# ---- block 1 ----
Block 1, clock wiring as the flow saved it:
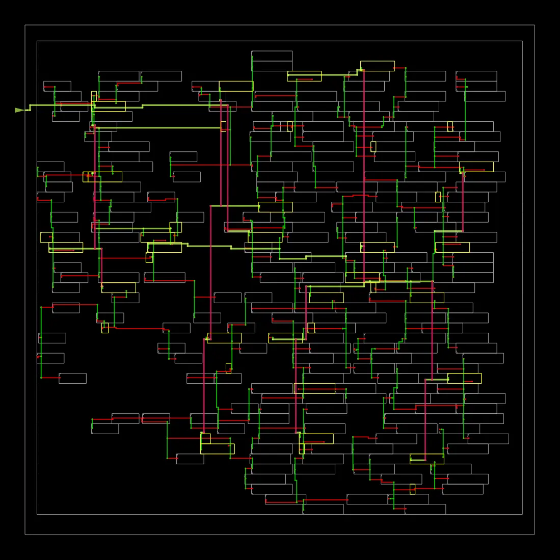
Block 1, supply network:
Pins as bars on the die edge. Tap cells in grey.
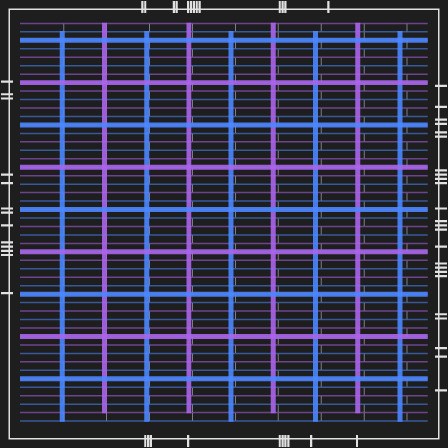
Block 1, placement by cell class:
Bar = 50 um.
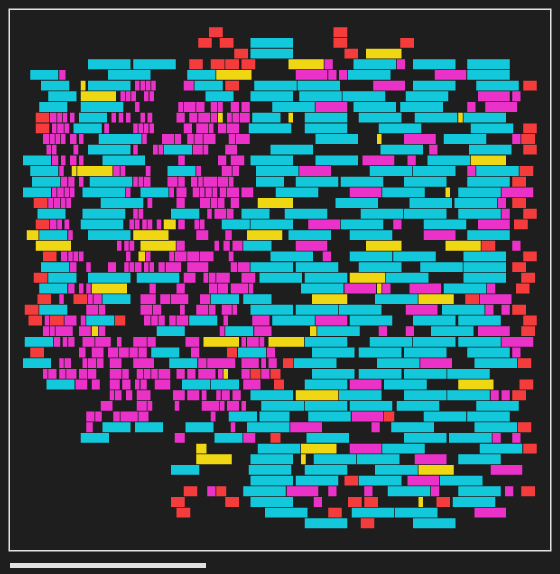
**src/rtl/spi_prefetch_fetch_if.sv**
```systemverilog
// CPU-side fetch bus of the SPI prefetch unit: redirect request, head-of-FIFO
// instruction handshake and occupancy.
interface spi_prefetch_fetch_if #(
    parameter int ADDR_W  = 16,
    parameter int INSTR_W = 16,
    parameter int DEPTH   = 4
);
    localparam int FILL_W = $clog2(DEPTH) + 1;

    logic               redirect;
    logic [ADDR_W-1:0]  redirect_addr;
    logic               instr_ready;
    logic               instr_valid;
    logic [INSTR_W-1:0] instr;
    logic [ADDR_W-1:0]  instr_addr;
    logic [FILL_W-1:0]  fill_level;

    // master: the CPU (program counter / control unit)
    modport master (
        output redirect, redirect_addr, instr_ready,
        input  instr_valid, instr, instr_addr, fill_level
    );

    // slave: the fetch unit
    modport slave (
        input  redirect, redirect_addr, instr_ready,
        output instr_valid, instr, instr_addr, fill_level
    );
endinterface

```
**src/rtl/spi_prefetch_fetch.sv**
```systemverilog
// Streaming SPI SRAM instruction fetcher: one READ command per address stream,
// sequential words shifted into a prefetch FIFO, flushed and restarted on redirect.
module spi_prefetch_fetch #(
    parameter int                ADDR_W     = 16,
    parameter int                INSTR_W    = 16,
    parameter int                SPI_ADDR_W = 24,
    parameter int                DEPTH      = 4,
    parameter int                CS_GAP     = 1,
    parameter logic [ADDR_W-1:0] RESET_ADDR = '0
) (
    input  logic                 clk,
    input  logic                 rst_n,
    spi_prefetch_fetch_if.slave  bus,
    output logic                 spi_cs,
    output logic                 spi_sck,
    output logic                 spi_mosi,
    input  logic                 spi_miso
);
    typedef enum logic [2:0] {GAP, CMD, ADDR, DATA, PAUSE} state_t;

    localparam int         PTR_W    = $clog2(DEPTH);
    localparam int         FILL_W   = PTR_W + 1;
    localparam int         TX_W     = 8 + SPI_ADDR_W;
    localparam int         CNT_W    = $clog2(TX_W + INSTR_W);
    localparam int         GAP_W    = $clog2(CS_GAP + 1);
    localparam logic [7:0] READ_CMD = 8'h03;

    state_t             state_q, state_d;
    logic               boot_q;
    logic               phase_q;
    logic [CNT_W-1:0]   bit_cnt_q;
    logic [GAP_W-1:0]   gap_cnt_q;
    logic [TX_W-1:0]    tx_q;
    logic [INSTR_W-2:0] rx_q;
    logic [ADDR_W-1:0]  fetch_addr_q;
    logic [INSTR_W-1:0] mem_data [DEPTH];
    logic [ADDR_W-1:0]  mem_addr [DEPTH];
    logic [PTR_W-1:0]   wr_ptr_q, rd_ptr_q;
    logic [FILL_W-1:0]  fill_q;

    logic               flush, shifting, bit_end, last_bit, gap_done;
    logic               push, pop, fifo_valid;
    logic [INSTR_W-1:0] word_in;
    logic [FILL_W-1:0]  fill_after;

    // The first cycle out of reset is treated exactly like a redirect.
    assign flush      = boot_q | bus.redirect;
    assign shifting   = (state_q == CMD) || (state_q == ADDR) || (state_q == DATA);
    assign bit_end    = shifting & phase_q;
    assign gap_done   = (gap_cnt_q == GAP_W'(CS_GAP - 1));
    assign word_in    = {rx_q, spi_miso};
    assign fifo_valid = (fill_q != '0);
    assign push       = (state_q == DATA) & bit_end & last_bit & ~flush;
    assign pop        = fifo_valid & bus.instr_ready & ~flush;
    assign fill_after = fill_q + FILL_W'(push) - FILL_W'(pop);

    always_comb begin
        last_bit = 1'b0;
        case (state_q)
            CMD:     last_bit = (bit_cnt_q == CNT_W'(7));
            ADDR:    last_bit = (bit_cnt_q == CNT_W'(SPI_ADDR_W - 1));
            DATA:    last_bit = (bit_cnt_q == CNT_W'(INSTR_W - 1));
            default: last_bit = 1'b0;
        endcase
    end

    always_ff @(posedge clk) begin
        if (!rst_n) state_q <= GAP;
        else        state_q <= state_d;
    end

    always_comb begin
        state_d = state_q;
        if (flush) begin
            state_d = GAP;
        end else begin
            case (state_q)
                GAP:     if (gap_done) state_d = CMD;
                CMD:     if (bit_end && last_bit) state_d = ADDR;
                ADDR:    if (bit_end && last_bit) state_d = DATA;
                // Stop before the next word if it could not be accepted.
                DATA:    if (push && (fill_after == FILL_W'(DEPTH))) state_d = PAUSE;
                PAUSE:   if (fill_q != FILL_W'(DEPTH)) state_d = DATA;
                default: state_d = GAP;
            endcase
        end
    end

    always_ff @(posedge clk) begin
        if (!rst_n) begin
            boot_q       <= 1'b1;
            phase_q      <= 1'b0;
            bit_cnt_q    <= '0;
            gap_cnt_q    <= '0;
            fetch_addr_q <= RESET_ADDR;
            wr_ptr_q     <= '0;
            rd_ptr_q     <= '0;
            fill_q       <= '0;
        end else begin
            boot_q <= 1'b0;
            if (flush) begin
                phase_q      <= 1'b0;
                bit_cnt_q    <= '0;
                gap_cnt_q    <= '0;
                fetch_addr_q <= bus.redirect ? bus.redirect_addr : RESET_ADDR;
                wr_ptr_q     <= '0;
                rd_ptr_q     <= '0;
                fill_q       <= '0;
            end else begin
                if (state_q == GAP)
                    gap_cnt_q <= gap_done ? '0 : gap_cnt_q + 1'b1;
                if (shifting)
                    phase_q <= ~phase_q;
                if (bit_end)
                    bit_cnt_q <= last_bit ? '0 : bit_cnt_q + 1'b1;
                if (push) begin
                    fetch_addr_q <= fetch_addr_q + 1'b1;
                    wr_ptr_q     <= wr_ptr_q + 1'b1;
                end
                if (pop)
                    rd_ptr_q <= rd_ptr_q + 1'b1;
                fill_q <= fill_after;
            end
        end
    end

    // Shift registers and FIFO storage carry no reset; outputs are qualified by state/fill.
    always_ff @(posedge clk) begin
        if (state_q == GAP)
            tx_q <= {READ_CMD, SPI_ADDR_W'({fetch_addr_q, 1'b0})};
        else if (bit_end)
            tx_q <= tx_q << 1;
        if (bit_end && (state_q == DATA))
            rx_q <= word_in[INSTR_W-2:0];
        if (push) begin
            mem_data[wr_ptr_q] <= word_in;
            mem_addr[wr_ptr_q] <= fetch_addr_q;
        end
    end

    assign spi_cs   = (state_q == GAP);
    assign spi_sck  = shifting & phase_q;
    assign spi_mosi = ((state_q == CMD) || (state_q == ADDR)) & tx_q[TX_W-1];

    assign bus.instr_valid = fifo_valid;
    assign bus.instr       = fifo_valid ? mem_data[rd_ptr_q] : '0;
    assign bus.instr_addr  = fifo_valid ? mem_addr[rd_ptr_q] : '0;
    assign bus.fill_level  = fill_q;
endmodule

```
**src/flat_wrapper.sv**
```systemverilog
// flat-port wrapper written by rule: the top's interface ports become plain ports
module spi_prefetch_fetch_flat 
#(
    parameter int                ADDR_W     = 16,
    parameter int                INSTR_W    = 16,
    parameter int                SPI_ADDR_W = 24,
    parameter int                DEPTH      = 4,
    parameter int                CS_GAP     = 1,
    parameter logic [ADDR_W-1:0] RESET_ADDR = '0
)
  (clk, rst_n, spi_cs, spi_sck, spi_mosi, spi_miso, bus_redirect, bus_redirect_addr, bus_instr_ready, bus_instr_valid, bus_instr, bus_instr_addr, bus_fill_level);
  spi_prefetch_fetch_if #(.ADDR_W(ADDR_W), .INSTR_W(INSTR_W), .DEPTH(DEPTH)) bus_i ();
  input  logic clk;
  input  logic rst_n;
  output logic spi_cs;
  output logic spi_sck;
  output logic spi_mosi;
  input  logic spi_miso;
  input wire logic [$bits(bus_i.redirect)-1:0] bus_redirect;
  input wire logic [$bits(bus_i.redirect_addr)-1:0] bus_redirect_addr;
  input wire logic [$bits(bus_i.instr_ready)-1:0] bus_instr_ready;
  output wire logic [$bits(bus_i.instr_valid)-1:0] bus_instr_valid;
  output wire logic [$bits(bus_i.instr)-1:0] bus_instr;
  output wire logic [$bits(bus_i.instr_addr)-1:0] bus_instr_addr;
  output wire logic [$bits(bus_i.fill_level)-1:0] bus_fill_level;
  assign bus_i.redirect = bus_redirect;
  assign bus_i.redirect_addr = bus_redirect_addr;
  assign bus_i.instr_ready = bus_instr_ready;
  assign bus_instr_valid = bus_i.instr_valid;
  assign bus_instr = bus_i.instr;
  assign bus_instr_addr = bus_i.instr_addr;
  assign bus_fill_level = bus_i.fill_level;
  spi_prefetch_fetch #(.ADDR_W(ADDR_W), .INSTR_W(INSTR_W), .SPI_ADDR_W(SPI_ADDR_W), .DEPTH(DEPTH), .CS_GAP(CS_GAP), .RESET_ADDR(RESET_ADDR)) u_core (.clk(clk), .rst_n(rst_n), .bus(bus_i), .spi_cs(spi_cs), .spi_sck(spi_sck), .spi_mosi(spi_mosi), .spi_miso(spi_miso));
endmodule
```
**config.mk**
```make
export PLATFORM = sky130hd
export DESIGN_NAME = spi_prefetch_fetch_flat
export DESIGN_NICKNAME = d
export VERILOG_FILES = /design/src/rtl/spi_prefetch_fetch_if.sv /design/src/rtl/spi_prefetch_fetch.sv /design/src/flat_wrapper.sv
export SDC_FILE = /design/constraint.sdc
export NUM_CORES = 1
export LEC_CHECK = 0
export ABC_CLOCK_PERIOD_IN_PS = 6050
export CAP_MARGIN = 20
export CORE_MARGIN = 3
export CORE_UTILIZATION = 50
export DETAILED_ROUTE_END_ITERATION = 8
export GPL_ROUTABILITY_DRIVEN = 0
export HOLD_SLACK_MARGIN = 0.02
export PLACE_DENSITY = 0.69
export SLEW_MARGIN = 20
export SYNTH_ARGS = -nofsm -noshare
export SYNTH_HDL_FRONTEND = slang
export SYNTH_SLANG_ARGS = --single-unit
```
**constraint.sdc**
```tcl
create_clock -name clk -period 6.05 [get_ports clk]
set_input_delay 1.21 -clock clk [delete_from_list [all_inputs] [get_ports clk]]
set_output_delay 1.21 -clock clk [all_outputs]
set_load 0.03 [all_outputs]
```
==> impl_metrics.yaml <==
# implementation run metrics
critical_path:
  critical_path.cell_chain: "or3_1 -> clkinv_1 -> clkdlybuf4s50_1"
  r2r-end: "u_core.state_q[2]"
  reg2reg_depth: 8
  worstSetupEndpoint: "spi_cs"
  cp.depth: 3
  crit_buf_inv: 2
  critPathSlowestCell: "clkdlybuf4s50_1"
  cp-start-kind: "flop"
clock_network:
  hold_buffers: 0
  clock_latency_ns: 0.50
  postCtsSetupBuffers: 0
  cts_tree: "done"
  ctsResizeCount: 0
  root_buffer: "clkbuf_16"
  htreeDepth: 1
  clkTransAtPathRegs_ns: 0.06
status:
  status: "complete, no violations"
hold_path:
  min_from: "u_core.tx_q[27]"
  hold_depth: 2
finish:
  reg_top3: "u_core.mem_addr: 64 flops, u_core.mem_data: 64 flops, u_core.tx_q: 31 flops"
  nNetsFinal: 703
  fillers: 1256
  post-route-util_pct: 60.36
  mi_logic_area_um2: 2639
  instances_no_fill: 909
  clk_share_pct: 6.790
  layout-drive-gt1-share_pct: 12.05
  inverters_excl_clock: 16
  seqCellArea_um2: 5797
  diodes: 0
synthesis:
  yosysWarnings: 0
  top_cell_area_share_pct: 55.15
  top_area_cell: "edfxtp_1"
  synth_cells: 618
  most_common_cell: "edfxtp_1"
  flop_cell: "edfxtp_1"
  syn-num-nets: 648
  synthTopCellsByArea: "edfxtp_1 55%, dfxtp_1 12%, mux4_2 8.3%"
  edf_count: 159
  ys_cells: 618
power:
  comb_power_share_pct: 2.3
  irDropWorstVdd_v: 0.0003259
  switching_share_pct: 20.10
  power_leader: "sequential cells"
die:
  rows: 47
  die-width_um: 137.6
timing:
  rsz0062_at_grt: "false"
  max_slew_margin_pct: 30.97
  worst_slack_ns: 1.608
  worst_slew_pin_slew_ns: 1.029
  period_needed_ns: 4.442
  timing.final.max_slew_violations: 0
  setup_viol_count_final: 0
  period_used_pct: 73.42
  tns_ns: 0
  fmax_mhz: 225.1
global_routing:
  track_usage_pct: 18.23
  grt_max_degree: 36
  grt_overflow: 0
  grt_pass1_wl_um: 27100
  grt_pass1_vias: 5156
  antenna_found_initial: 0
routing:
  dr.pass1.iters: 5
  drc_errors: 0
  vias_per_cell: 5.766
flow_run:
  maxCapViolCount: 0
place:
  dpl_cell_area_um2: 9429
Notes on 'clock wiring as the flow saved it' of block 1 above:
Clk. pwr: 1.27 mW
CLK BUF: 29
clk sinks: 210
total CTS buffers: 23

Notes on 'supply network' of block 1 above:
Purple stands for VDD. Blue stands for VSS.
9 straps on met4. 48 met1 rails follow the rows. 60 signal pins sit on the boundary. 220 tap cells.

Notes on 'placement by cell class' of block 1 above:
Cyan stands for sequential cells, cells 210, share of their area 59%. Magenta stands for remaining logic cells, cells 370, share of their area 27%. Red stands for remaining buffers and delay cells, cells 68, share of their area 6.7%. Yellow stands for clock drivers and dummy loads, cells 41, share of their area 7.0%.

kinds of logic (layout without fill, tap and decap cells):
logic type               Yosys count  in the layout  share of synthesized area (%)
AND-OR/OR-AND                     83             83                          6.417
XOR/XNOR                          10             10                          1.012
adder cells (fa/ha/maj)            9              9                          1.388
buffers and inverters             54            125                          2.573
flip-flops                       210            210                          66.95
multiplexers                      34             34                          8.571
AND/OR/NAND/NOR                  218            218                          13.09
metal layers:
metal  vias to the layer above  track usage (%)  wire length [um]
met4                         0            4.823               460
met1                      2585            25.14              7233
li1                       2427                -                 -
met2                       174            30.21              8197
met3                        55            3.178               981
met5                         -                0                 0

# ---- block 2 ----
Block 2, placement by cell class:
Bar = 200 um.
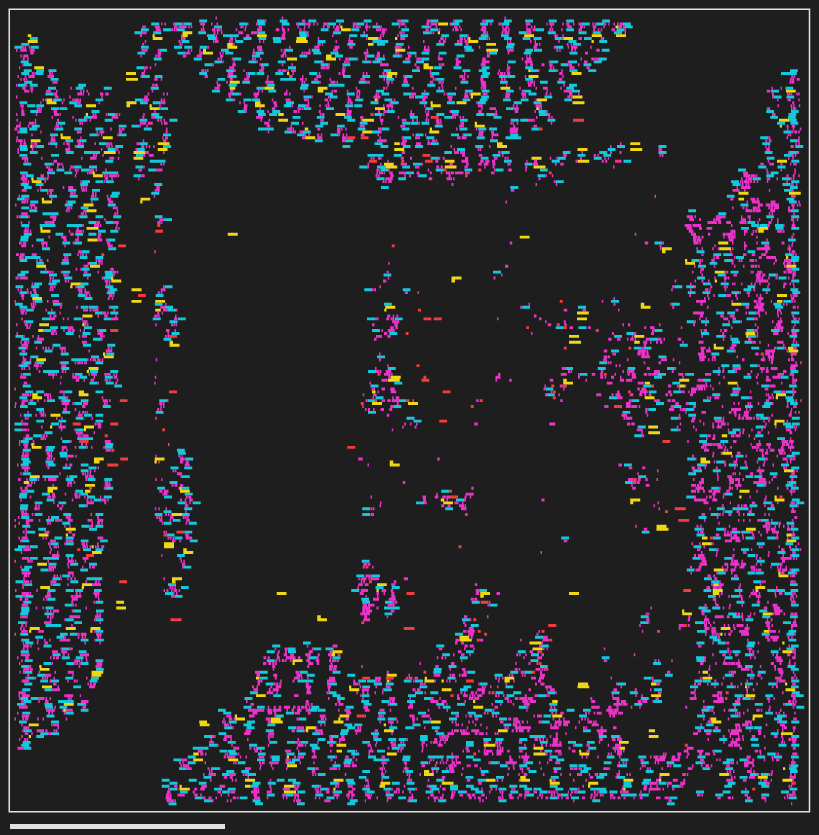
Block 2, clock distribution:
Bar = 200 um.
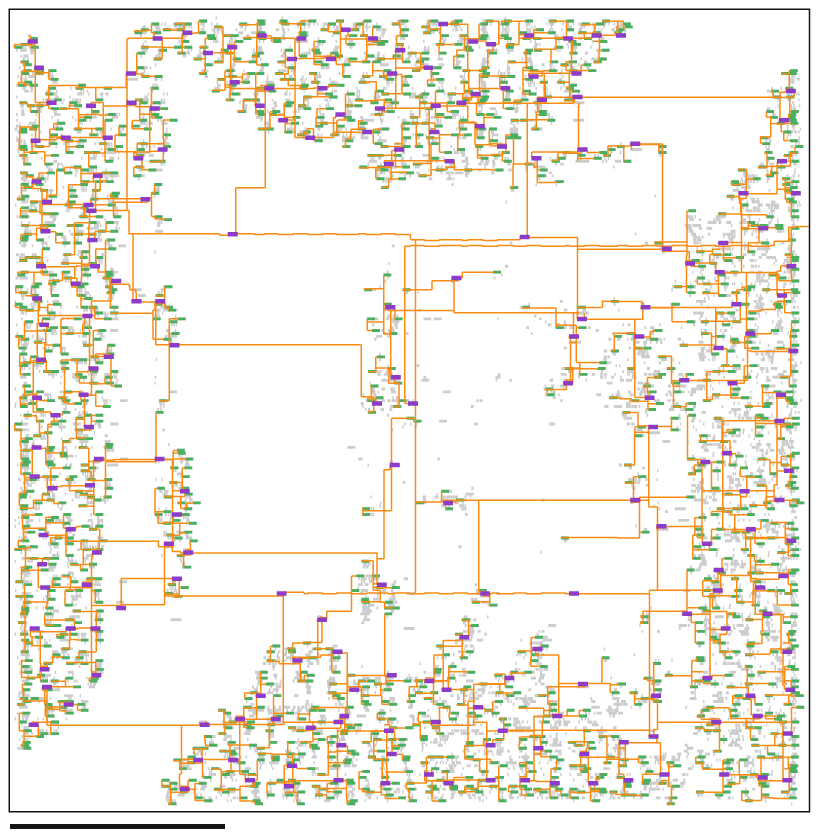
$ cat config.mk
export PLATFORM = sky130hd
export DESIGN_NAME = sha256_nonce_scheduler
export DESIGN_NICKNAME = d
export VERILOG_FILES = /design/src/rtl/sha256_nonce_scheduler.sv
export SDC_FILE = /design/constraint.sdc
export NUM_CORES = 2
export LEC_CHECK = 0
export CORE_AREA = 4 4 740 742
export DETAILED_ROUTE_END_ITERATION = 16
export DIE_AREA = 0 0 744 746
export DONT_BUFFER_PORTS = 1
export PLACE_DENSITY_LB_ADDON = 0.15
export REMOVE_ABC_BUFFERS = 1
export SYNTH_ARGS = -nofsm -noshare
export SYNTH_HDL_FRONTEND = slang
export SYNTH_SLANG_ARGS = --single-unit
$ cat constraint.sdc
create_clock -name clk -period 6.3 [get_ports clk]
set_input_delay 1.26 -clock clk [delete_from_list [all_inputs] [get_ports clk]]
set_output_delay 1.26 -clock clk [all_outputs]
set_load 0.01 [all_outputs]
$ cat src/rtl/sha256_nonce_scheduler.sv
// Walks a nonce range through one single-block SHA-256 core and compares each digest against a target.
// Each nonce costs core latency + 2 cycles; the config handshake is only taken while idle or after a sweep ends.
module sha256_nonce_scheduler #(
  parameter int NONCE_LSB      = 384,
  parameter int TIMEOUT_CYCLES = 128
) (
  input  logic         clk,
  input  logic         reset,
  input  logic         cfg_valid,
  output logic         cfg_ready,
  input  logic [511:0] cfg_template,
  input  logic [255:0] cfg_target,
  input  logic [31:0]  cfg_nonce_start,
  input  logic [31:0]  cfg_nonce_end,
  input  logic         abort,
  output logic         core_start,
  output logic [511:0] core_block,
  input  logic         core_done,
  input  logic [255:0] core_hash,
  output logic         busy,
  output logic         found,
  output logic         exhausted,
  output logic         timeout_err,
  output logic [31:0]  result_nonce,
  output logic [255:0] result_hash,
  output logic [31:0]  hash_count
);

  localparam int WD_W = $clog2(TIMEOUT_CYCLES + 1);

  typedef enum logic [2:0] {
    S_IDLE, S_START, S_WAIT, S_CHECK, S_FOUND, S_EXH, S_TERR
  } state_t;

  state_t state, state_nxt;

  logic [511:0]    tmpl;
  logic [255:0]    target;
  logic [31:0]     nonce;
  logic [31:0]     nonce_end;
  logic [31:0]     nonce_nxt;
  logic [WD_W-1:0] wdog;
  logic            abort_pend;
  logic            rest, accept, hit, abort_now, wd_expire, last_nonce;

  function automatic logic [511:0] insert_nonce(input logic [511:0] blk, input logic [31:0] n);
    logic [511:0] b;
    b = blk;
    b[NONCE_LSB +: 32] = n;
    return b;
  endfunction

  assign rest        = (state == S_IDLE) || (state == S_FOUND) || (state == S_EXH) || (state == S_TERR);
  assign cfg_ready   = rest;
  assign busy        = !rest;
  assign core_start  = (state == S_START);
  assign found       = (state == S_FOUND);
  assign exhausted   = (state == S_EXH);
  assign timeout_err = (state == S_TERR);

  assign accept     = cfg_valid && rest;
  assign hit        = result_hash < target;
  assign abort_now  = abort_pend || abort;
  assign wd_expire  = (wdog == WD_W'(TIMEOUT_CYCLES - 1));
  assign last_nonce = (nonce == nonce_end);
  assign nonce_nxt  = nonce + 32'd1;

  always_comb begin
    state_nxt = state;
    case (state)
      S_IDLE, S_FOUND, S_EXH, S_TERR: if (cfg_valid) state_nxt = S_START;
      S_START: state_nxt = S_WAIT;
      // A digest arriving on the expiry cycle still counts.
      S_WAIT: begin
        if (core_done)      state_nxt = S_CHECK;
        else if (wd_expire) state_nxt = S_TERR;
      end
      S_CHECK: begin
        if (hit)             state_nxt = S_FOUND;
        else if (abort_now)  state_nxt = S_IDLE;
        else if (last_nonce) state_nxt = S_EXH;
        else                 state_nxt = S_START;
      end
      default: state_nxt = S_IDLE;
    endcase
  end

  always_ff @(posedge clk) begin
    if (reset) begin
      state        <= S_IDLE;
      tmpl         <= '0;
      target       <= '0;
      nonce        <= '0;
      nonce_end    <= '0;
      wdog         <= '0;
      abort_pend   <= 1'b0;
      core_block   <= '0;
      result_nonce <= '0;
      result_hash  <= '0;
      hash_count   <= '0;
    end else begin
      state <= state_nxt;
      if (accept) begin
        tmpl       <= cfg_template;
        target     <= cfg_target;
        nonce      <= cfg_nonce_start;
        nonce_end  <= cfg_nonce_end;
        hash_count <= '0;
        abort_pend <= 1'b0;
        core_block <= insert_nonce(cfg_template, cfg_nonce_start);
      end else if (busy && abort) begin
        abort_pend <= 1'b1;
      end
      case (state)
        S_START: wdog <= '0;
        S_WAIT: begin
          if (core_done) begin
            result_hash  <= core_hash;
            result_nonce <= nonce;
          end else begin
            wdog <= wdog + WD_W'(1);
          end
        end
        S_CHECK: begin
          if (hash_count != 32'hFFFF_FFFF) hash_count <= hash_count + 32'd1;
          // Block for the next nonce is loaded here so it is valid during its START cycle.
          if (!hit && !abort_now && !last_nonce) begin
            nonce      <= nonce_nxt;
            core_block <= insert_nonce(tmpl, nonce_nxt);
          end
        end
        default: ;
      endcase
    end
  end

endmodule

==> impl_metrics.yaml <==
# implementation run metrics
finish:
  fin_area_um2: 83150
  fillers: 61075
  diodes: 71
  largest_register: "core_block"
  area_growth_pct: 22.94
  flop-count: 1644
  inverters_excl_clock: 278
  logic_gates: 5866
  seqAreaFraction_pct: 39.58
clock_network:
  cts_buffers: 223
  clkTransAtPathRegs_ns: 0.06
  hold_buffers: 0
power:
  p_total_mw: 30.00
  powerDensity_nw_per_um2: 360.8
hold_path:
  min_to: "result_hash[52]"
routing:
  drc_errors: 0
  postRouteAntennaNets: 0
  drt_wl_total_um: 407800
  num_vias: 59893
synthesis:
  synth_area_um2: 67640
  compound_area_share_pct: 19.04
  synthTopCellsByArea: "dfxtp_1 49%, nand2_1 15%, a21oi_1 8.9%"
timing:
  period_needed_ns: 5.542
  rsz0062_at_grt: "false"
  timing.final.max_slew_violations: 296
  period_used_pct: 87.97
  max_slew_margin_pct: -15.11
  final_hold_viol_count: 0
  fin_hold_ws_ns: 0.4327
die:
  fp_util_pct: 12.52
  rows: 270
  die_height_um: 746
  tapCellCount: 7208
  die-area_um2: 555000
status:
  violations: "slew limit"
  status: "finished, violations left"
critical_path:
  cp-start-kind: "flop"
  cpLargestDelayFamily: "simple AND/OR/NAND/NOR gates"
  worstSetupStartpoint: "result_hash[250]"
  critPathMaxFanout: 92
place:
  io_buffers: 0
global_routing:
  globalRoute.busiestLayer: "met2"
  grtUsageMet1_pct: 13.83
  grt_overflow: 0
About 'placement by cell class' of block 2:
Red stands for remaining buffers and delay cells, cells 116, share of their area 2.0%. Yellow stands for clock drivers and dummy loads, cells 406, share of their area 10%. Magenta stands for remaining logic cells, cells 6144, share of their area 43%. Cyan stands for sequential cells, cells 1644, share of their area 45%.

About 'clock distribution' of block 2:
Purple stands for clock-net drivers, count 223. Green stands for flip-flops, count 1644. Orange stands for clock wires, length 32.3 mm.
There are 224 routed clock nets.

layer usage:
metal	vias to the layer above	share of wire [%]
met2	2088	51
met4	100	4.3
met3	572	10
met1	29083	35
li1	28050	-
met5	-	0.17
report_power, final:
| part | switching, mW | internal (mW) | leakage (nW) | total (mW) |
|---|---|---|---|---|
| logic | 2.61 | 1.18 | 11.9 | 3.80 |
| registers | 1.37 | 11.3 | 13.5 | 12.7 |
| clock network | 5.45 | 8.06 | 3.77 | 13.5 |

# ---- block 3 ----
File: src/rtl/display_mux.sv
// display_mux: time-multiplexes two synchronized hex switch values onto a shared
// seven-segment bus, with a blanking gap between digits to prevent ghosting.
module display_mux #(
   parameter int REFRESH_CYCLES = 24000,
   parameter int BLANK_CYCLES   = 240
) (
   input  logic       clk,
   input  logic       reset,
   input  logic [3:0] switch1,
   input  logic [3:0] switch2,
   output logic [6:0] seg_n,
   output logic [1:0] anode_n,
   output logic       frame_start
);
   localparam int MAXN = REFRESH_CYCLES > BLANK_CYCLES ? REFRESH_CYCLES : BLANK_CYCLES;
   localparam int CW = $clog2(MAXN);
   localparam logic [6:0] HEX [16] = '{
      7'b1000000, 7'b1111001, 7'b0100100, 7'b0110000,
      7'b0011001, 7'b0010010, 7'b0000010, 7'b1111000,
      7'b0000000, 7'b0010000, 7'b0001000, 7'b0000011,
      7'b1000110, 7'b0100001, 7'b0000110, 7'b0001110
   };
   typedef enum logic [1:0] {BLANK_L, SHOW_L, BLANK_R, SHOW_R} state_t;
   state_t          state, state_nxt;
   logic [CW-1:0]   cnt, cnt_nxt;
   logic [3:0]      sw1_s1, sw1_s2, sw2_s1, sw2_s2;
   logic            last;
   always_ff @(posedge clk or negedge reset)
      if (!reset) begin
         state  <= BLANK_L;
         cnt    <= '0;
         sw1_s1 <= '0;
         sw1_s2 <= '0;
         sw2_s1 <= '0;
         sw2_s2 <= '0;
      end else begin
         state  <= state_nxt;
         cnt    <= cnt_nxt;
         sw1_s1 <= switch1;
         sw1_s2 <= sw1_s1;
         sw2_s1 <= switch2;
         sw2_s2 <= sw2_s1;
      end
   always_comb begin
      last      = cnt == ((state == SHOW_L || state == SHOW_R) ? CW'(REFRESH_CYCLES - 1) : CW'(BLANK_CYCLES - 1));
      state_nxt = last ? state_t'(state + 2'd1) : state;
      cnt_nxt   = last ? '0 : cnt + CW'(1);
   end
   // segments are captured only on state entry, so each SHOW phase stays frozen
   always_ff @(posedge clk or negedge reset)
      if (!reset) begin
         seg_n       <= 7'h7F;
         anode_n     <= 2'b11;
         frame_start <= 1'b0;
      end else begin
         frame_start <= last && state == BLANK_L;
         if (last) begin
            anode_n <= state_nxt == SHOW_L ? 2'b01 : state_nxt == SHOW_R ? 2'b10 : 2'b11;
            seg_n   <= state_nxt == SHOW_L ? HEX[sw1_s2] : state_nxt == SHOW_R ? HEX[sw2_s2] : 7'h7F;
         end
      end
endmodule

File: config.mk
export PLATFORM = sky130hd
export DESIGN_NAME = display_mux
export DESIGN_NICKNAME = d
export VERILOG_FILES = /design/src/rtl/display_mux.sv
export SDC_FILE = /design/constraint.sdc
export NUM_CORES = 1
export LEC_CHECK = 0
export CAP_MARGIN = 15
export CORE_MARGIN = 3
export CORE_UTILIZATION = 40
export CTS_BUF_LIST = sky130_fd_sc_hd__clkbuf_4 sky130_fd_sc_hd__clkbuf_8
export CTS_CLUSTER_DIAMETER = 120
export DETAILED_ROUTE_END_ITERATION = 10
export GPL_TIMING_DRIVEN = 0
export PLACE_DENSITY = 0.64
export SYNTH_ARGS = -nofsm -noshare
export SYNTH_HDL_FRONTEND = slang
export SYNTH_SLANG_ARGS = --single-unit
export TNS_END_PERCENT = 10
File: constraint.sdc
create_clock -name clk -period 2.55 [get_ports clk]
set_input_delay 0.51 -clock clk [delete_from_list [all_inputs] [get_ports clk]]
set_output_delay 0.51 -clock clk [all_outputs]
set_load 0.01 [all_outputs]
Block 3, gate families picked out:
Bar = 20 um.
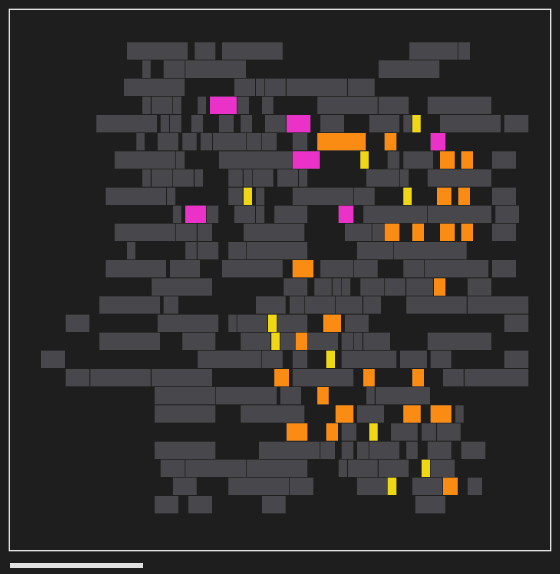
Magenta stands for and/or cells, cells 6, where top centre. Orange stands for aoi and oai cells, cells 24, most used a21oi_1. Yellow stands for inv cells, cells 10, most used inv_1.

Block 3, supply network:
Pins as bars on the die edge. Tap cells in grey.
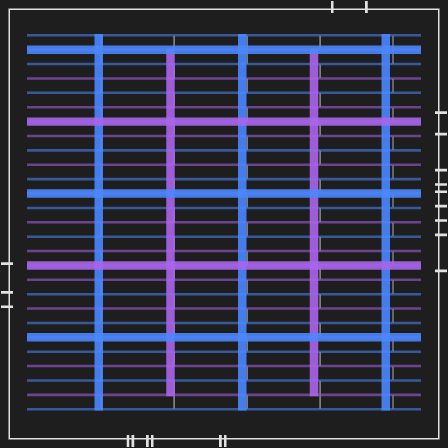
Blue stands for VSS. Purple stands for VDD.
5 straps on met4. 20 signal pins sit on the boundary. The core has 26 rows. 5 straps on met5. 70 tap cells.

[worst paths after layout]
path / start / depth (start not counted) / slack (ns) / to
max: cnt[11] / 6 / 0.33 / state[0]
min: reset / 1 / 0.07 / sw2_s1[3]
max reg2reg: cnt[11] / 6 / 0.33 / state[0]
min reg2reg: sw1_s1[3] / 0 / 0.35 / sw1_s2[3]
max in group asynchronous: reset / 2 / 1.96 / seg_n[1]
min in group clk: sw1_s1[3] / 0 / 0.35 / sw1_s2[3]
[through the flow]
step	TNS, ns	std cells
final	0	296
after global routing	0	296
after CTS	0	296
after detailed placement	0	288
after global placement	-3.267	287
after floorplan	0	198
==> impl_metrics.yaml <==
# implementation run metrics
status:
  status: "complete, no violations"
die:
  die-width_um: 80.95
  fp_util_pct: 42.64
  io_pins: 20
place:
  dpl_cell_area_um2: 2540
  gp_congestion: 0.8441
  post-place-ws_ns: 0.3622
clock_network:
  cts_tree: "done"
  postCtsSetupBuffers: 0
routing:
  postRouteAntennaNets: 0
  drt_wl_total_um: 4012
  vias_per_cell: 5.068
  route.met3.wl_um: 112
  wl_per_cell_um: 13.55
finish:
  mi_logic_area_um2: 1059
  signal_buffers: 29
  logic_gates: 136
  fillers: 493
  reg_top3: "cnt: 15 flops, seg_n: 7 flops"
  seqAreaFraction_pct: 40.63
  lay_top_cells: "34 x dfrtp_1, 18 x clkdlybuf4s50_1, 16 x nor2_1, 16 x ha_1"
  clk_share_pct: 5.096
  nNetsFinal: 251
  post-route-util_pct: 50.78
timing:
  worst_slew_pin_slew_ns: 0.6557
  skew_ns: 0.009311
  rsz0062_at_grt: "false"
  timing.final.max_slew_violations: 0
  period_needed_ns: 2.219
  final_hold_viol_count: 0
  worst_slack_ns: 0.3306
  max_slew_margin_pct: 55.04
critical_path:
  cp-start-kind: "flop"
  crit_type: "reg -> reg"
  critical_path.cell_chain: "or4b_1 -> mux2i_1 -> and2_1 -> buf_6 -> buf_8 -> xnor2_1"
power:
  comb_power_share_pct: 7.1
  powerDensity_nw_per_um2: 537.8
  p_total_mw: 1.439
  irDropWorstVdd_v: 0.0002136
  power_leader: "sequential cells"
  p_sw_mw: 0.3028
synthesis:
  common_cells: "34 x dfrtp_1, 16 x ha_1, 16 x nor2_1"
  top_area_cell: "dfrtp_1"
  yosysWarnings: 0
  synthArstFlopShare_pct: 100.0
  ys_cells: 198
  ys_area_um2: 2247
  mux_area_share_pct: 9.020
  syn_area_per_cell_um2: 11.35
  numSynthFlops: 43
flow_run:
  maxCapViolCount: 0
global_routing:
  grt_pass1_vias: 1495
  grt_pass1_wl_um: 7031
hold_path:
  min_path_type: "in -> async"

# ---- block 4 ----
Block 4, gate families picked out:
Bar = 20 um.
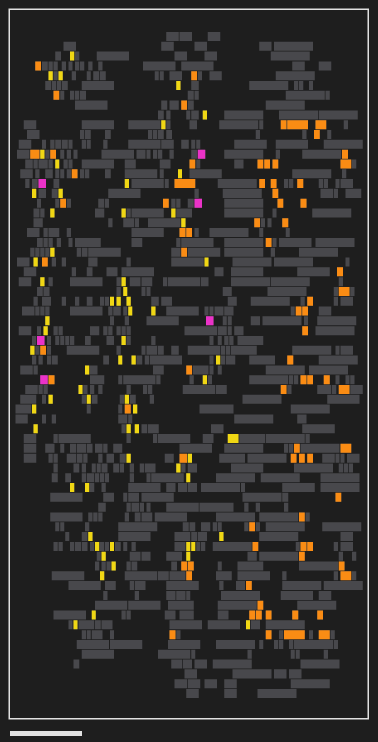
Block 4, clock wiring as the flow saved it:
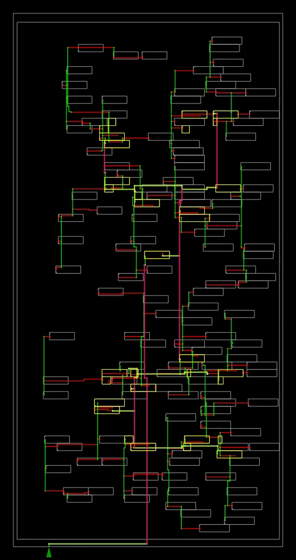
Block 4, supply network:
Pins as bars on the die edge. Tap cells in grey.
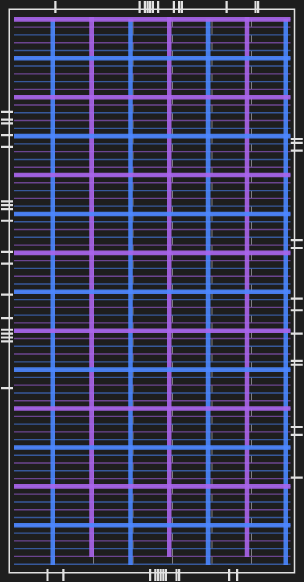
===== src/rtl/uart_rx_ctrl.sv =====
// Receive-side controller: baud tick generator, frame FIFO with valid/ready head,
// overrun / frame-error status tracking and level interrupt.
module uart_rx_ctrl #(
    parameter int unsigned WIDTH     = 8,
    parameter int unsigned DEPTH     = 8,
    parameter int unsigned DIV_W     = 16,
    parameter int unsigned IRQ_LEVEL = 4
) (
    input  logic                       clk,
    input  logic                       rst_n,
    input  logic                       rx_en,
    input  logic [DIV_W-1:0]           baud_div,
    output logic                       baud_tick,
    input  logic [WIDTH-1:0]           core_data,
    input  logic                       core_ready,
    input  logic                       core_error,
    output logic [WIDTH-1:0]           m_data,
    output logic                       m_frame_err,
    output logic                       m_valid,
    input  logic                       m_ready,
    output logic [$clog2(DEPTH):0]     level,
    output logic                       overrun,
    output logic [7:0]                 frame_err_cnt,
    input  logic                       clr_status,
    output logic                       irq
);

    localparam int unsigned AW = $clog2(DEPTH);
    localparam int unsigned LW = AW + 1;

    // Baud generator: the terminal value is latched at each wrap (and while
    // disabled), so a divisor change never strands the counter past its end.
    logic [DIV_W-1:0] div_cnt;
    logic [DIV_W-1:0] div_term;
    logic [DIV_W-1:0] term_next;

    always_comb begin
        term_next = (baud_div == '0) ? '0 : baud_div - DIV_W'(1);
    end

    assign baud_tick = rst_n && rx_en && (div_cnt == div_term);

    always_ff @(posedge clk or negedge rst_n) begin
        if (!rst_n) begin
            div_cnt  <= '0;
            div_term <= '0;
        end else if (!rx_en || baud_tick) begin
            div_cnt  <= '0;
            div_term <= term_next;
        end else begin
            div_cnt  <= div_cnt + DIV_W'(1);
        end
    end

    logic [WIDTH:0]  mem [DEPTH];
    logic [AW-1:0]   wr_ptr;
    logic [AW-1:0]   rd_ptr;
    logic            push_req;
    logic            pop;
    logic            full;
    logic            accept;
    logic            ovr_event;
    logic            err_event;
    logic [WIDTH:0]  head;

    assign m_valid   = (level != '0);
    assign full      = (level == LW'(DEPTH));
    assign push_req  = core_ready && rx_en;
    assign pop       = m_valid && m_ready;
    assign accept    = push_req && (!full || pop);
    assign ovr_event = push_req && full && !pop;
    assign err_event = accept && core_error;

    assign head        = mem[rd_ptr];
    assign m_data      = m_valid ? head[WIDTH-1:0] : '0;
    assign m_frame_err = m_valid && head[WIDTH];
    assign irq         = (level >= LW'(IRQ_LEVEL)) || overrun;

    always_ff @(posedge clk) begin
        if (accept) begin
            mem[wr_ptr] <= {core_error, core_data};
        end
    end

    always_ff @(posedge clk or negedge rst_n) begin
        if (!rst_n) begin
            wr_ptr <= '0;
            rd_ptr <= '0;
            level  <= '0;
        end else begin
            if (accept) begin
                wr_ptr <= wr_ptr + AW'(1);
            end
            if (pop) begin
                rd_ptr <= rd_ptr + AW'(1);
            end
            if (accept && !pop) begin
                level <= level + LW'(1);
            end else if (pop && !accept) begin
                level <= level - LW'(1);
            end
        end
    end

    // A new event in the same cycle as clr_status takes priority over the clear.
    always_ff @(posedge clk or negedge rst_n) begin
        if (!rst_n) begin
            overrun       <= 1'b0;
            frame_err_cnt <= '0;
        end else begin
            if (ovr_event) begin
                overrun <= 1'b1;
            end else if (clr_status) begin
                overrun <= 1'b0;
            end
            if (err_event) begin
                if (clr_status) begin
                    frame_err_cnt <= 8'd1;
                end else if (frame_err_cnt != 8'hFF) begin
                    frame_err_cnt <= frame_err_cnt + 8'd1;
                end
            end else if (clr_status) begin
                frame_err_cnt <= '0;
            end
        end
    end

endmodule


===== config.mk =====
export PLATFORM = sky130hd
export DESIGN_NAME = uart_rx_ctrl
export DESIGN_NICKNAME = d
export VERILOG_FILES = /design/src/rtl/uart_rx_ctrl.sv
export SDC_FILE = /design/constraint.sdc
export NUM_CORES = 1
export LEC_CHECK = 0
export ABC_AREA = 1
export CAP_MARGIN = 10
export CORE_ASPECT_RATIO = 2
export CORE_MARGIN = 1
export CORE_UTILIZATION = 33
export DETAILED_ROUTE_END_ITERATION = 8
export PLACE_DENSITY_LB_ADDON = 0.08
export SLEW_MARGIN = 20
export SYNTH_ARGS = -nofsm -noshare
export SYNTH_HDL_FRONTEND = slang
export SYNTH_SLANG_ARGS = --single-unit

===== constraint.sdc =====
create_clock -name clk -period 2.8 [get_ports clk]
set_clock_uncertainty 0.1 [all_clocks]
set_input_delay 0.7 -clock clk [delete_from_list [all_inputs] [get_ports clk]]
set_output_delay 0.7 -clock clk [all_outputs]
set_load 0.005 [all_outputs]

==> impl_metrics.yaml <==
# implementation run metrics
synthesis:
  adder_share_pct: 2.127
  top_area_cell: "edfxtp_1"
  synthArstFlopShare_pct: 41.46
  most_common_cell: "nor2_1"
  ys_area_um2: 6235
  synthTopCellsByArea: "edfxtp_1 35%, dfrtp_1 20%, nor2_1 9.6%"
  mux_area_share_pct: 0.1806
  ys_top_logic_family: "simple AND/OR/NAND/NOR gates"
status:
  violations: "setup timing"
  status: "finished, violations left"
finish:
  seqCellArea_um2: 3441
  layout-drive-gt1-share_pct: 11.92
  area_growth_pct: 27.89
  nNetsFinal: 850
  diodes: 0
hold_path:
  min_from: "div_cnt[0]"
critical_path:
  critical_path.cell_chain: "inv_6 -> buf_12 -> nor2_1 -> o32ai_1 -> nor2_1 -> nor2_1 -> clkdlybuf4s50_1"
  reg2reg_depth: 12
  crit_buf_inv: 3
place:
  gp_congestion: 0.8869
power:
  p_leak_nw: 3.306
die:
  core_area_um2: 18390
timing:
  worst_slack_ns: -0.1434
  final_hold_viol_count: 0
  period_used_pct: 105.1
  setup_viol_count_final: 8
Notes on 'gate families picked out' of block 4 above:
Yellow stands for inv cells, cells 65, most used inv_1. Magenta stands for and/or cells, cells 6, most used or2_2. Orange stands for aoi and oai cells, cells 78, most used o21ai_0, where widely spread.

Notes on 'clock wiring as the flow saved it' of block 4 above:
Clk. pwr: 2.13 mW
FFs & Latches: 123
total CTS buffers: 17

Notes on 'supply network' of block 4 above:
Purple stands for VDD. Blue stands for VSS.
216 tap cells. 7 straps on met4. The core has 70 rows. 56 signal pins sit on the boundary.

[state kept, by name, summed over array words and instances, names as in the netlist]
signal	flops
div_term	16
wr_ptr	3
frame_err_cnt	8
overrun	1
level	4
div_cnt	16
rd_ptr	3
mem	72
[timing repair]
action                     in CTS  in global routing
gates resized                   5                 27
cloned                          0                  4
setup endpoints to repair      10                 11
buffers inserted                0                  2
[per-layer routing]
layer,part of all wire [%],global-route usage [%],vias up
li1,-,-,2556
met1,32,15.56,2401
met2,60,38.36,123
met3,2.6,3.121,46
met4,5.2,10.95,0
met5,0,0,-

# ---- block 5 ----
`src/rtl/uart_tx_cfg.sv`:
```
// Queued UART transmitter: a character FIFO feeding a start/data/parity/stop
// shifter whose baud divisor, parity mode and stop-bit count are latched per frame.
module uart_tx_cfg #(
  parameter int DATA_W     = 8,
  parameter int FIFO_DEPTH = 16,
  parameter int DIV_W      = 16
) (
  input  logic                        clk,
  input  logic                        rst,
  input  logic                        s_valid,
  output logic                        s_ready,
  input  logic [DATA_W-1:0]           s_data,
  input  logic [DIV_W-1:0]            cfg_div,
  input  logic                        cfg_par_en,
  input  logic                        cfg_par_odd,
  input  logic                        cfg_stop2,
  output logic                        tx,
  output logic                        busy,
  output logic [$clog2(FIFO_DEPTH):0] fifo_level
);

  localparam int AW = $clog2(FIFO_DEPTH);
  localparam int LW = AW + 1;
  localparam int CW = 4;
  localparam logic [LW-1:0] LEVEL_FULL = LW'(FIFO_DEPTH);
  localparam logic [CW-1:0] LAST_DATA  = CW'(DATA_W - 1);

  typedef enum logic [2:0] {
    IDLE   = 3'd0,
    START  = 3'd1,
    DATA   = 3'd2,
    PARITY = 3'd3,
    STOP   = 3'd4
  } state_e;

  // Odd parity is the complement of the even-parity bit.
  function automatic logic parity_bit(input logic [DATA_W-1:0] ch, input logic odd);
    return (^ch) ^ odd;
  endfunction

  logic [DATA_W-1:0] mem_q [FIFO_DEPTH];
  logic [AW-1:0]     wr_ptr_q;
  logic [AW-1:0]     rd_ptr_q;
  logic [LW-1:0]     level_q;
  logic [LW-1:0]     level_d;

  state_e            state_q;
  logic              tx_q;
  logic              busy_q;
  logic [DIV_W-1:0]  timer_q;
  logic [DIV_W-1:0]  div_q;
  logic [CW-1:0]     bit_cnt_q;
  logic [DATA_W-1:0] shift_q;
  logic              par_en_q;
  logic              par_bit_q;
  logic              stop2_q;

  logic              full_s;
  logic              push_s;
  logic              pop_s;
  logic              timer_zero_s;
  logic              last_stop_s;
  logic [DATA_W-1:0] rd_data_s;

  assign full_s       = (level_q == LEVEL_FULL);
  assign s_ready      = !full_s && !rst;
  assign push_s       = s_valid && s_ready;
  assign timer_zero_s = (timer_q == {DIV_W{1'b0}});
  assign last_stop_s  = (state_q == STOP) && timer_zero_s &&
                        (!stop2_q || (bit_cnt_q == 4'd1));
  assign pop_s        = (level_q != {LW{1'b0}}) && ((state_q == IDLE) || last_stop_s);
  assign rd_data_s    = mem_q[rd_ptr_q];

  assign tx         = tx_q;
  assign busy       = busy_q;
  assign fifo_level = level_q;

  // Queue occupancy after this cycle's push and/or pop.
  always_comb begin
    level_d = level_q;
    case ({push_s, pop_s})
      2'b10:   level_d = level_q + LW'(1);
      2'b01:   level_d = level_q - LW'(1);
      default: level_d = level_q;
    endcase
  end

  // Queue pointers and occupancy.
  always_ff @(posedge clk) begin
    if (rst) begin
      wr_ptr_q <= {AW{1'b0}};
      rd_ptr_q <= {AW{1'b0}};
      level_q  <= {LW{1'b0}};
    end else begin
      if (push_s) begin
        wr_ptr_q <= wr_ptr_q + AW'(1);
      end
      if (pop_s) begin
        rd_ptr_q <= rd_ptr_q + AW'(1);
      end
      level_q <= level_d;
    end
  end

  // Queue storage; contents are don't-care until written.
  always_ff @(posedge clk) begin
    if (push_s) begin
      mem_q[wr_ptr_q] <= s_data;
    end
  end

  // Frame sequencer; a pop at the end of the last stop bit chains straight into START.
  always_ff @(posedge clk) begin
    if (rst) begin
      state_q   <= IDLE;
      tx_q      <= 1'b1;
      busy_q    <= 1'b0;
      timer_q   <= {DIV_W{1'b0}};
      div_q     <= {DIV_W{1'b0}};
      bit_cnt_q <= {CW{1'b0}};
      shift_q   <= {DATA_W{1'b0}};
      par_en_q  <= 1'b0;
      par_bit_q <= 1'b0;
      stop2_q   <= 1'b0;
    end else if (pop_s) begin
      state_q   <= START;
      tx_q      <= 1'b0;
      busy_q    <= 1'b1;
      timer_q   <= cfg_div;
      div_q     <= cfg_div;
      bit_cnt_q <= {CW{1'b0}};
      shift_q   <= rd_data_s;
      par_en_q  <= cfg_par_en;
      par_bit_q <= parity_bit(rd_data_s, cfg_par_odd);
      stop2_q   <= cfg_stop2;
    end else if (!timer_zero_s) begin
      timer_q <= timer_q - DIV_W'(1);
    end else begin
      case (state_q)
        IDLE: begin
          tx_q   <= 1'b1;
          busy_q <= 1'b0;
        end
        START: begin
          state_q   <= DATA;
          tx_q      <= shift_q[0];
          timer_q   <= div_q;
          bit_cnt_q <= {CW{1'b0}};
        end
        DATA: begin
          timer_q <= div_q;
          if (bit_cnt_q == LAST_DATA) begin
            bit_cnt_q <= {CW{1'b0}};
            if (par_en_q) begin
              state_q <= PARITY;
              tx_q    <= par_bit_q;
            end else begin
              state_q <= STOP;
              tx_q    <= 1'b1;
            end
          end else begin
            bit_cnt_q <= bit_cnt_q + CW'(1);
            shift_q   <= {1'b0, shift_q[DATA_W-1:1]};
            tx_q      <= shift_q[1];
          end
        end
        PARITY: begin
          state_q   <= STOP;
          tx_q      <= 1'b1;
          timer_q   <= div_q;
          bit_cnt_q <= {CW{1'b0}};
        end
        STOP: begin
          if (stop2_q && (bit_cnt_q == 4'd0)) begin
            bit_cnt_q <= 4'd1;
            timer_q   <= div_q;
          end else begin
            state_q <= IDLE;
            tx_q    <= 1'b1;
            busy_q  <= 1'b0;
          end
        end
        default: begin
          state_q <= IDLE;
          tx_q    <= 1'b1;
          busy_q  <= 1'b0;
        end
      endcase
    end
  end

endmodule

```
`config.mk`:
```
export PLATFORM = sky130hd
export DESIGN_NAME = uart_tx_cfg
export DESIGN_NICKNAME = d
export VERILOG_FILES = /design/src/rtl/uart_tx_cfg.sv
export SDC_FILE = /design/constraint.sdc
export NUM_CORES = 1
export LEC_CHECK = 0
export ABC_AREA = 1
export CAP_MARGIN = 30
export CORE_MARGIN = 2
export CORE_UTILIZATION = 40
export DETAILED_ROUTE_END_ITERATION = 6
export SETUP_SLACK_MARGIN = 0.02
export SLEW_MARGIN = 0
export SYNTH_ARGS = -nofsm -noshare
export SYNTH_HDL_FRONTEND = slang
export SYNTH_SLANG_ARGS = --single-unit
```
`constraint.sdc`:
```
create_clock -name clk -period 4.1 [get_ports clk]
set_input_delay 0.41 -clock clk [delete_from_list [all_inputs] [get_ports clk]]
set_output_delay 0.41 -clock clk [all_outputs]
set_load 0.03 [all_outputs]
```
==> impl_metrics.yaml <==
# implementation run metrics
status:
  status: "complete, no violations"
routing:
  highest_layer: "met4"
  wl_met1_um: 9732
  drtIter0Drc: 473
  met2_length_um: 9683
  num_vias: 6713
critical_path:
  crit_required_ns: 4.42
  cp.depth: 22
  ff2ff_setup_slack_ns: 0.72
  critical_path.cell_chain: "inv_1 -> ha_1 -> nand2_2 -> nor2_4 -> nand3_2 -> clkinv_2 -> nand3_4 -> o21ai_2 -> nand2_4 -> inv_4 -> ha_1 -> xor2_1 -> ha_1 -> a21o_1 -> nand2_1 -> nand2_1 -> a21oi_1 -> inv_1 -> o21ai_0 -> a21oi_1 -> o21ai_0 -> a21oi_1"
  critPathSlowestCell: "dfxtp_1"
  worstPathArrival_ns: 3.70
  crit_type: "reg -> reg"
  r2r-end: "fifo_level[4]"
global_routing:
  grt_pass1_vias: 6356
  globalRoute.busiestLayer: "met2"
  track_usage_pct: 18.16
  grt_util_met3_pct: 3.334
  antenna_found_initial: 0
  grtUsageMet1_pct: 25.10
  grt_use_met2_pct: 28.85
  grt_max_degree: 68
  grt_pass1_wl_um: 33540
place:
  dpl_cell_area_um2: 9604
  dp.cells: 1302
  io_buffers: 37
flow_run:
  warnings: 32
  maxCapViolCount: 0
finish:
  area_growth_pct: 12.77
  clk_share_pct: 5.607
  signal_buffers: 45
  lay_top_cells: "297 x nand2_1, 130 x inv_1, 128 x edfxtp_1"
  area_dominant_class: "sequential cells"
  logic_gates: 644
  nNetsFinal: 1084
  diodes: 0
  inverters_excl_clock: 136
  mostFrequentLayoutCell: "nand2_1"
  flop-count: 197
synthesis:
  synth.cellmix.simpleShare_pct: 23.82
  edf_count: 128
  synthArstFlopShare_pct: 0
  top_area_cell: "edfxtp_1"
  adder_share_pct: 1.803
  synth_area_um2: 9022
  syn_area_per_cell_um2: 8.880
  flop_cell: "edfxtp_1"
  most_common_cell: "nand2_1"
clock_network:
  cts_buffers: 17
  ctsResizeCount: 0
  root_buffer: "clkbuf_16"
  cts_buffer_depth: 2
  clkTransAtPathRegs_ns: 0.07
die:
  tapCellCount: 280
power:
  p_total_mw: 6.769
  power_leader: "combinational logic"
  internal_power_mw: 4.065
  comb_power_share_pct: 38.6
  irDropWorstVdd_v: 0.0003768
  powerDensity_nw_per_um2: 665.3
  p_sw_mw: 2.704
timing:
  skew_ns: 0.008349
  max_slew_margin_pct: 40.04
  final_hold_viol_count: 0
  tns_ns: 0
  period_used_pct: 82.49
  worst_slew_pin_slew_ns: 0.8961
  period_needed_ns: 3.382
hold_path:
  min_path_type: "reg -> reg"
  hold_depth: 2
[state kept, by name (all words and copies together), names as in the netlist, named ones only]
register    count
shift_q         8
wr_ptr_q        4
tx              1
state_q         3
div_q          16
bit_cnt_q       4
par_en_q        1
timer_q        16
stop2_q         1
busy            1
par_bit_q       1
mem_q         128
rd_ptr_q        4
fifo_level      5
[per-stage QoR]
step	util, %	setup slack, ns
final	46.34	0.7178
after CTS	46.34	0.7175
after global placement	43.65	0.8569
after floorplan	-	1.091
after detailed placement	43.74	0.7541
after global routing	46.34	0.3175
Block 5, clock wiring as the flow saved it:
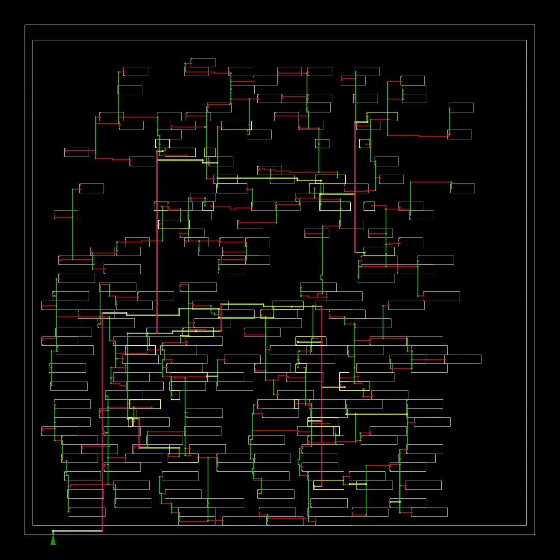
Clk. pwr: 1.64 mW
clk sinks: 197
worst-skew pair later-pin latency: 0.44 ns

Block 5, supply network:
Pins as bars on the die edge. Tap cells in grey.
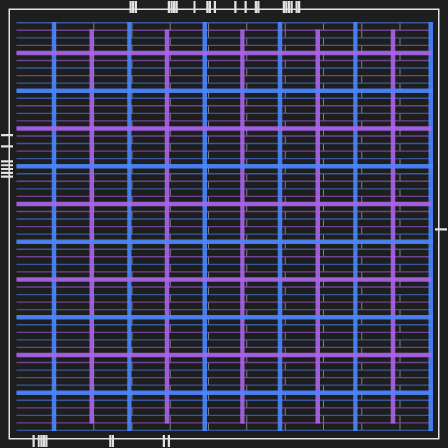
Purple stands for VDD. Blue stands for VSS.
The core has 54 rows. 11 straps on met4. 38 signal pins sit on the boundary. 55 met1 rails follow the rows. 10 straps on met5.


# ---- block 6 ----
### src/rtl/hash_round_ctrl.sv
// Sequencer for the 4-byte hash round. A last block accepted at edge T shows digest_valid at T+N_ROUNDS+2.
// msg_ready is high only in IDLE and the digest is held until taken. Define HASH_ROUND_CTRL_PERF_EN to add perf_cycles.
module hash_round_ctrl #(
  parameter int N_ROUNDS = 8,
  parameter int CNT_W    = 8
) (
  input  logic            clk,
  input  logic            rst_n,
  input  logic [3:0][7:0] iv,
  input  logic            msg_valid,
  output logic            msg_ready,
  input  logic [3:0][7:0] msg_data,
  input  logic            msg_last,
  output logic [2:0]      round_state,
  output logic [3:0][7:0] round_h_in,
  output logic [3:0][7:0] round_iv,
  input  logic [3:0][7:0] round_h_out,
  output logic            digest_valid,
  input  logic            digest_ready,
  output logic [3:0][7:0] digest,
  output logic            busy
`ifdef HASH_ROUND_CTRL_PERF_EN
  ,
  output logic [15:0]     perf_cycles
`endif
);

  typedef enum logic [2:0] {
    S_IDLE       = 3'b000,
    S_CALC_SA    = 3'b001,
    S_CALC_ROUND = 3'b010,
    S_CALC_FINAL = 3'b011,
    S_DONE       = 3'b100
  } state_t;

  state_t          state_q, state_d;
  logic [3:0][7:0] h_q, iv_q, msg_q, digest_q;
  logic            last_q, first_q;
  logic [CNT_W-1:0] cnt_q;
  logic            msg_xfer, last_rnd;

  // Ready is masked while reset is asserted so no block can slip in during reset.
  assign msg_ready    = (state_q == S_IDLE) && rst_n;
  assign msg_xfer     = msg_valid && msg_ready;
  assign last_rnd     = (cnt_q == CNT_W'(N_ROUNDS - 1));
  assign round_state  = state_q;
  assign round_iv     = iv_q;
  assign digest       = digest_q;
  assign digest_valid = (state_q == S_DONE);
  assign busy         = (state_q != S_IDLE);

  always_ff @(posedge clk or negedge rst_n) begin
    if (!rst_n) begin
      state_q <= S_IDLE;
    end else begin
      state_q <= state_d;
    end
  end

  always_comb begin
    state_d    = state_q;
    round_h_in = '0;
    case (state_q)
      S_IDLE: begin
        if (msg_xfer) state_d = S_CALC_SA;
      end
      S_CALC_SA: begin
        round_h_in = msg_q ^ h_q;
        state_d    = S_CALC_ROUND;
      end
      S_CALC_ROUND: begin
        round_h_in = h_q;
        if (last_rnd) state_d = last_q ? S_CALC_FINAL : S_IDLE;
      end
      S_CALC_FINAL: begin
        round_h_in = h_q;
        state_d    = S_DONE;
      end
      S_DONE: begin
        if (digest_ready) state_d = S_IDLE;
      end
      default: state_d = S_IDLE;
    endcase
  end

  always_ff @(posedge clk or negedge rst_n) begin
    if (!rst_n) begin
      h_q      <= '0;
      iv_q     <= '0;
      msg_q    <= '0;
      digest_q <= '0;
      last_q   <= 1'b0;
      first_q  <= 1'b1;
      cnt_q    <= '0;
    end else begin
      case (state_q)
        S_IDLE: begin
          if (msg_xfer) begin
            msg_q  <= msg_data;
            last_q <= msg_last;
            // IV is sampled only at the start of a message; later blocks chain from H.
            if (first_q) begin
              iv_q <= iv;
              h_q  <= iv;
            end
          end
        end
        S_CALC_SA: begin
          h_q   <= round_h_out;
          cnt_q <= '0;
        end
        S_CALC_ROUND: begin
          h_q   <= round_h_out;
          cnt_q <= cnt_q + CNT_W'(1);
          if (last_rnd && !last_q) first_q <= 1'b0;
        end
        S_CALC_FINAL: begin
          h_q      <= round_h_out;
          digest_q <= round_h_out;
        end
        S_DONE: begin
          if (digest_ready) begin
            first_q <= 1'b1;
            h_q     <= '0;
          end
        end
        default: ;
      endcase
    end
  end

`ifdef HASH_ROUND_CTRL_PERF_EN
  logic [15:0] perf_q;

  // Counts SA/ROUND/FINAL cycles of a message; frozen in DONE and idle gaps.
  always_ff @(posedge clk or negedge rst_n) begin
    if (!rst_n) begin
      perf_q <= '0;
    end else if (msg_xfer && first_q) begin
      perf_q <= '0;
    end else if (busy && (state_q != S_DONE) && (perf_q != 16'hFFFF)) begin
      perf_q <= perf_q + 16'd1;
    end
  end

  assign perf_cycles = perf_q;
`endif

endmodule

### config.mk
export PLATFORM = sky130hd
export DESIGN_NAME = hash_round_ctrl
export DESIGN_NICKNAME = d
export VERILOG_FILES = /design/src/rtl/hash_round_ctrl.sv
export SDC_FILE = /design/constraint.sdc
export NUM_CORES = 1
export LEC_CHECK = 0
export CORE_ASPECT_RATIO = 0.75
export CORE_MARGIN = 3
export CORE_UTILIZATION = 42
export DETAILED_ROUTE_END_ITERATION = 16
export GPL_TIMING_DRIVEN = 0
export PLACE_DENSITY = 0.77
export SETUP_SLACK_MARGIN = 0.1
export SYNTH_ARGS = -nofsm -noshare
export SYNTH_HDL_FRONTEND = slang
export SYNTH_SLANG_ARGS = --single-unit
### constraint.sdc
create_clock -name clk -period 5.55 [get_ports clk]
set_input_delay 0.555 -clock clk [delete_from_list [all_inputs] [get_ports clk]]
set_output_delay 0.555 -clock clk [all_outputs]
set_load 0.1 [all_outputs]
Block 6, placement by cell class:
Bar = 50 um.
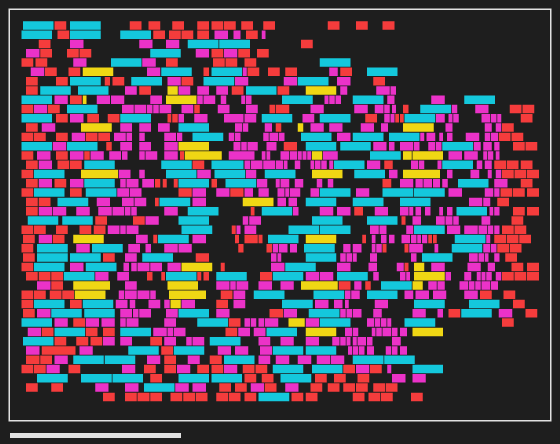
Red stands for remaining buffers and delay cells, cells 251, share of their area 23%. Magenta stands for remaining logic cells, cells 440, share of their area 35%. Yellow stands for clock drivers and dummy loads, cells 32, share of their area 6.8%. Cyan stands for sequential cells, cells 141, share of their area 35%.

==> impl_metrics.yaml <==
# implementation run metrics
timing:
  period_used_pct: 73.63
  period_needed_ns: 4.087
  fin_hold_ws_ns: 0.08528
  fmax_mhz: 244.7
  worst_slack_ns: 1.463
clock_network:
  postCtsSetupBuffers: 0
  hold_buffers: 0
finish:
  layout.nonclk_buf_share_pct: 22.49
  area_dominant_class: "sequential cells"
  lay_top_cells: "201 x clkdlybuf4s50_1, 140 x dfrtp_1, 124 x mux2_2"
  flop-count: 141
critical_path:
  crit_path_end_kind: "output port"
  critical_path.cell_chain: "buf_6 -> buf_6 -> buf_2 -> buf_1 -> nand2_1 -> a21oi_1 -> clkdlybuf4s50_1"
  critPathMaxFanout: 10
synthesis:
  compound_area_share_pct: 8.441
  common_cells: "140 x dfrtp_1, 124 x mux2_2, 68 x o21ai_0, 42 x nand2_1, 35 x a21oi_1"
  seq_area_frac_synth_pct: 48.40
  synth_cell_types: 36
  synthArstFlopShare_pct: 100.0
  synth_area_um2: 7293
die:
  fp_util_pct: 43.08
routing:
  met2_length_um: 9576
global_routing:
  grtUsageMet1_pct: 35.57
  antenna_found_initial: 0
  grt_overflow: 0
place:
  io_buffers: 202
status:
  status: "complete, no violations"
Block 6, clock distribution:
Bar = 50 um.
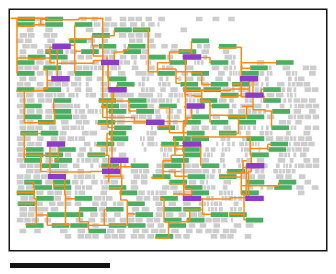
Green stands for flip-flops, count 141. Purple stands for clock-net drivers, count 17. Orange stands for clock wires, length 1910 um.
There are 18 routed clock nets. Position of the flops: widely spread.

==> per-stage QoR <==
| stage | util [%] | instances |
|---|---|---|
| 5_1_grt | 60.80 | 1079 |
| 2_1_floorplan | - | 629 |
| 3_3_place_gp | 56.61 | 1046 |
| 3_5_place_dp | 56.78 | 1047 |
| 4_1_cts | 60.80 | 1079 |
| 6_report | 60.80 | 1079 |
==> registers in the layout, indices dropped and copies added, names as in the netlist <==
signal	flops
digest	32
h_q	32
round_iv	32
last_q	1
round_state	3
first_q	1
cnt_q	8
msg_q	32

# ---- block 7 ----
**src/rtl/inst_buffer_pkg.sv**
```systemverilog
// Shared types for the fetch-to-decode instruction buffer: the IF/ID packet
// and the payload view of it that the buffer actually stores.
package inst_buffer_pkg;

    localparam int INST_BUF_DEPTH = 8;

    typedef struct packed {
        logic        valid;
        logic [31:0] inst;
        logic [31:0] pc;
        logic [31:0] npc;
    } IF_ID_PACKET;

    // Everything below the valid bit; a stored entry is valid by construction.
    localparam int PAYLOAD_W = $bits(IF_ID_PACKET) - 1;
    typedef logic [PAYLOAD_W-1:0] payload_t;

    function automatic payload_t strip_valid(input IF_ID_PACKET pkt);
        return pkt[PAYLOAD_W-1:0];
    endfunction

    function automatic IF_ID_PACKET with_valid(input payload_t payload);
        return {1'b1, payload};
    endfunction

endpackage

```
**src/rtl/inst_buffer_fifo_ptr.sv**
```systemverilog
// Generic FIFO bookkeeping: wrapping read/write pointers plus occupancy count.
// Reusable for any power-of-two circular queue (LSQ, ROB).
module inst_buffer_fifo_ptr #(
    parameter  int DEPTH = 8,
    localparam int PTR_W = $clog2(DEPTH)
) (
    input  logic             clock,
    input  logic             reset,
    input  logic             clear,
    input  logic             push,
    input  logic             pop,
    output logic [PTR_W-1:0] wr_ptr,
    output logic [PTR_W-1:0] rd_ptr,
    output logic [PTR_W:0]   count,
    output logic             full,
    output logic             empty
);

    localparam logic [PTR_W:0] FULL_COUNT = (PTR_W + 1)'(DEPTH);

    // NOTE: sequential state uses non-blocking assignments so every register
    // samples pre-edge values, independent of statement order.
    always_ff @(posedge clock) begin
        if (reset || clear) begin
            wr_ptr <= '0;
            rd_ptr <= '0;
            count  <= '0;
        end else begin
            if (push) wr_ptr <= wr_ptr + 1'b1;
            if (pop)  rd_ptr <= rd_ptr + 1'b1;
            case ({push, pop})
                2'b10:   count <= count + 1'b1;
                2'b01:   count <= count - 1'b1;
                default: ;
            endcase
        end
    end

    assign full  = (count == FULL_COUNT);
    assign empty = (count == '0);

endmodule

```
**src/rtl/inst_buffer.sv**
```systemverilog
// Registered FIFO between fetch and decode, flushed by squash.
// Define INST_BUF_BYPASS_EN to let an empty buffer pass fetch straight through.
module inst_buffer
    import inst_buffer_pkg::*;
#(
    parameter  int DEPTH = INST_BUF_DEPTH,
    localparam int PTR_W = $clog2(DEPTH)
) (
    input  logic           clock,
    input  logic           reset,
    input  logic           squash,
    input  IF_ID_PACKET    if_packet_in,
    output logic           in_ready,
    output IF_ID_PACKET    id_packet_out,
    input  logic           out_ready,
    output logic [PTR_W:0] count
);

    payload_t         mem [DEPTH];
    logic [PTR_W-1:0] head;
    logic [PTR_W-1:0] tail;
    logic             full;
    logic             empty;
    logic             enq;
    logic             deq;
    logic             wr_en;

    assign in_ready = ~full;
    assign enq      = if_packet_in.valid & in_ready & ~squash;

    // NOTE: the default assignment up front keeps this always_comb latch-free.
    always_comb begin
        id_packet_out = '0;
        if (!squash) begin
            if (!empty) begin
                id_packet_out = with_valid(mem[head]);
            end
`ifdef INST_BUF_BYPASS_EN
            else if (if_packet_in.valid) begin
                id_packet_out = if_packet_in;
            end
`endif
        end
    end

    assign deq = id_packet_out.valid & out_ready;

    // A bypassed packet consumed while empty never needs to land in storage.
    assign wr_en = enq & ~(empty & deq);

    // NOTE: storage has no reset; the occupancy count alone decides which
    // entries are live, so stale contents are never observed.
    always_ff @(posedge clock) begin
        if (wr_en) mem[tail] <= strip_valid(if_packet_in);
    end

    inst_buffer_fifo_ptr #(
        .DEPTH (DEPTH)
    ) u_ptr (
        .clock  (clock),
        .reset  (reset),
        .clear  (squash),
        .push   (enq),
        .pop    (deq),
        .wr_ptr (tail),
        .rd_ptr (head),
        .count  (count),
        .full   (full),
        .empty  (empty)
    );

endmodule

```
**config.mk**
```make
export PLATFORM = sky130hd
export DESIGN_NAME = inst_buffer
export DESIGN_NICKNAME = d
export VERILOG_FILES = /design/src/rtl/inst_buffer_pkg.sv /design/src/rtl/inst_buffer_fifo_ptr.sv /design/src/rtl/inst_buffer.sv
export SDC_FILE = /design/constraint.sdc
export NUM_CORES = 1
export LEC_CHECK = 0
export CAP_MARGIN = 20
export CORE_UTILIZATION = 59
export CTS_CLUSTER_SIZE = 28
export DETAILED_ROUTE_END_ITERATION = 7
export PLACE_DENSITY = 0.89
export RECOVER_POWER = 100
export SYNTH_ARGS = -nofsm -noshare
export SYNTH_HDL_FRONTEND = slang
export SYNTH_SLANG_ARGS = --single-unit
```
**constraint.sdc**
```tcl
create_clock -name clock -period 11.3 [get_ports clock]
set_input_delay 2.26 -clock clock [delete_from_list [all_inputs] [get_ports clock]]
set_output_delay 2.26 -clock clock [all_outputs]
set_load 0.01 [all_outputs]
```
Block 7, clock wiring as the flow saved it:
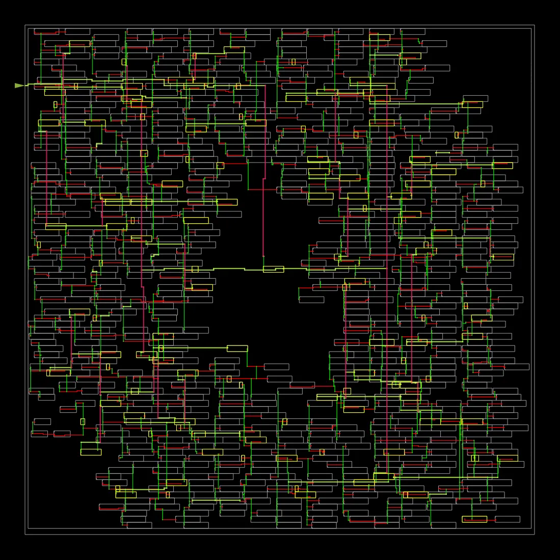
FFs & Latches: 781
final setup skew: 0.01565 ns
clk sinks: 781
total CTS buffers: 75

Block 7, clock distribution:
Bar = 50 um.
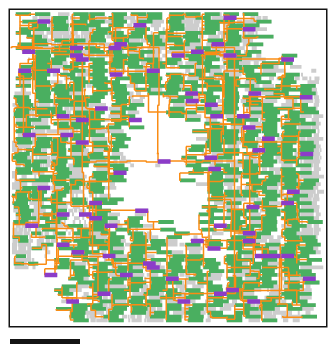
Purple stands for clock-net drivers, count 75. Green stands for flip-flops, count 781. Orange stands for clock wires, length 8100 um.
Position of the flops: widely spread. There are 76 routed clock nets.

==> impl_metrics.yaml <==
# implementation run metrics
critical_path:
  ff2ff_setup_slack_ns: 5.28
  cpLargestDelayFamily: "buffers and inverters"
  r2r-end: "mem[2][91]"
  cp.depth: 5
  crit_required_ns: 9.04
  worstPathArrival_ns: 6.63
  cp-start-kind: "input pin"
  critPathMaxFanout: 53
  crit_buf_inv: 3
  reg2reg_depth: 5
timing:
  setup_viol_count_final: 0
  rsz0062_at_grt: "false"
  fin_hold_ws_ns: 0.4896
  timing.final.max_slew_violations: 792
clock_network:
  clock_latency_ns: 0.61
  ctsResizeCount: 0
  hold_buffers: 0
  cts_buffer_depth: 3
  postCtsSetupBuffers: 0
die:
  fp_util_pct: 59.81
  rows: 82
  io_pins: 203
finish:
  fin_area_um2: 34920
  instances_no_fill: 2279
  diodes: 12
  mostFrequentLayoutCell: "edfxtp_1"
  nNetsFinal: 1640
  post-route-util_pct: 69.75
  nClkBuffers: 86
  seqCellArea_um2: 23330
  largest_reg_flops: 768
  seqAreaFraction_pct: 66.81
global_routing:
  track_usage_pct: 24.04
  grt_use_met2_pct: 39.50
  grt_overflow: 0
  grt_util_met3_pct: 5.395
  globalRoute.busiestLayer: "met2"
routing:
  route.met3.wl_um: 4639
  drt_wl_total_um: 60590
  drtIter0Drc: 1228
  postRouteAntennaNets: 0
  wl_met1_um: 23270
status:
  violations: "capacitance limit, slew limit"
  status: "finished, violations left"
synthesis:
  synth_cell_types: 36
  most_common_cell: "edfxtp_1"
  ys_cells: 1299
  synthArstFlopShare_pct: 0
  numSynthFlops: 781
power:
  clk-power_mw: 2.52
  powerDensity_nw_per_um2: 168.4
  power_leader: "sequential cells"
  internal_power_mw: 4.740
  p_total_mw: 5.882
  comb_power_share_pct: 2.5
  p_sw_mw: 1.142
  switching_share_pct: 19.41
  p_seq_mw: 3.22
place:
  dpl_cell_area_um2: 32520
  io_buffers: 202
hold_path:
  min_from: "u_ptr.rd_ptr[1]"
flow_run:
  maxCapViolCount: 18
cell families (layout without fill, tap and decap cells):
| family | after synthesis | count (layout) | share of synthesized area, % |
|---|---|---|---|
| mux | 289 | 289 | 17.68 |
| fa+ha+maj | 5 | 5 | 0.2089 |
| compound gates | 8 | 8 | 0.1462 |
| simple gates | 139 | 139 | 2.005 |
| flops | 781 | 781 | 77.88 |
| xor+xnor | 7 | 7 | 0.2047 |
| buf+inv | 70 | 366 | 1.876 |
| other cells | 0 | 12 | 0 |

# ---- block 8 ----
Block 8, clock distribution:
Bar = 20 um.
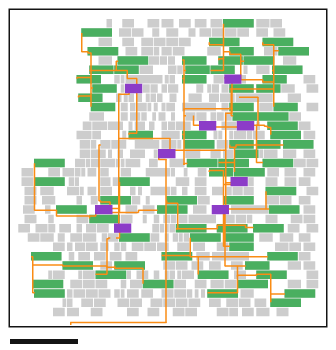
Block 8, supply network:
Pins as bars on the die edge. Tap cells in grey.
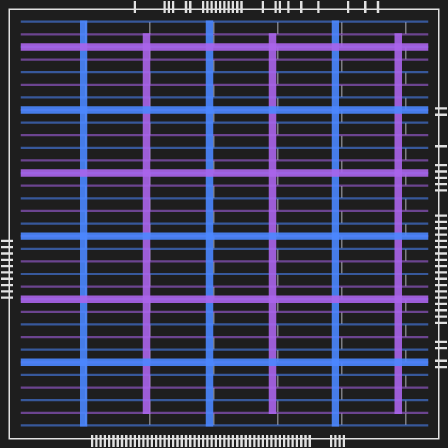
**config.mk**
```make
export PLATFORM = sky130hd
export DESIGN_NAME = vga_tile_mem_arbiter
export DESIGN_NICKNAME = d
export VERILOG_FILES = /design/src/rtl/vga_tile_mem_arbiter.sv
export SDC_FILE = /design/constraint.sdc
export NUM_CORES = 1
export LEC_CHECK = 0
export CORE_MARGIN = 2
export CORE_UTILIZATION = 45
export CTS_BUF_LIST = sky130_fd_sc_hd__clkbuf_8
export DETAILED_ROUTE_END_ITERATION = 10
export GPL_TIMING_DRIVEN = 0
export HOLD_SLACK_MARGIN = 0.06
export PLACE_DENSITY = 0.8
export SLEW_MARGIN = 20
export SYNTH_ARGS = -nofsm -noshare
export SYNTH_HDL_FRONTEND = slang
export SYNTH_SLANG_ARGS = --single-unit
export TNS_END_PERCENT = 100
```
**constraint.sdc**
```tcl
create_clock -name pclk -period 5.5 [get_ports pclk]
set_input_delay 1.1 -clock pclk [delete_from_list [all_inputs] [get_ports pclk]]
set_output_delay 1.1 -clock pclk [all_outputs]
set_load 0.01 [all_outputs]
```
**src/rtl/vga_tile_mem_arbiter.sv**
```systemverilog
// Single-port tile-map RAM scheduler: fixed video prefetch slots from the raster
// counters take priority, every other cycle goes round-robin to writers A and B.
module vga_tile_mem_arbiter #(
    parameter int H_VIS = 640,
    parameter int V_VIS = 480,
    parameter int H_TOT = 800,
    parameter int V_TOT = 525,
    parameter int COLS  = 80,
    parameter int AW    = 13,
    parameter int DW    = 8
) (
    input  logic          pclk,
    input  logic          rst_n,
    input  logic [9:0]    h,
    input  logic [9:0]    v,
    input  logic          wra_req,
    input  logic [AW-1:0] wra_addr,
    input  logic [DW-1:0] wra_data,
    output logic          wra_ack,
    input  logic          wrb_req,
    input  logic [AW-1:0] wrb_addr,
    input  logic [DW-1:0] wrb_data,
    output logic          wrb_ack,
    output logic [AW-1:0] mem_addr,
    output logic          mem_we,
    output logic [DW-1:0] mem_wdata,
    input  logic [DW-1:0] mem_rdata,
    output logic [DW-1:0] vid_tile,
    output logic [6:0]    vid_col,
    output logic [5:0]    vid_row,
    output logic          vid_valid,
    output logic          wr_err
);

    localparam logic [9:0]    H_LAST  = 10'(H_VIS - 16);
    localparam logic [9:0]    H_PREF  = 10'(H_TOT - 8);
    localparam logic [9:0]    V_LAST  = 10'(V_TOT - 1);
    localparam logic [9:0]    V_VIS_W = 10'(V_VIS);
    localparam logic [AW-1:0] N_TILES = AW'(COLS * (V_VIS / 8));

    // row*80 built from two shifts so no multiplier is needed
    function automatic logic [AW-1:0] tile_addr(input logic [9:0] line, input logic [6:0] col);
        logic [AW-1:0] row;
        row = AW'(line >> 3);
        return (row << 6) + (row << 4) + AW'(col);
    endfunction

    logic          slot_en;
    logic [6:0]    slot_col;
    logic [9:0]    slot_line;
    logic          sel_a, sel_b, wr_ok, favor_b;
    logic [AW-1:0] wr_addr;
    logic [DW-1:0] wr_data;
    logic          vld_p0, vld_p1;
    logic [6:0]    col_p0, col_p1;
    logic [5:0]    row_p0, row_p1;

    always_comb begin
        slot_en   = 1'b0;
        slot_col  = '0;
        slot_line = '0;
        if (h[2:0] == 3'd0 && h <= H_LAST && v < V_VIS_W) begin
            slot_en   = 1'b1;
            slot_col  = h[9:3] + 7'd1;
            slot_line = v;
        end else if (h == H_PREF) begin
            slot_line = (v == V_LAST) ? 10'd0 : v + 10'd1;
            slot_en   = (slot_line < V_VIS_W);
        end
    end

    always_comb begin
        sel_a   = !slot_en && wra_req && (!wrb_req || !favor_b);
        sel_b   = !slot_en && wrb_req && !sel_a;
        wr_addr = sel_b ? wrb_addr : wra_addr;
        wr_data = sel_b ? wrb_data : wra_data;
        wr_ok   = (wr_addr < N_TILES);
    end

    // Stage p0: issue to RAM; p1: RAM access; output stage captures read data
    always_ff @(posedge pclk or negedge rst_n) begin
        if (!rst_n) begin
            mem_addr  <= '0;
            mem_we    <= 1'b0;
            mem_wdata <= '0;
            wra_ack   <= 1'b0;
            wrb_ack   <= 1'b0;
            wr_err    <= 1'b0;
            favor_b   <= 1'b0;
            vld_p0    <= 1'b0;
            vld_p1    <= 1'b0;
            vid_valid <= 1'b0;
            vid_tile  <= '0;
            vid_col   <= '0;
            vid_row   <= '0;
        end else begin
            mem_we    <= 1'b0;
            wra_ack   <= sel_a;
            wrb_ack   <= sel_b;
            vld_p0    <= slot_en;
            vld_p1    <= vld_p0;
            vid_valid <= vld_p1;
            if (slot_en) begin
                mem_addr <= tile_addr(slot_line, slot_col);
            end else if (sel_a || sel_b) begin
                favor_b <= sel_a;
                if (wr_ok) begin
                    mem_we    <= 1'b1;
                    mem_addr  <= wr_addr;
                    mem_wdata <= wr_data;
                end else begin
                    wr_err <= 1'b1;
                end
            end
            if (vld_p1) begin
                vid_tile <= mem_rdata;
                vid_col  <= col_p1;
                vid_row  <= row_p1;
            end
        end
    end

    always_ff @(posedge pclk) begin
        col_p0 <= slot_col;
        row_p0 <= 6'(slot_line >> 3);
        col_p1 <= col_p0;
        row_p1 <= row_p0;
    end

endmodule
```
==> impl_metrics.yaml <==
# implementation run metrics
status:
  status: "complete, no violations"
routing:
  num_vias: 2822
  dr.pass1.iters: 5
  postRouteAntennaNets: 0
  drt_wl_total_um: 8350
hold_path:
  min_from: "col_p0[2]"
synthesis:
  seq_area_frac_synth_pct: 50.52
  ys_area_um2: 3507
die:
  die-area_um2: 8516
critical_path:
  worstSetupStartpoint: "h[3]"
finish:
  seqCellArea_um2: 1772
  seqAreaFraction_pct: 34.79
power:
  p_clk_share_pct: 36.3
  clk-power_mw: 0.562
global_routing:
  grt_use_met2_pct: 36.64
  antenna_found_initial: 0
  grt_overflow: 0
place:
  gp_congestion: 0.8551
timing:
  max_slew_margin_pct: 44.15
  period_used_pct: 94.69
flow_run:
  warnings: 26
  maxCapViolCount: 0
About 'clock distribution' of block 8:
Green stands for flip-flops, count 76. Orange stands for clock wires, length 863 um. Purple stands for clock-net drivers, count 9.
There are 10 routed clock nets. Position of the flops: widely spread.

About 'supply network' of block 8:
Blue stands for VSS. Purple stands for VDD.
6 straps on met5. 33 met1 rails follow the rows. 102 tap cells. 121 signal pins sit on the boundary. 6 straps on met4.

-- cells by family (layout without fill, tap and decap cells) --
logic type      after synthesis  after routing  share of synthesized area, %
compound gates               68             68                         13.16
xor+xnor                     10             10                         2.497
fa+ha+maj                    16             16                         6.136
buf+inv                      22            156                         2.961
flops                        76             76                         50.52
mux                          50             50                         15.59
simple gates                 65             65                         9.134
-- through the flow --
step | instance area, um^2 | setup WS [ns]
floorplan | 3507 | 0.7499
global placement | 4826 | -0.03276
detailed placement | 4823 | -0.1138
CTS | 5094 | 0.2488
global route | 5092 | 0.04167
finish | 5092 | 0.2922


==> notes/layouts.md <==
Pictures saved along the way, in no particular order.

Supply network.
Pins as bars on the die edge. Tap cells in grey.
Plate I
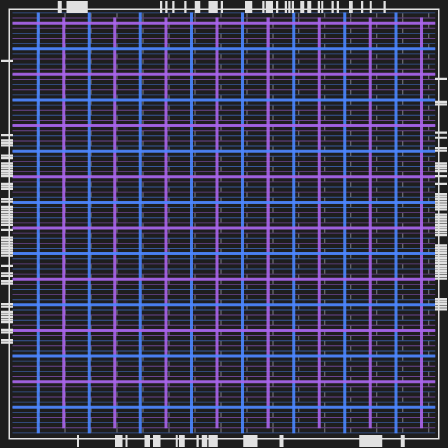
Plate II
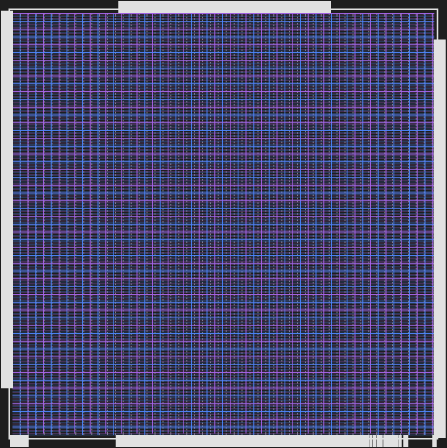
Plate III
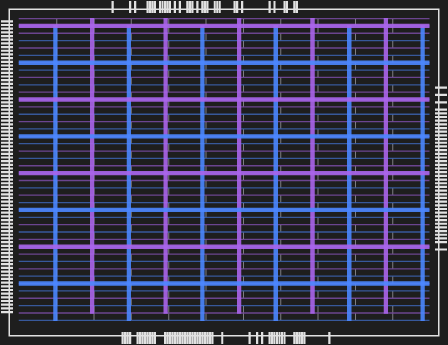
- most pins: Plate II
For block 6, see Plate III.
For block 7, see Plate I.
For block 2, see Plate II.

Key to Plate II:
Blue stands for VSS. Purple stands for VDD.
271 met1 rails follow the rows. 1931 signal pins sit on the boundary. 7208 tap cells. 54 straps on met5.


==> gallery <==
Clock wiring as the flow saved it.
panel A
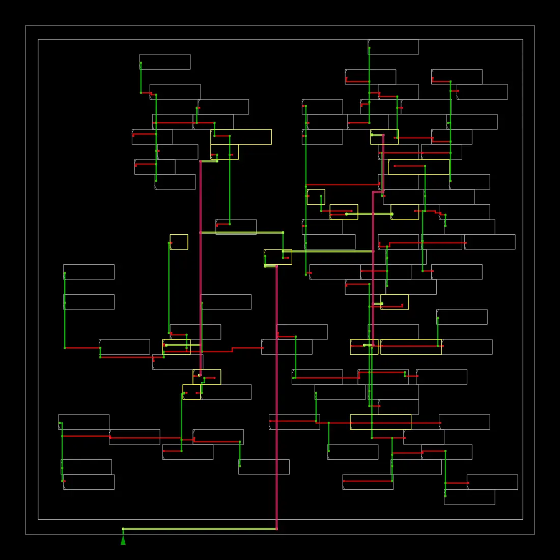
panel B
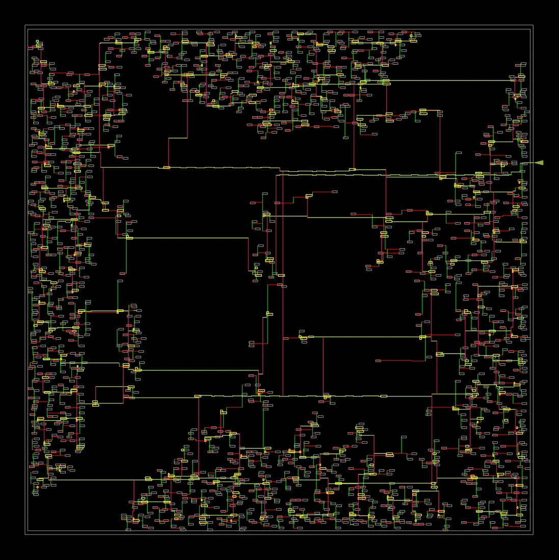
panel C
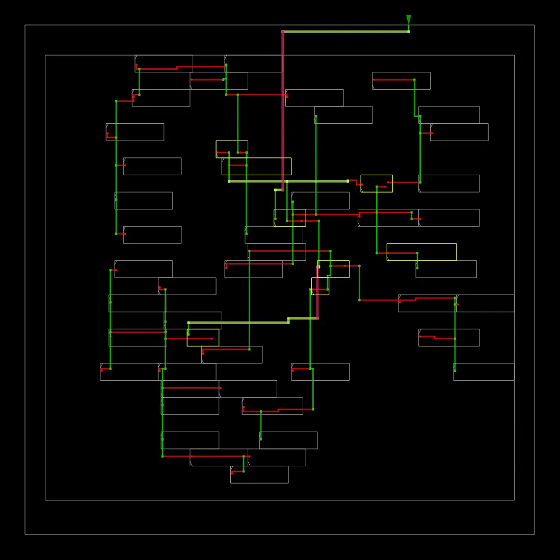
panel D
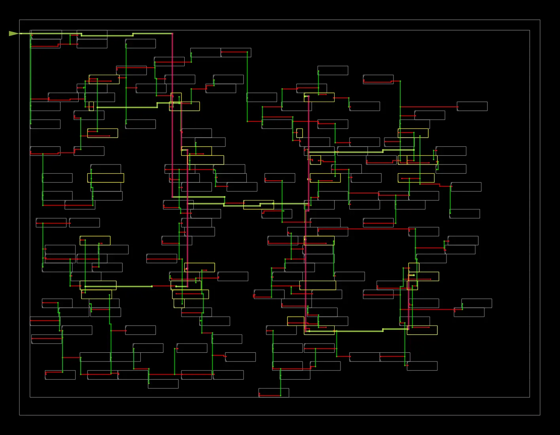
block 8: panel A
block 3: panel C
block 6: panel D
block 2: panel B

Power is estimated from default activity; no workload was simulated.
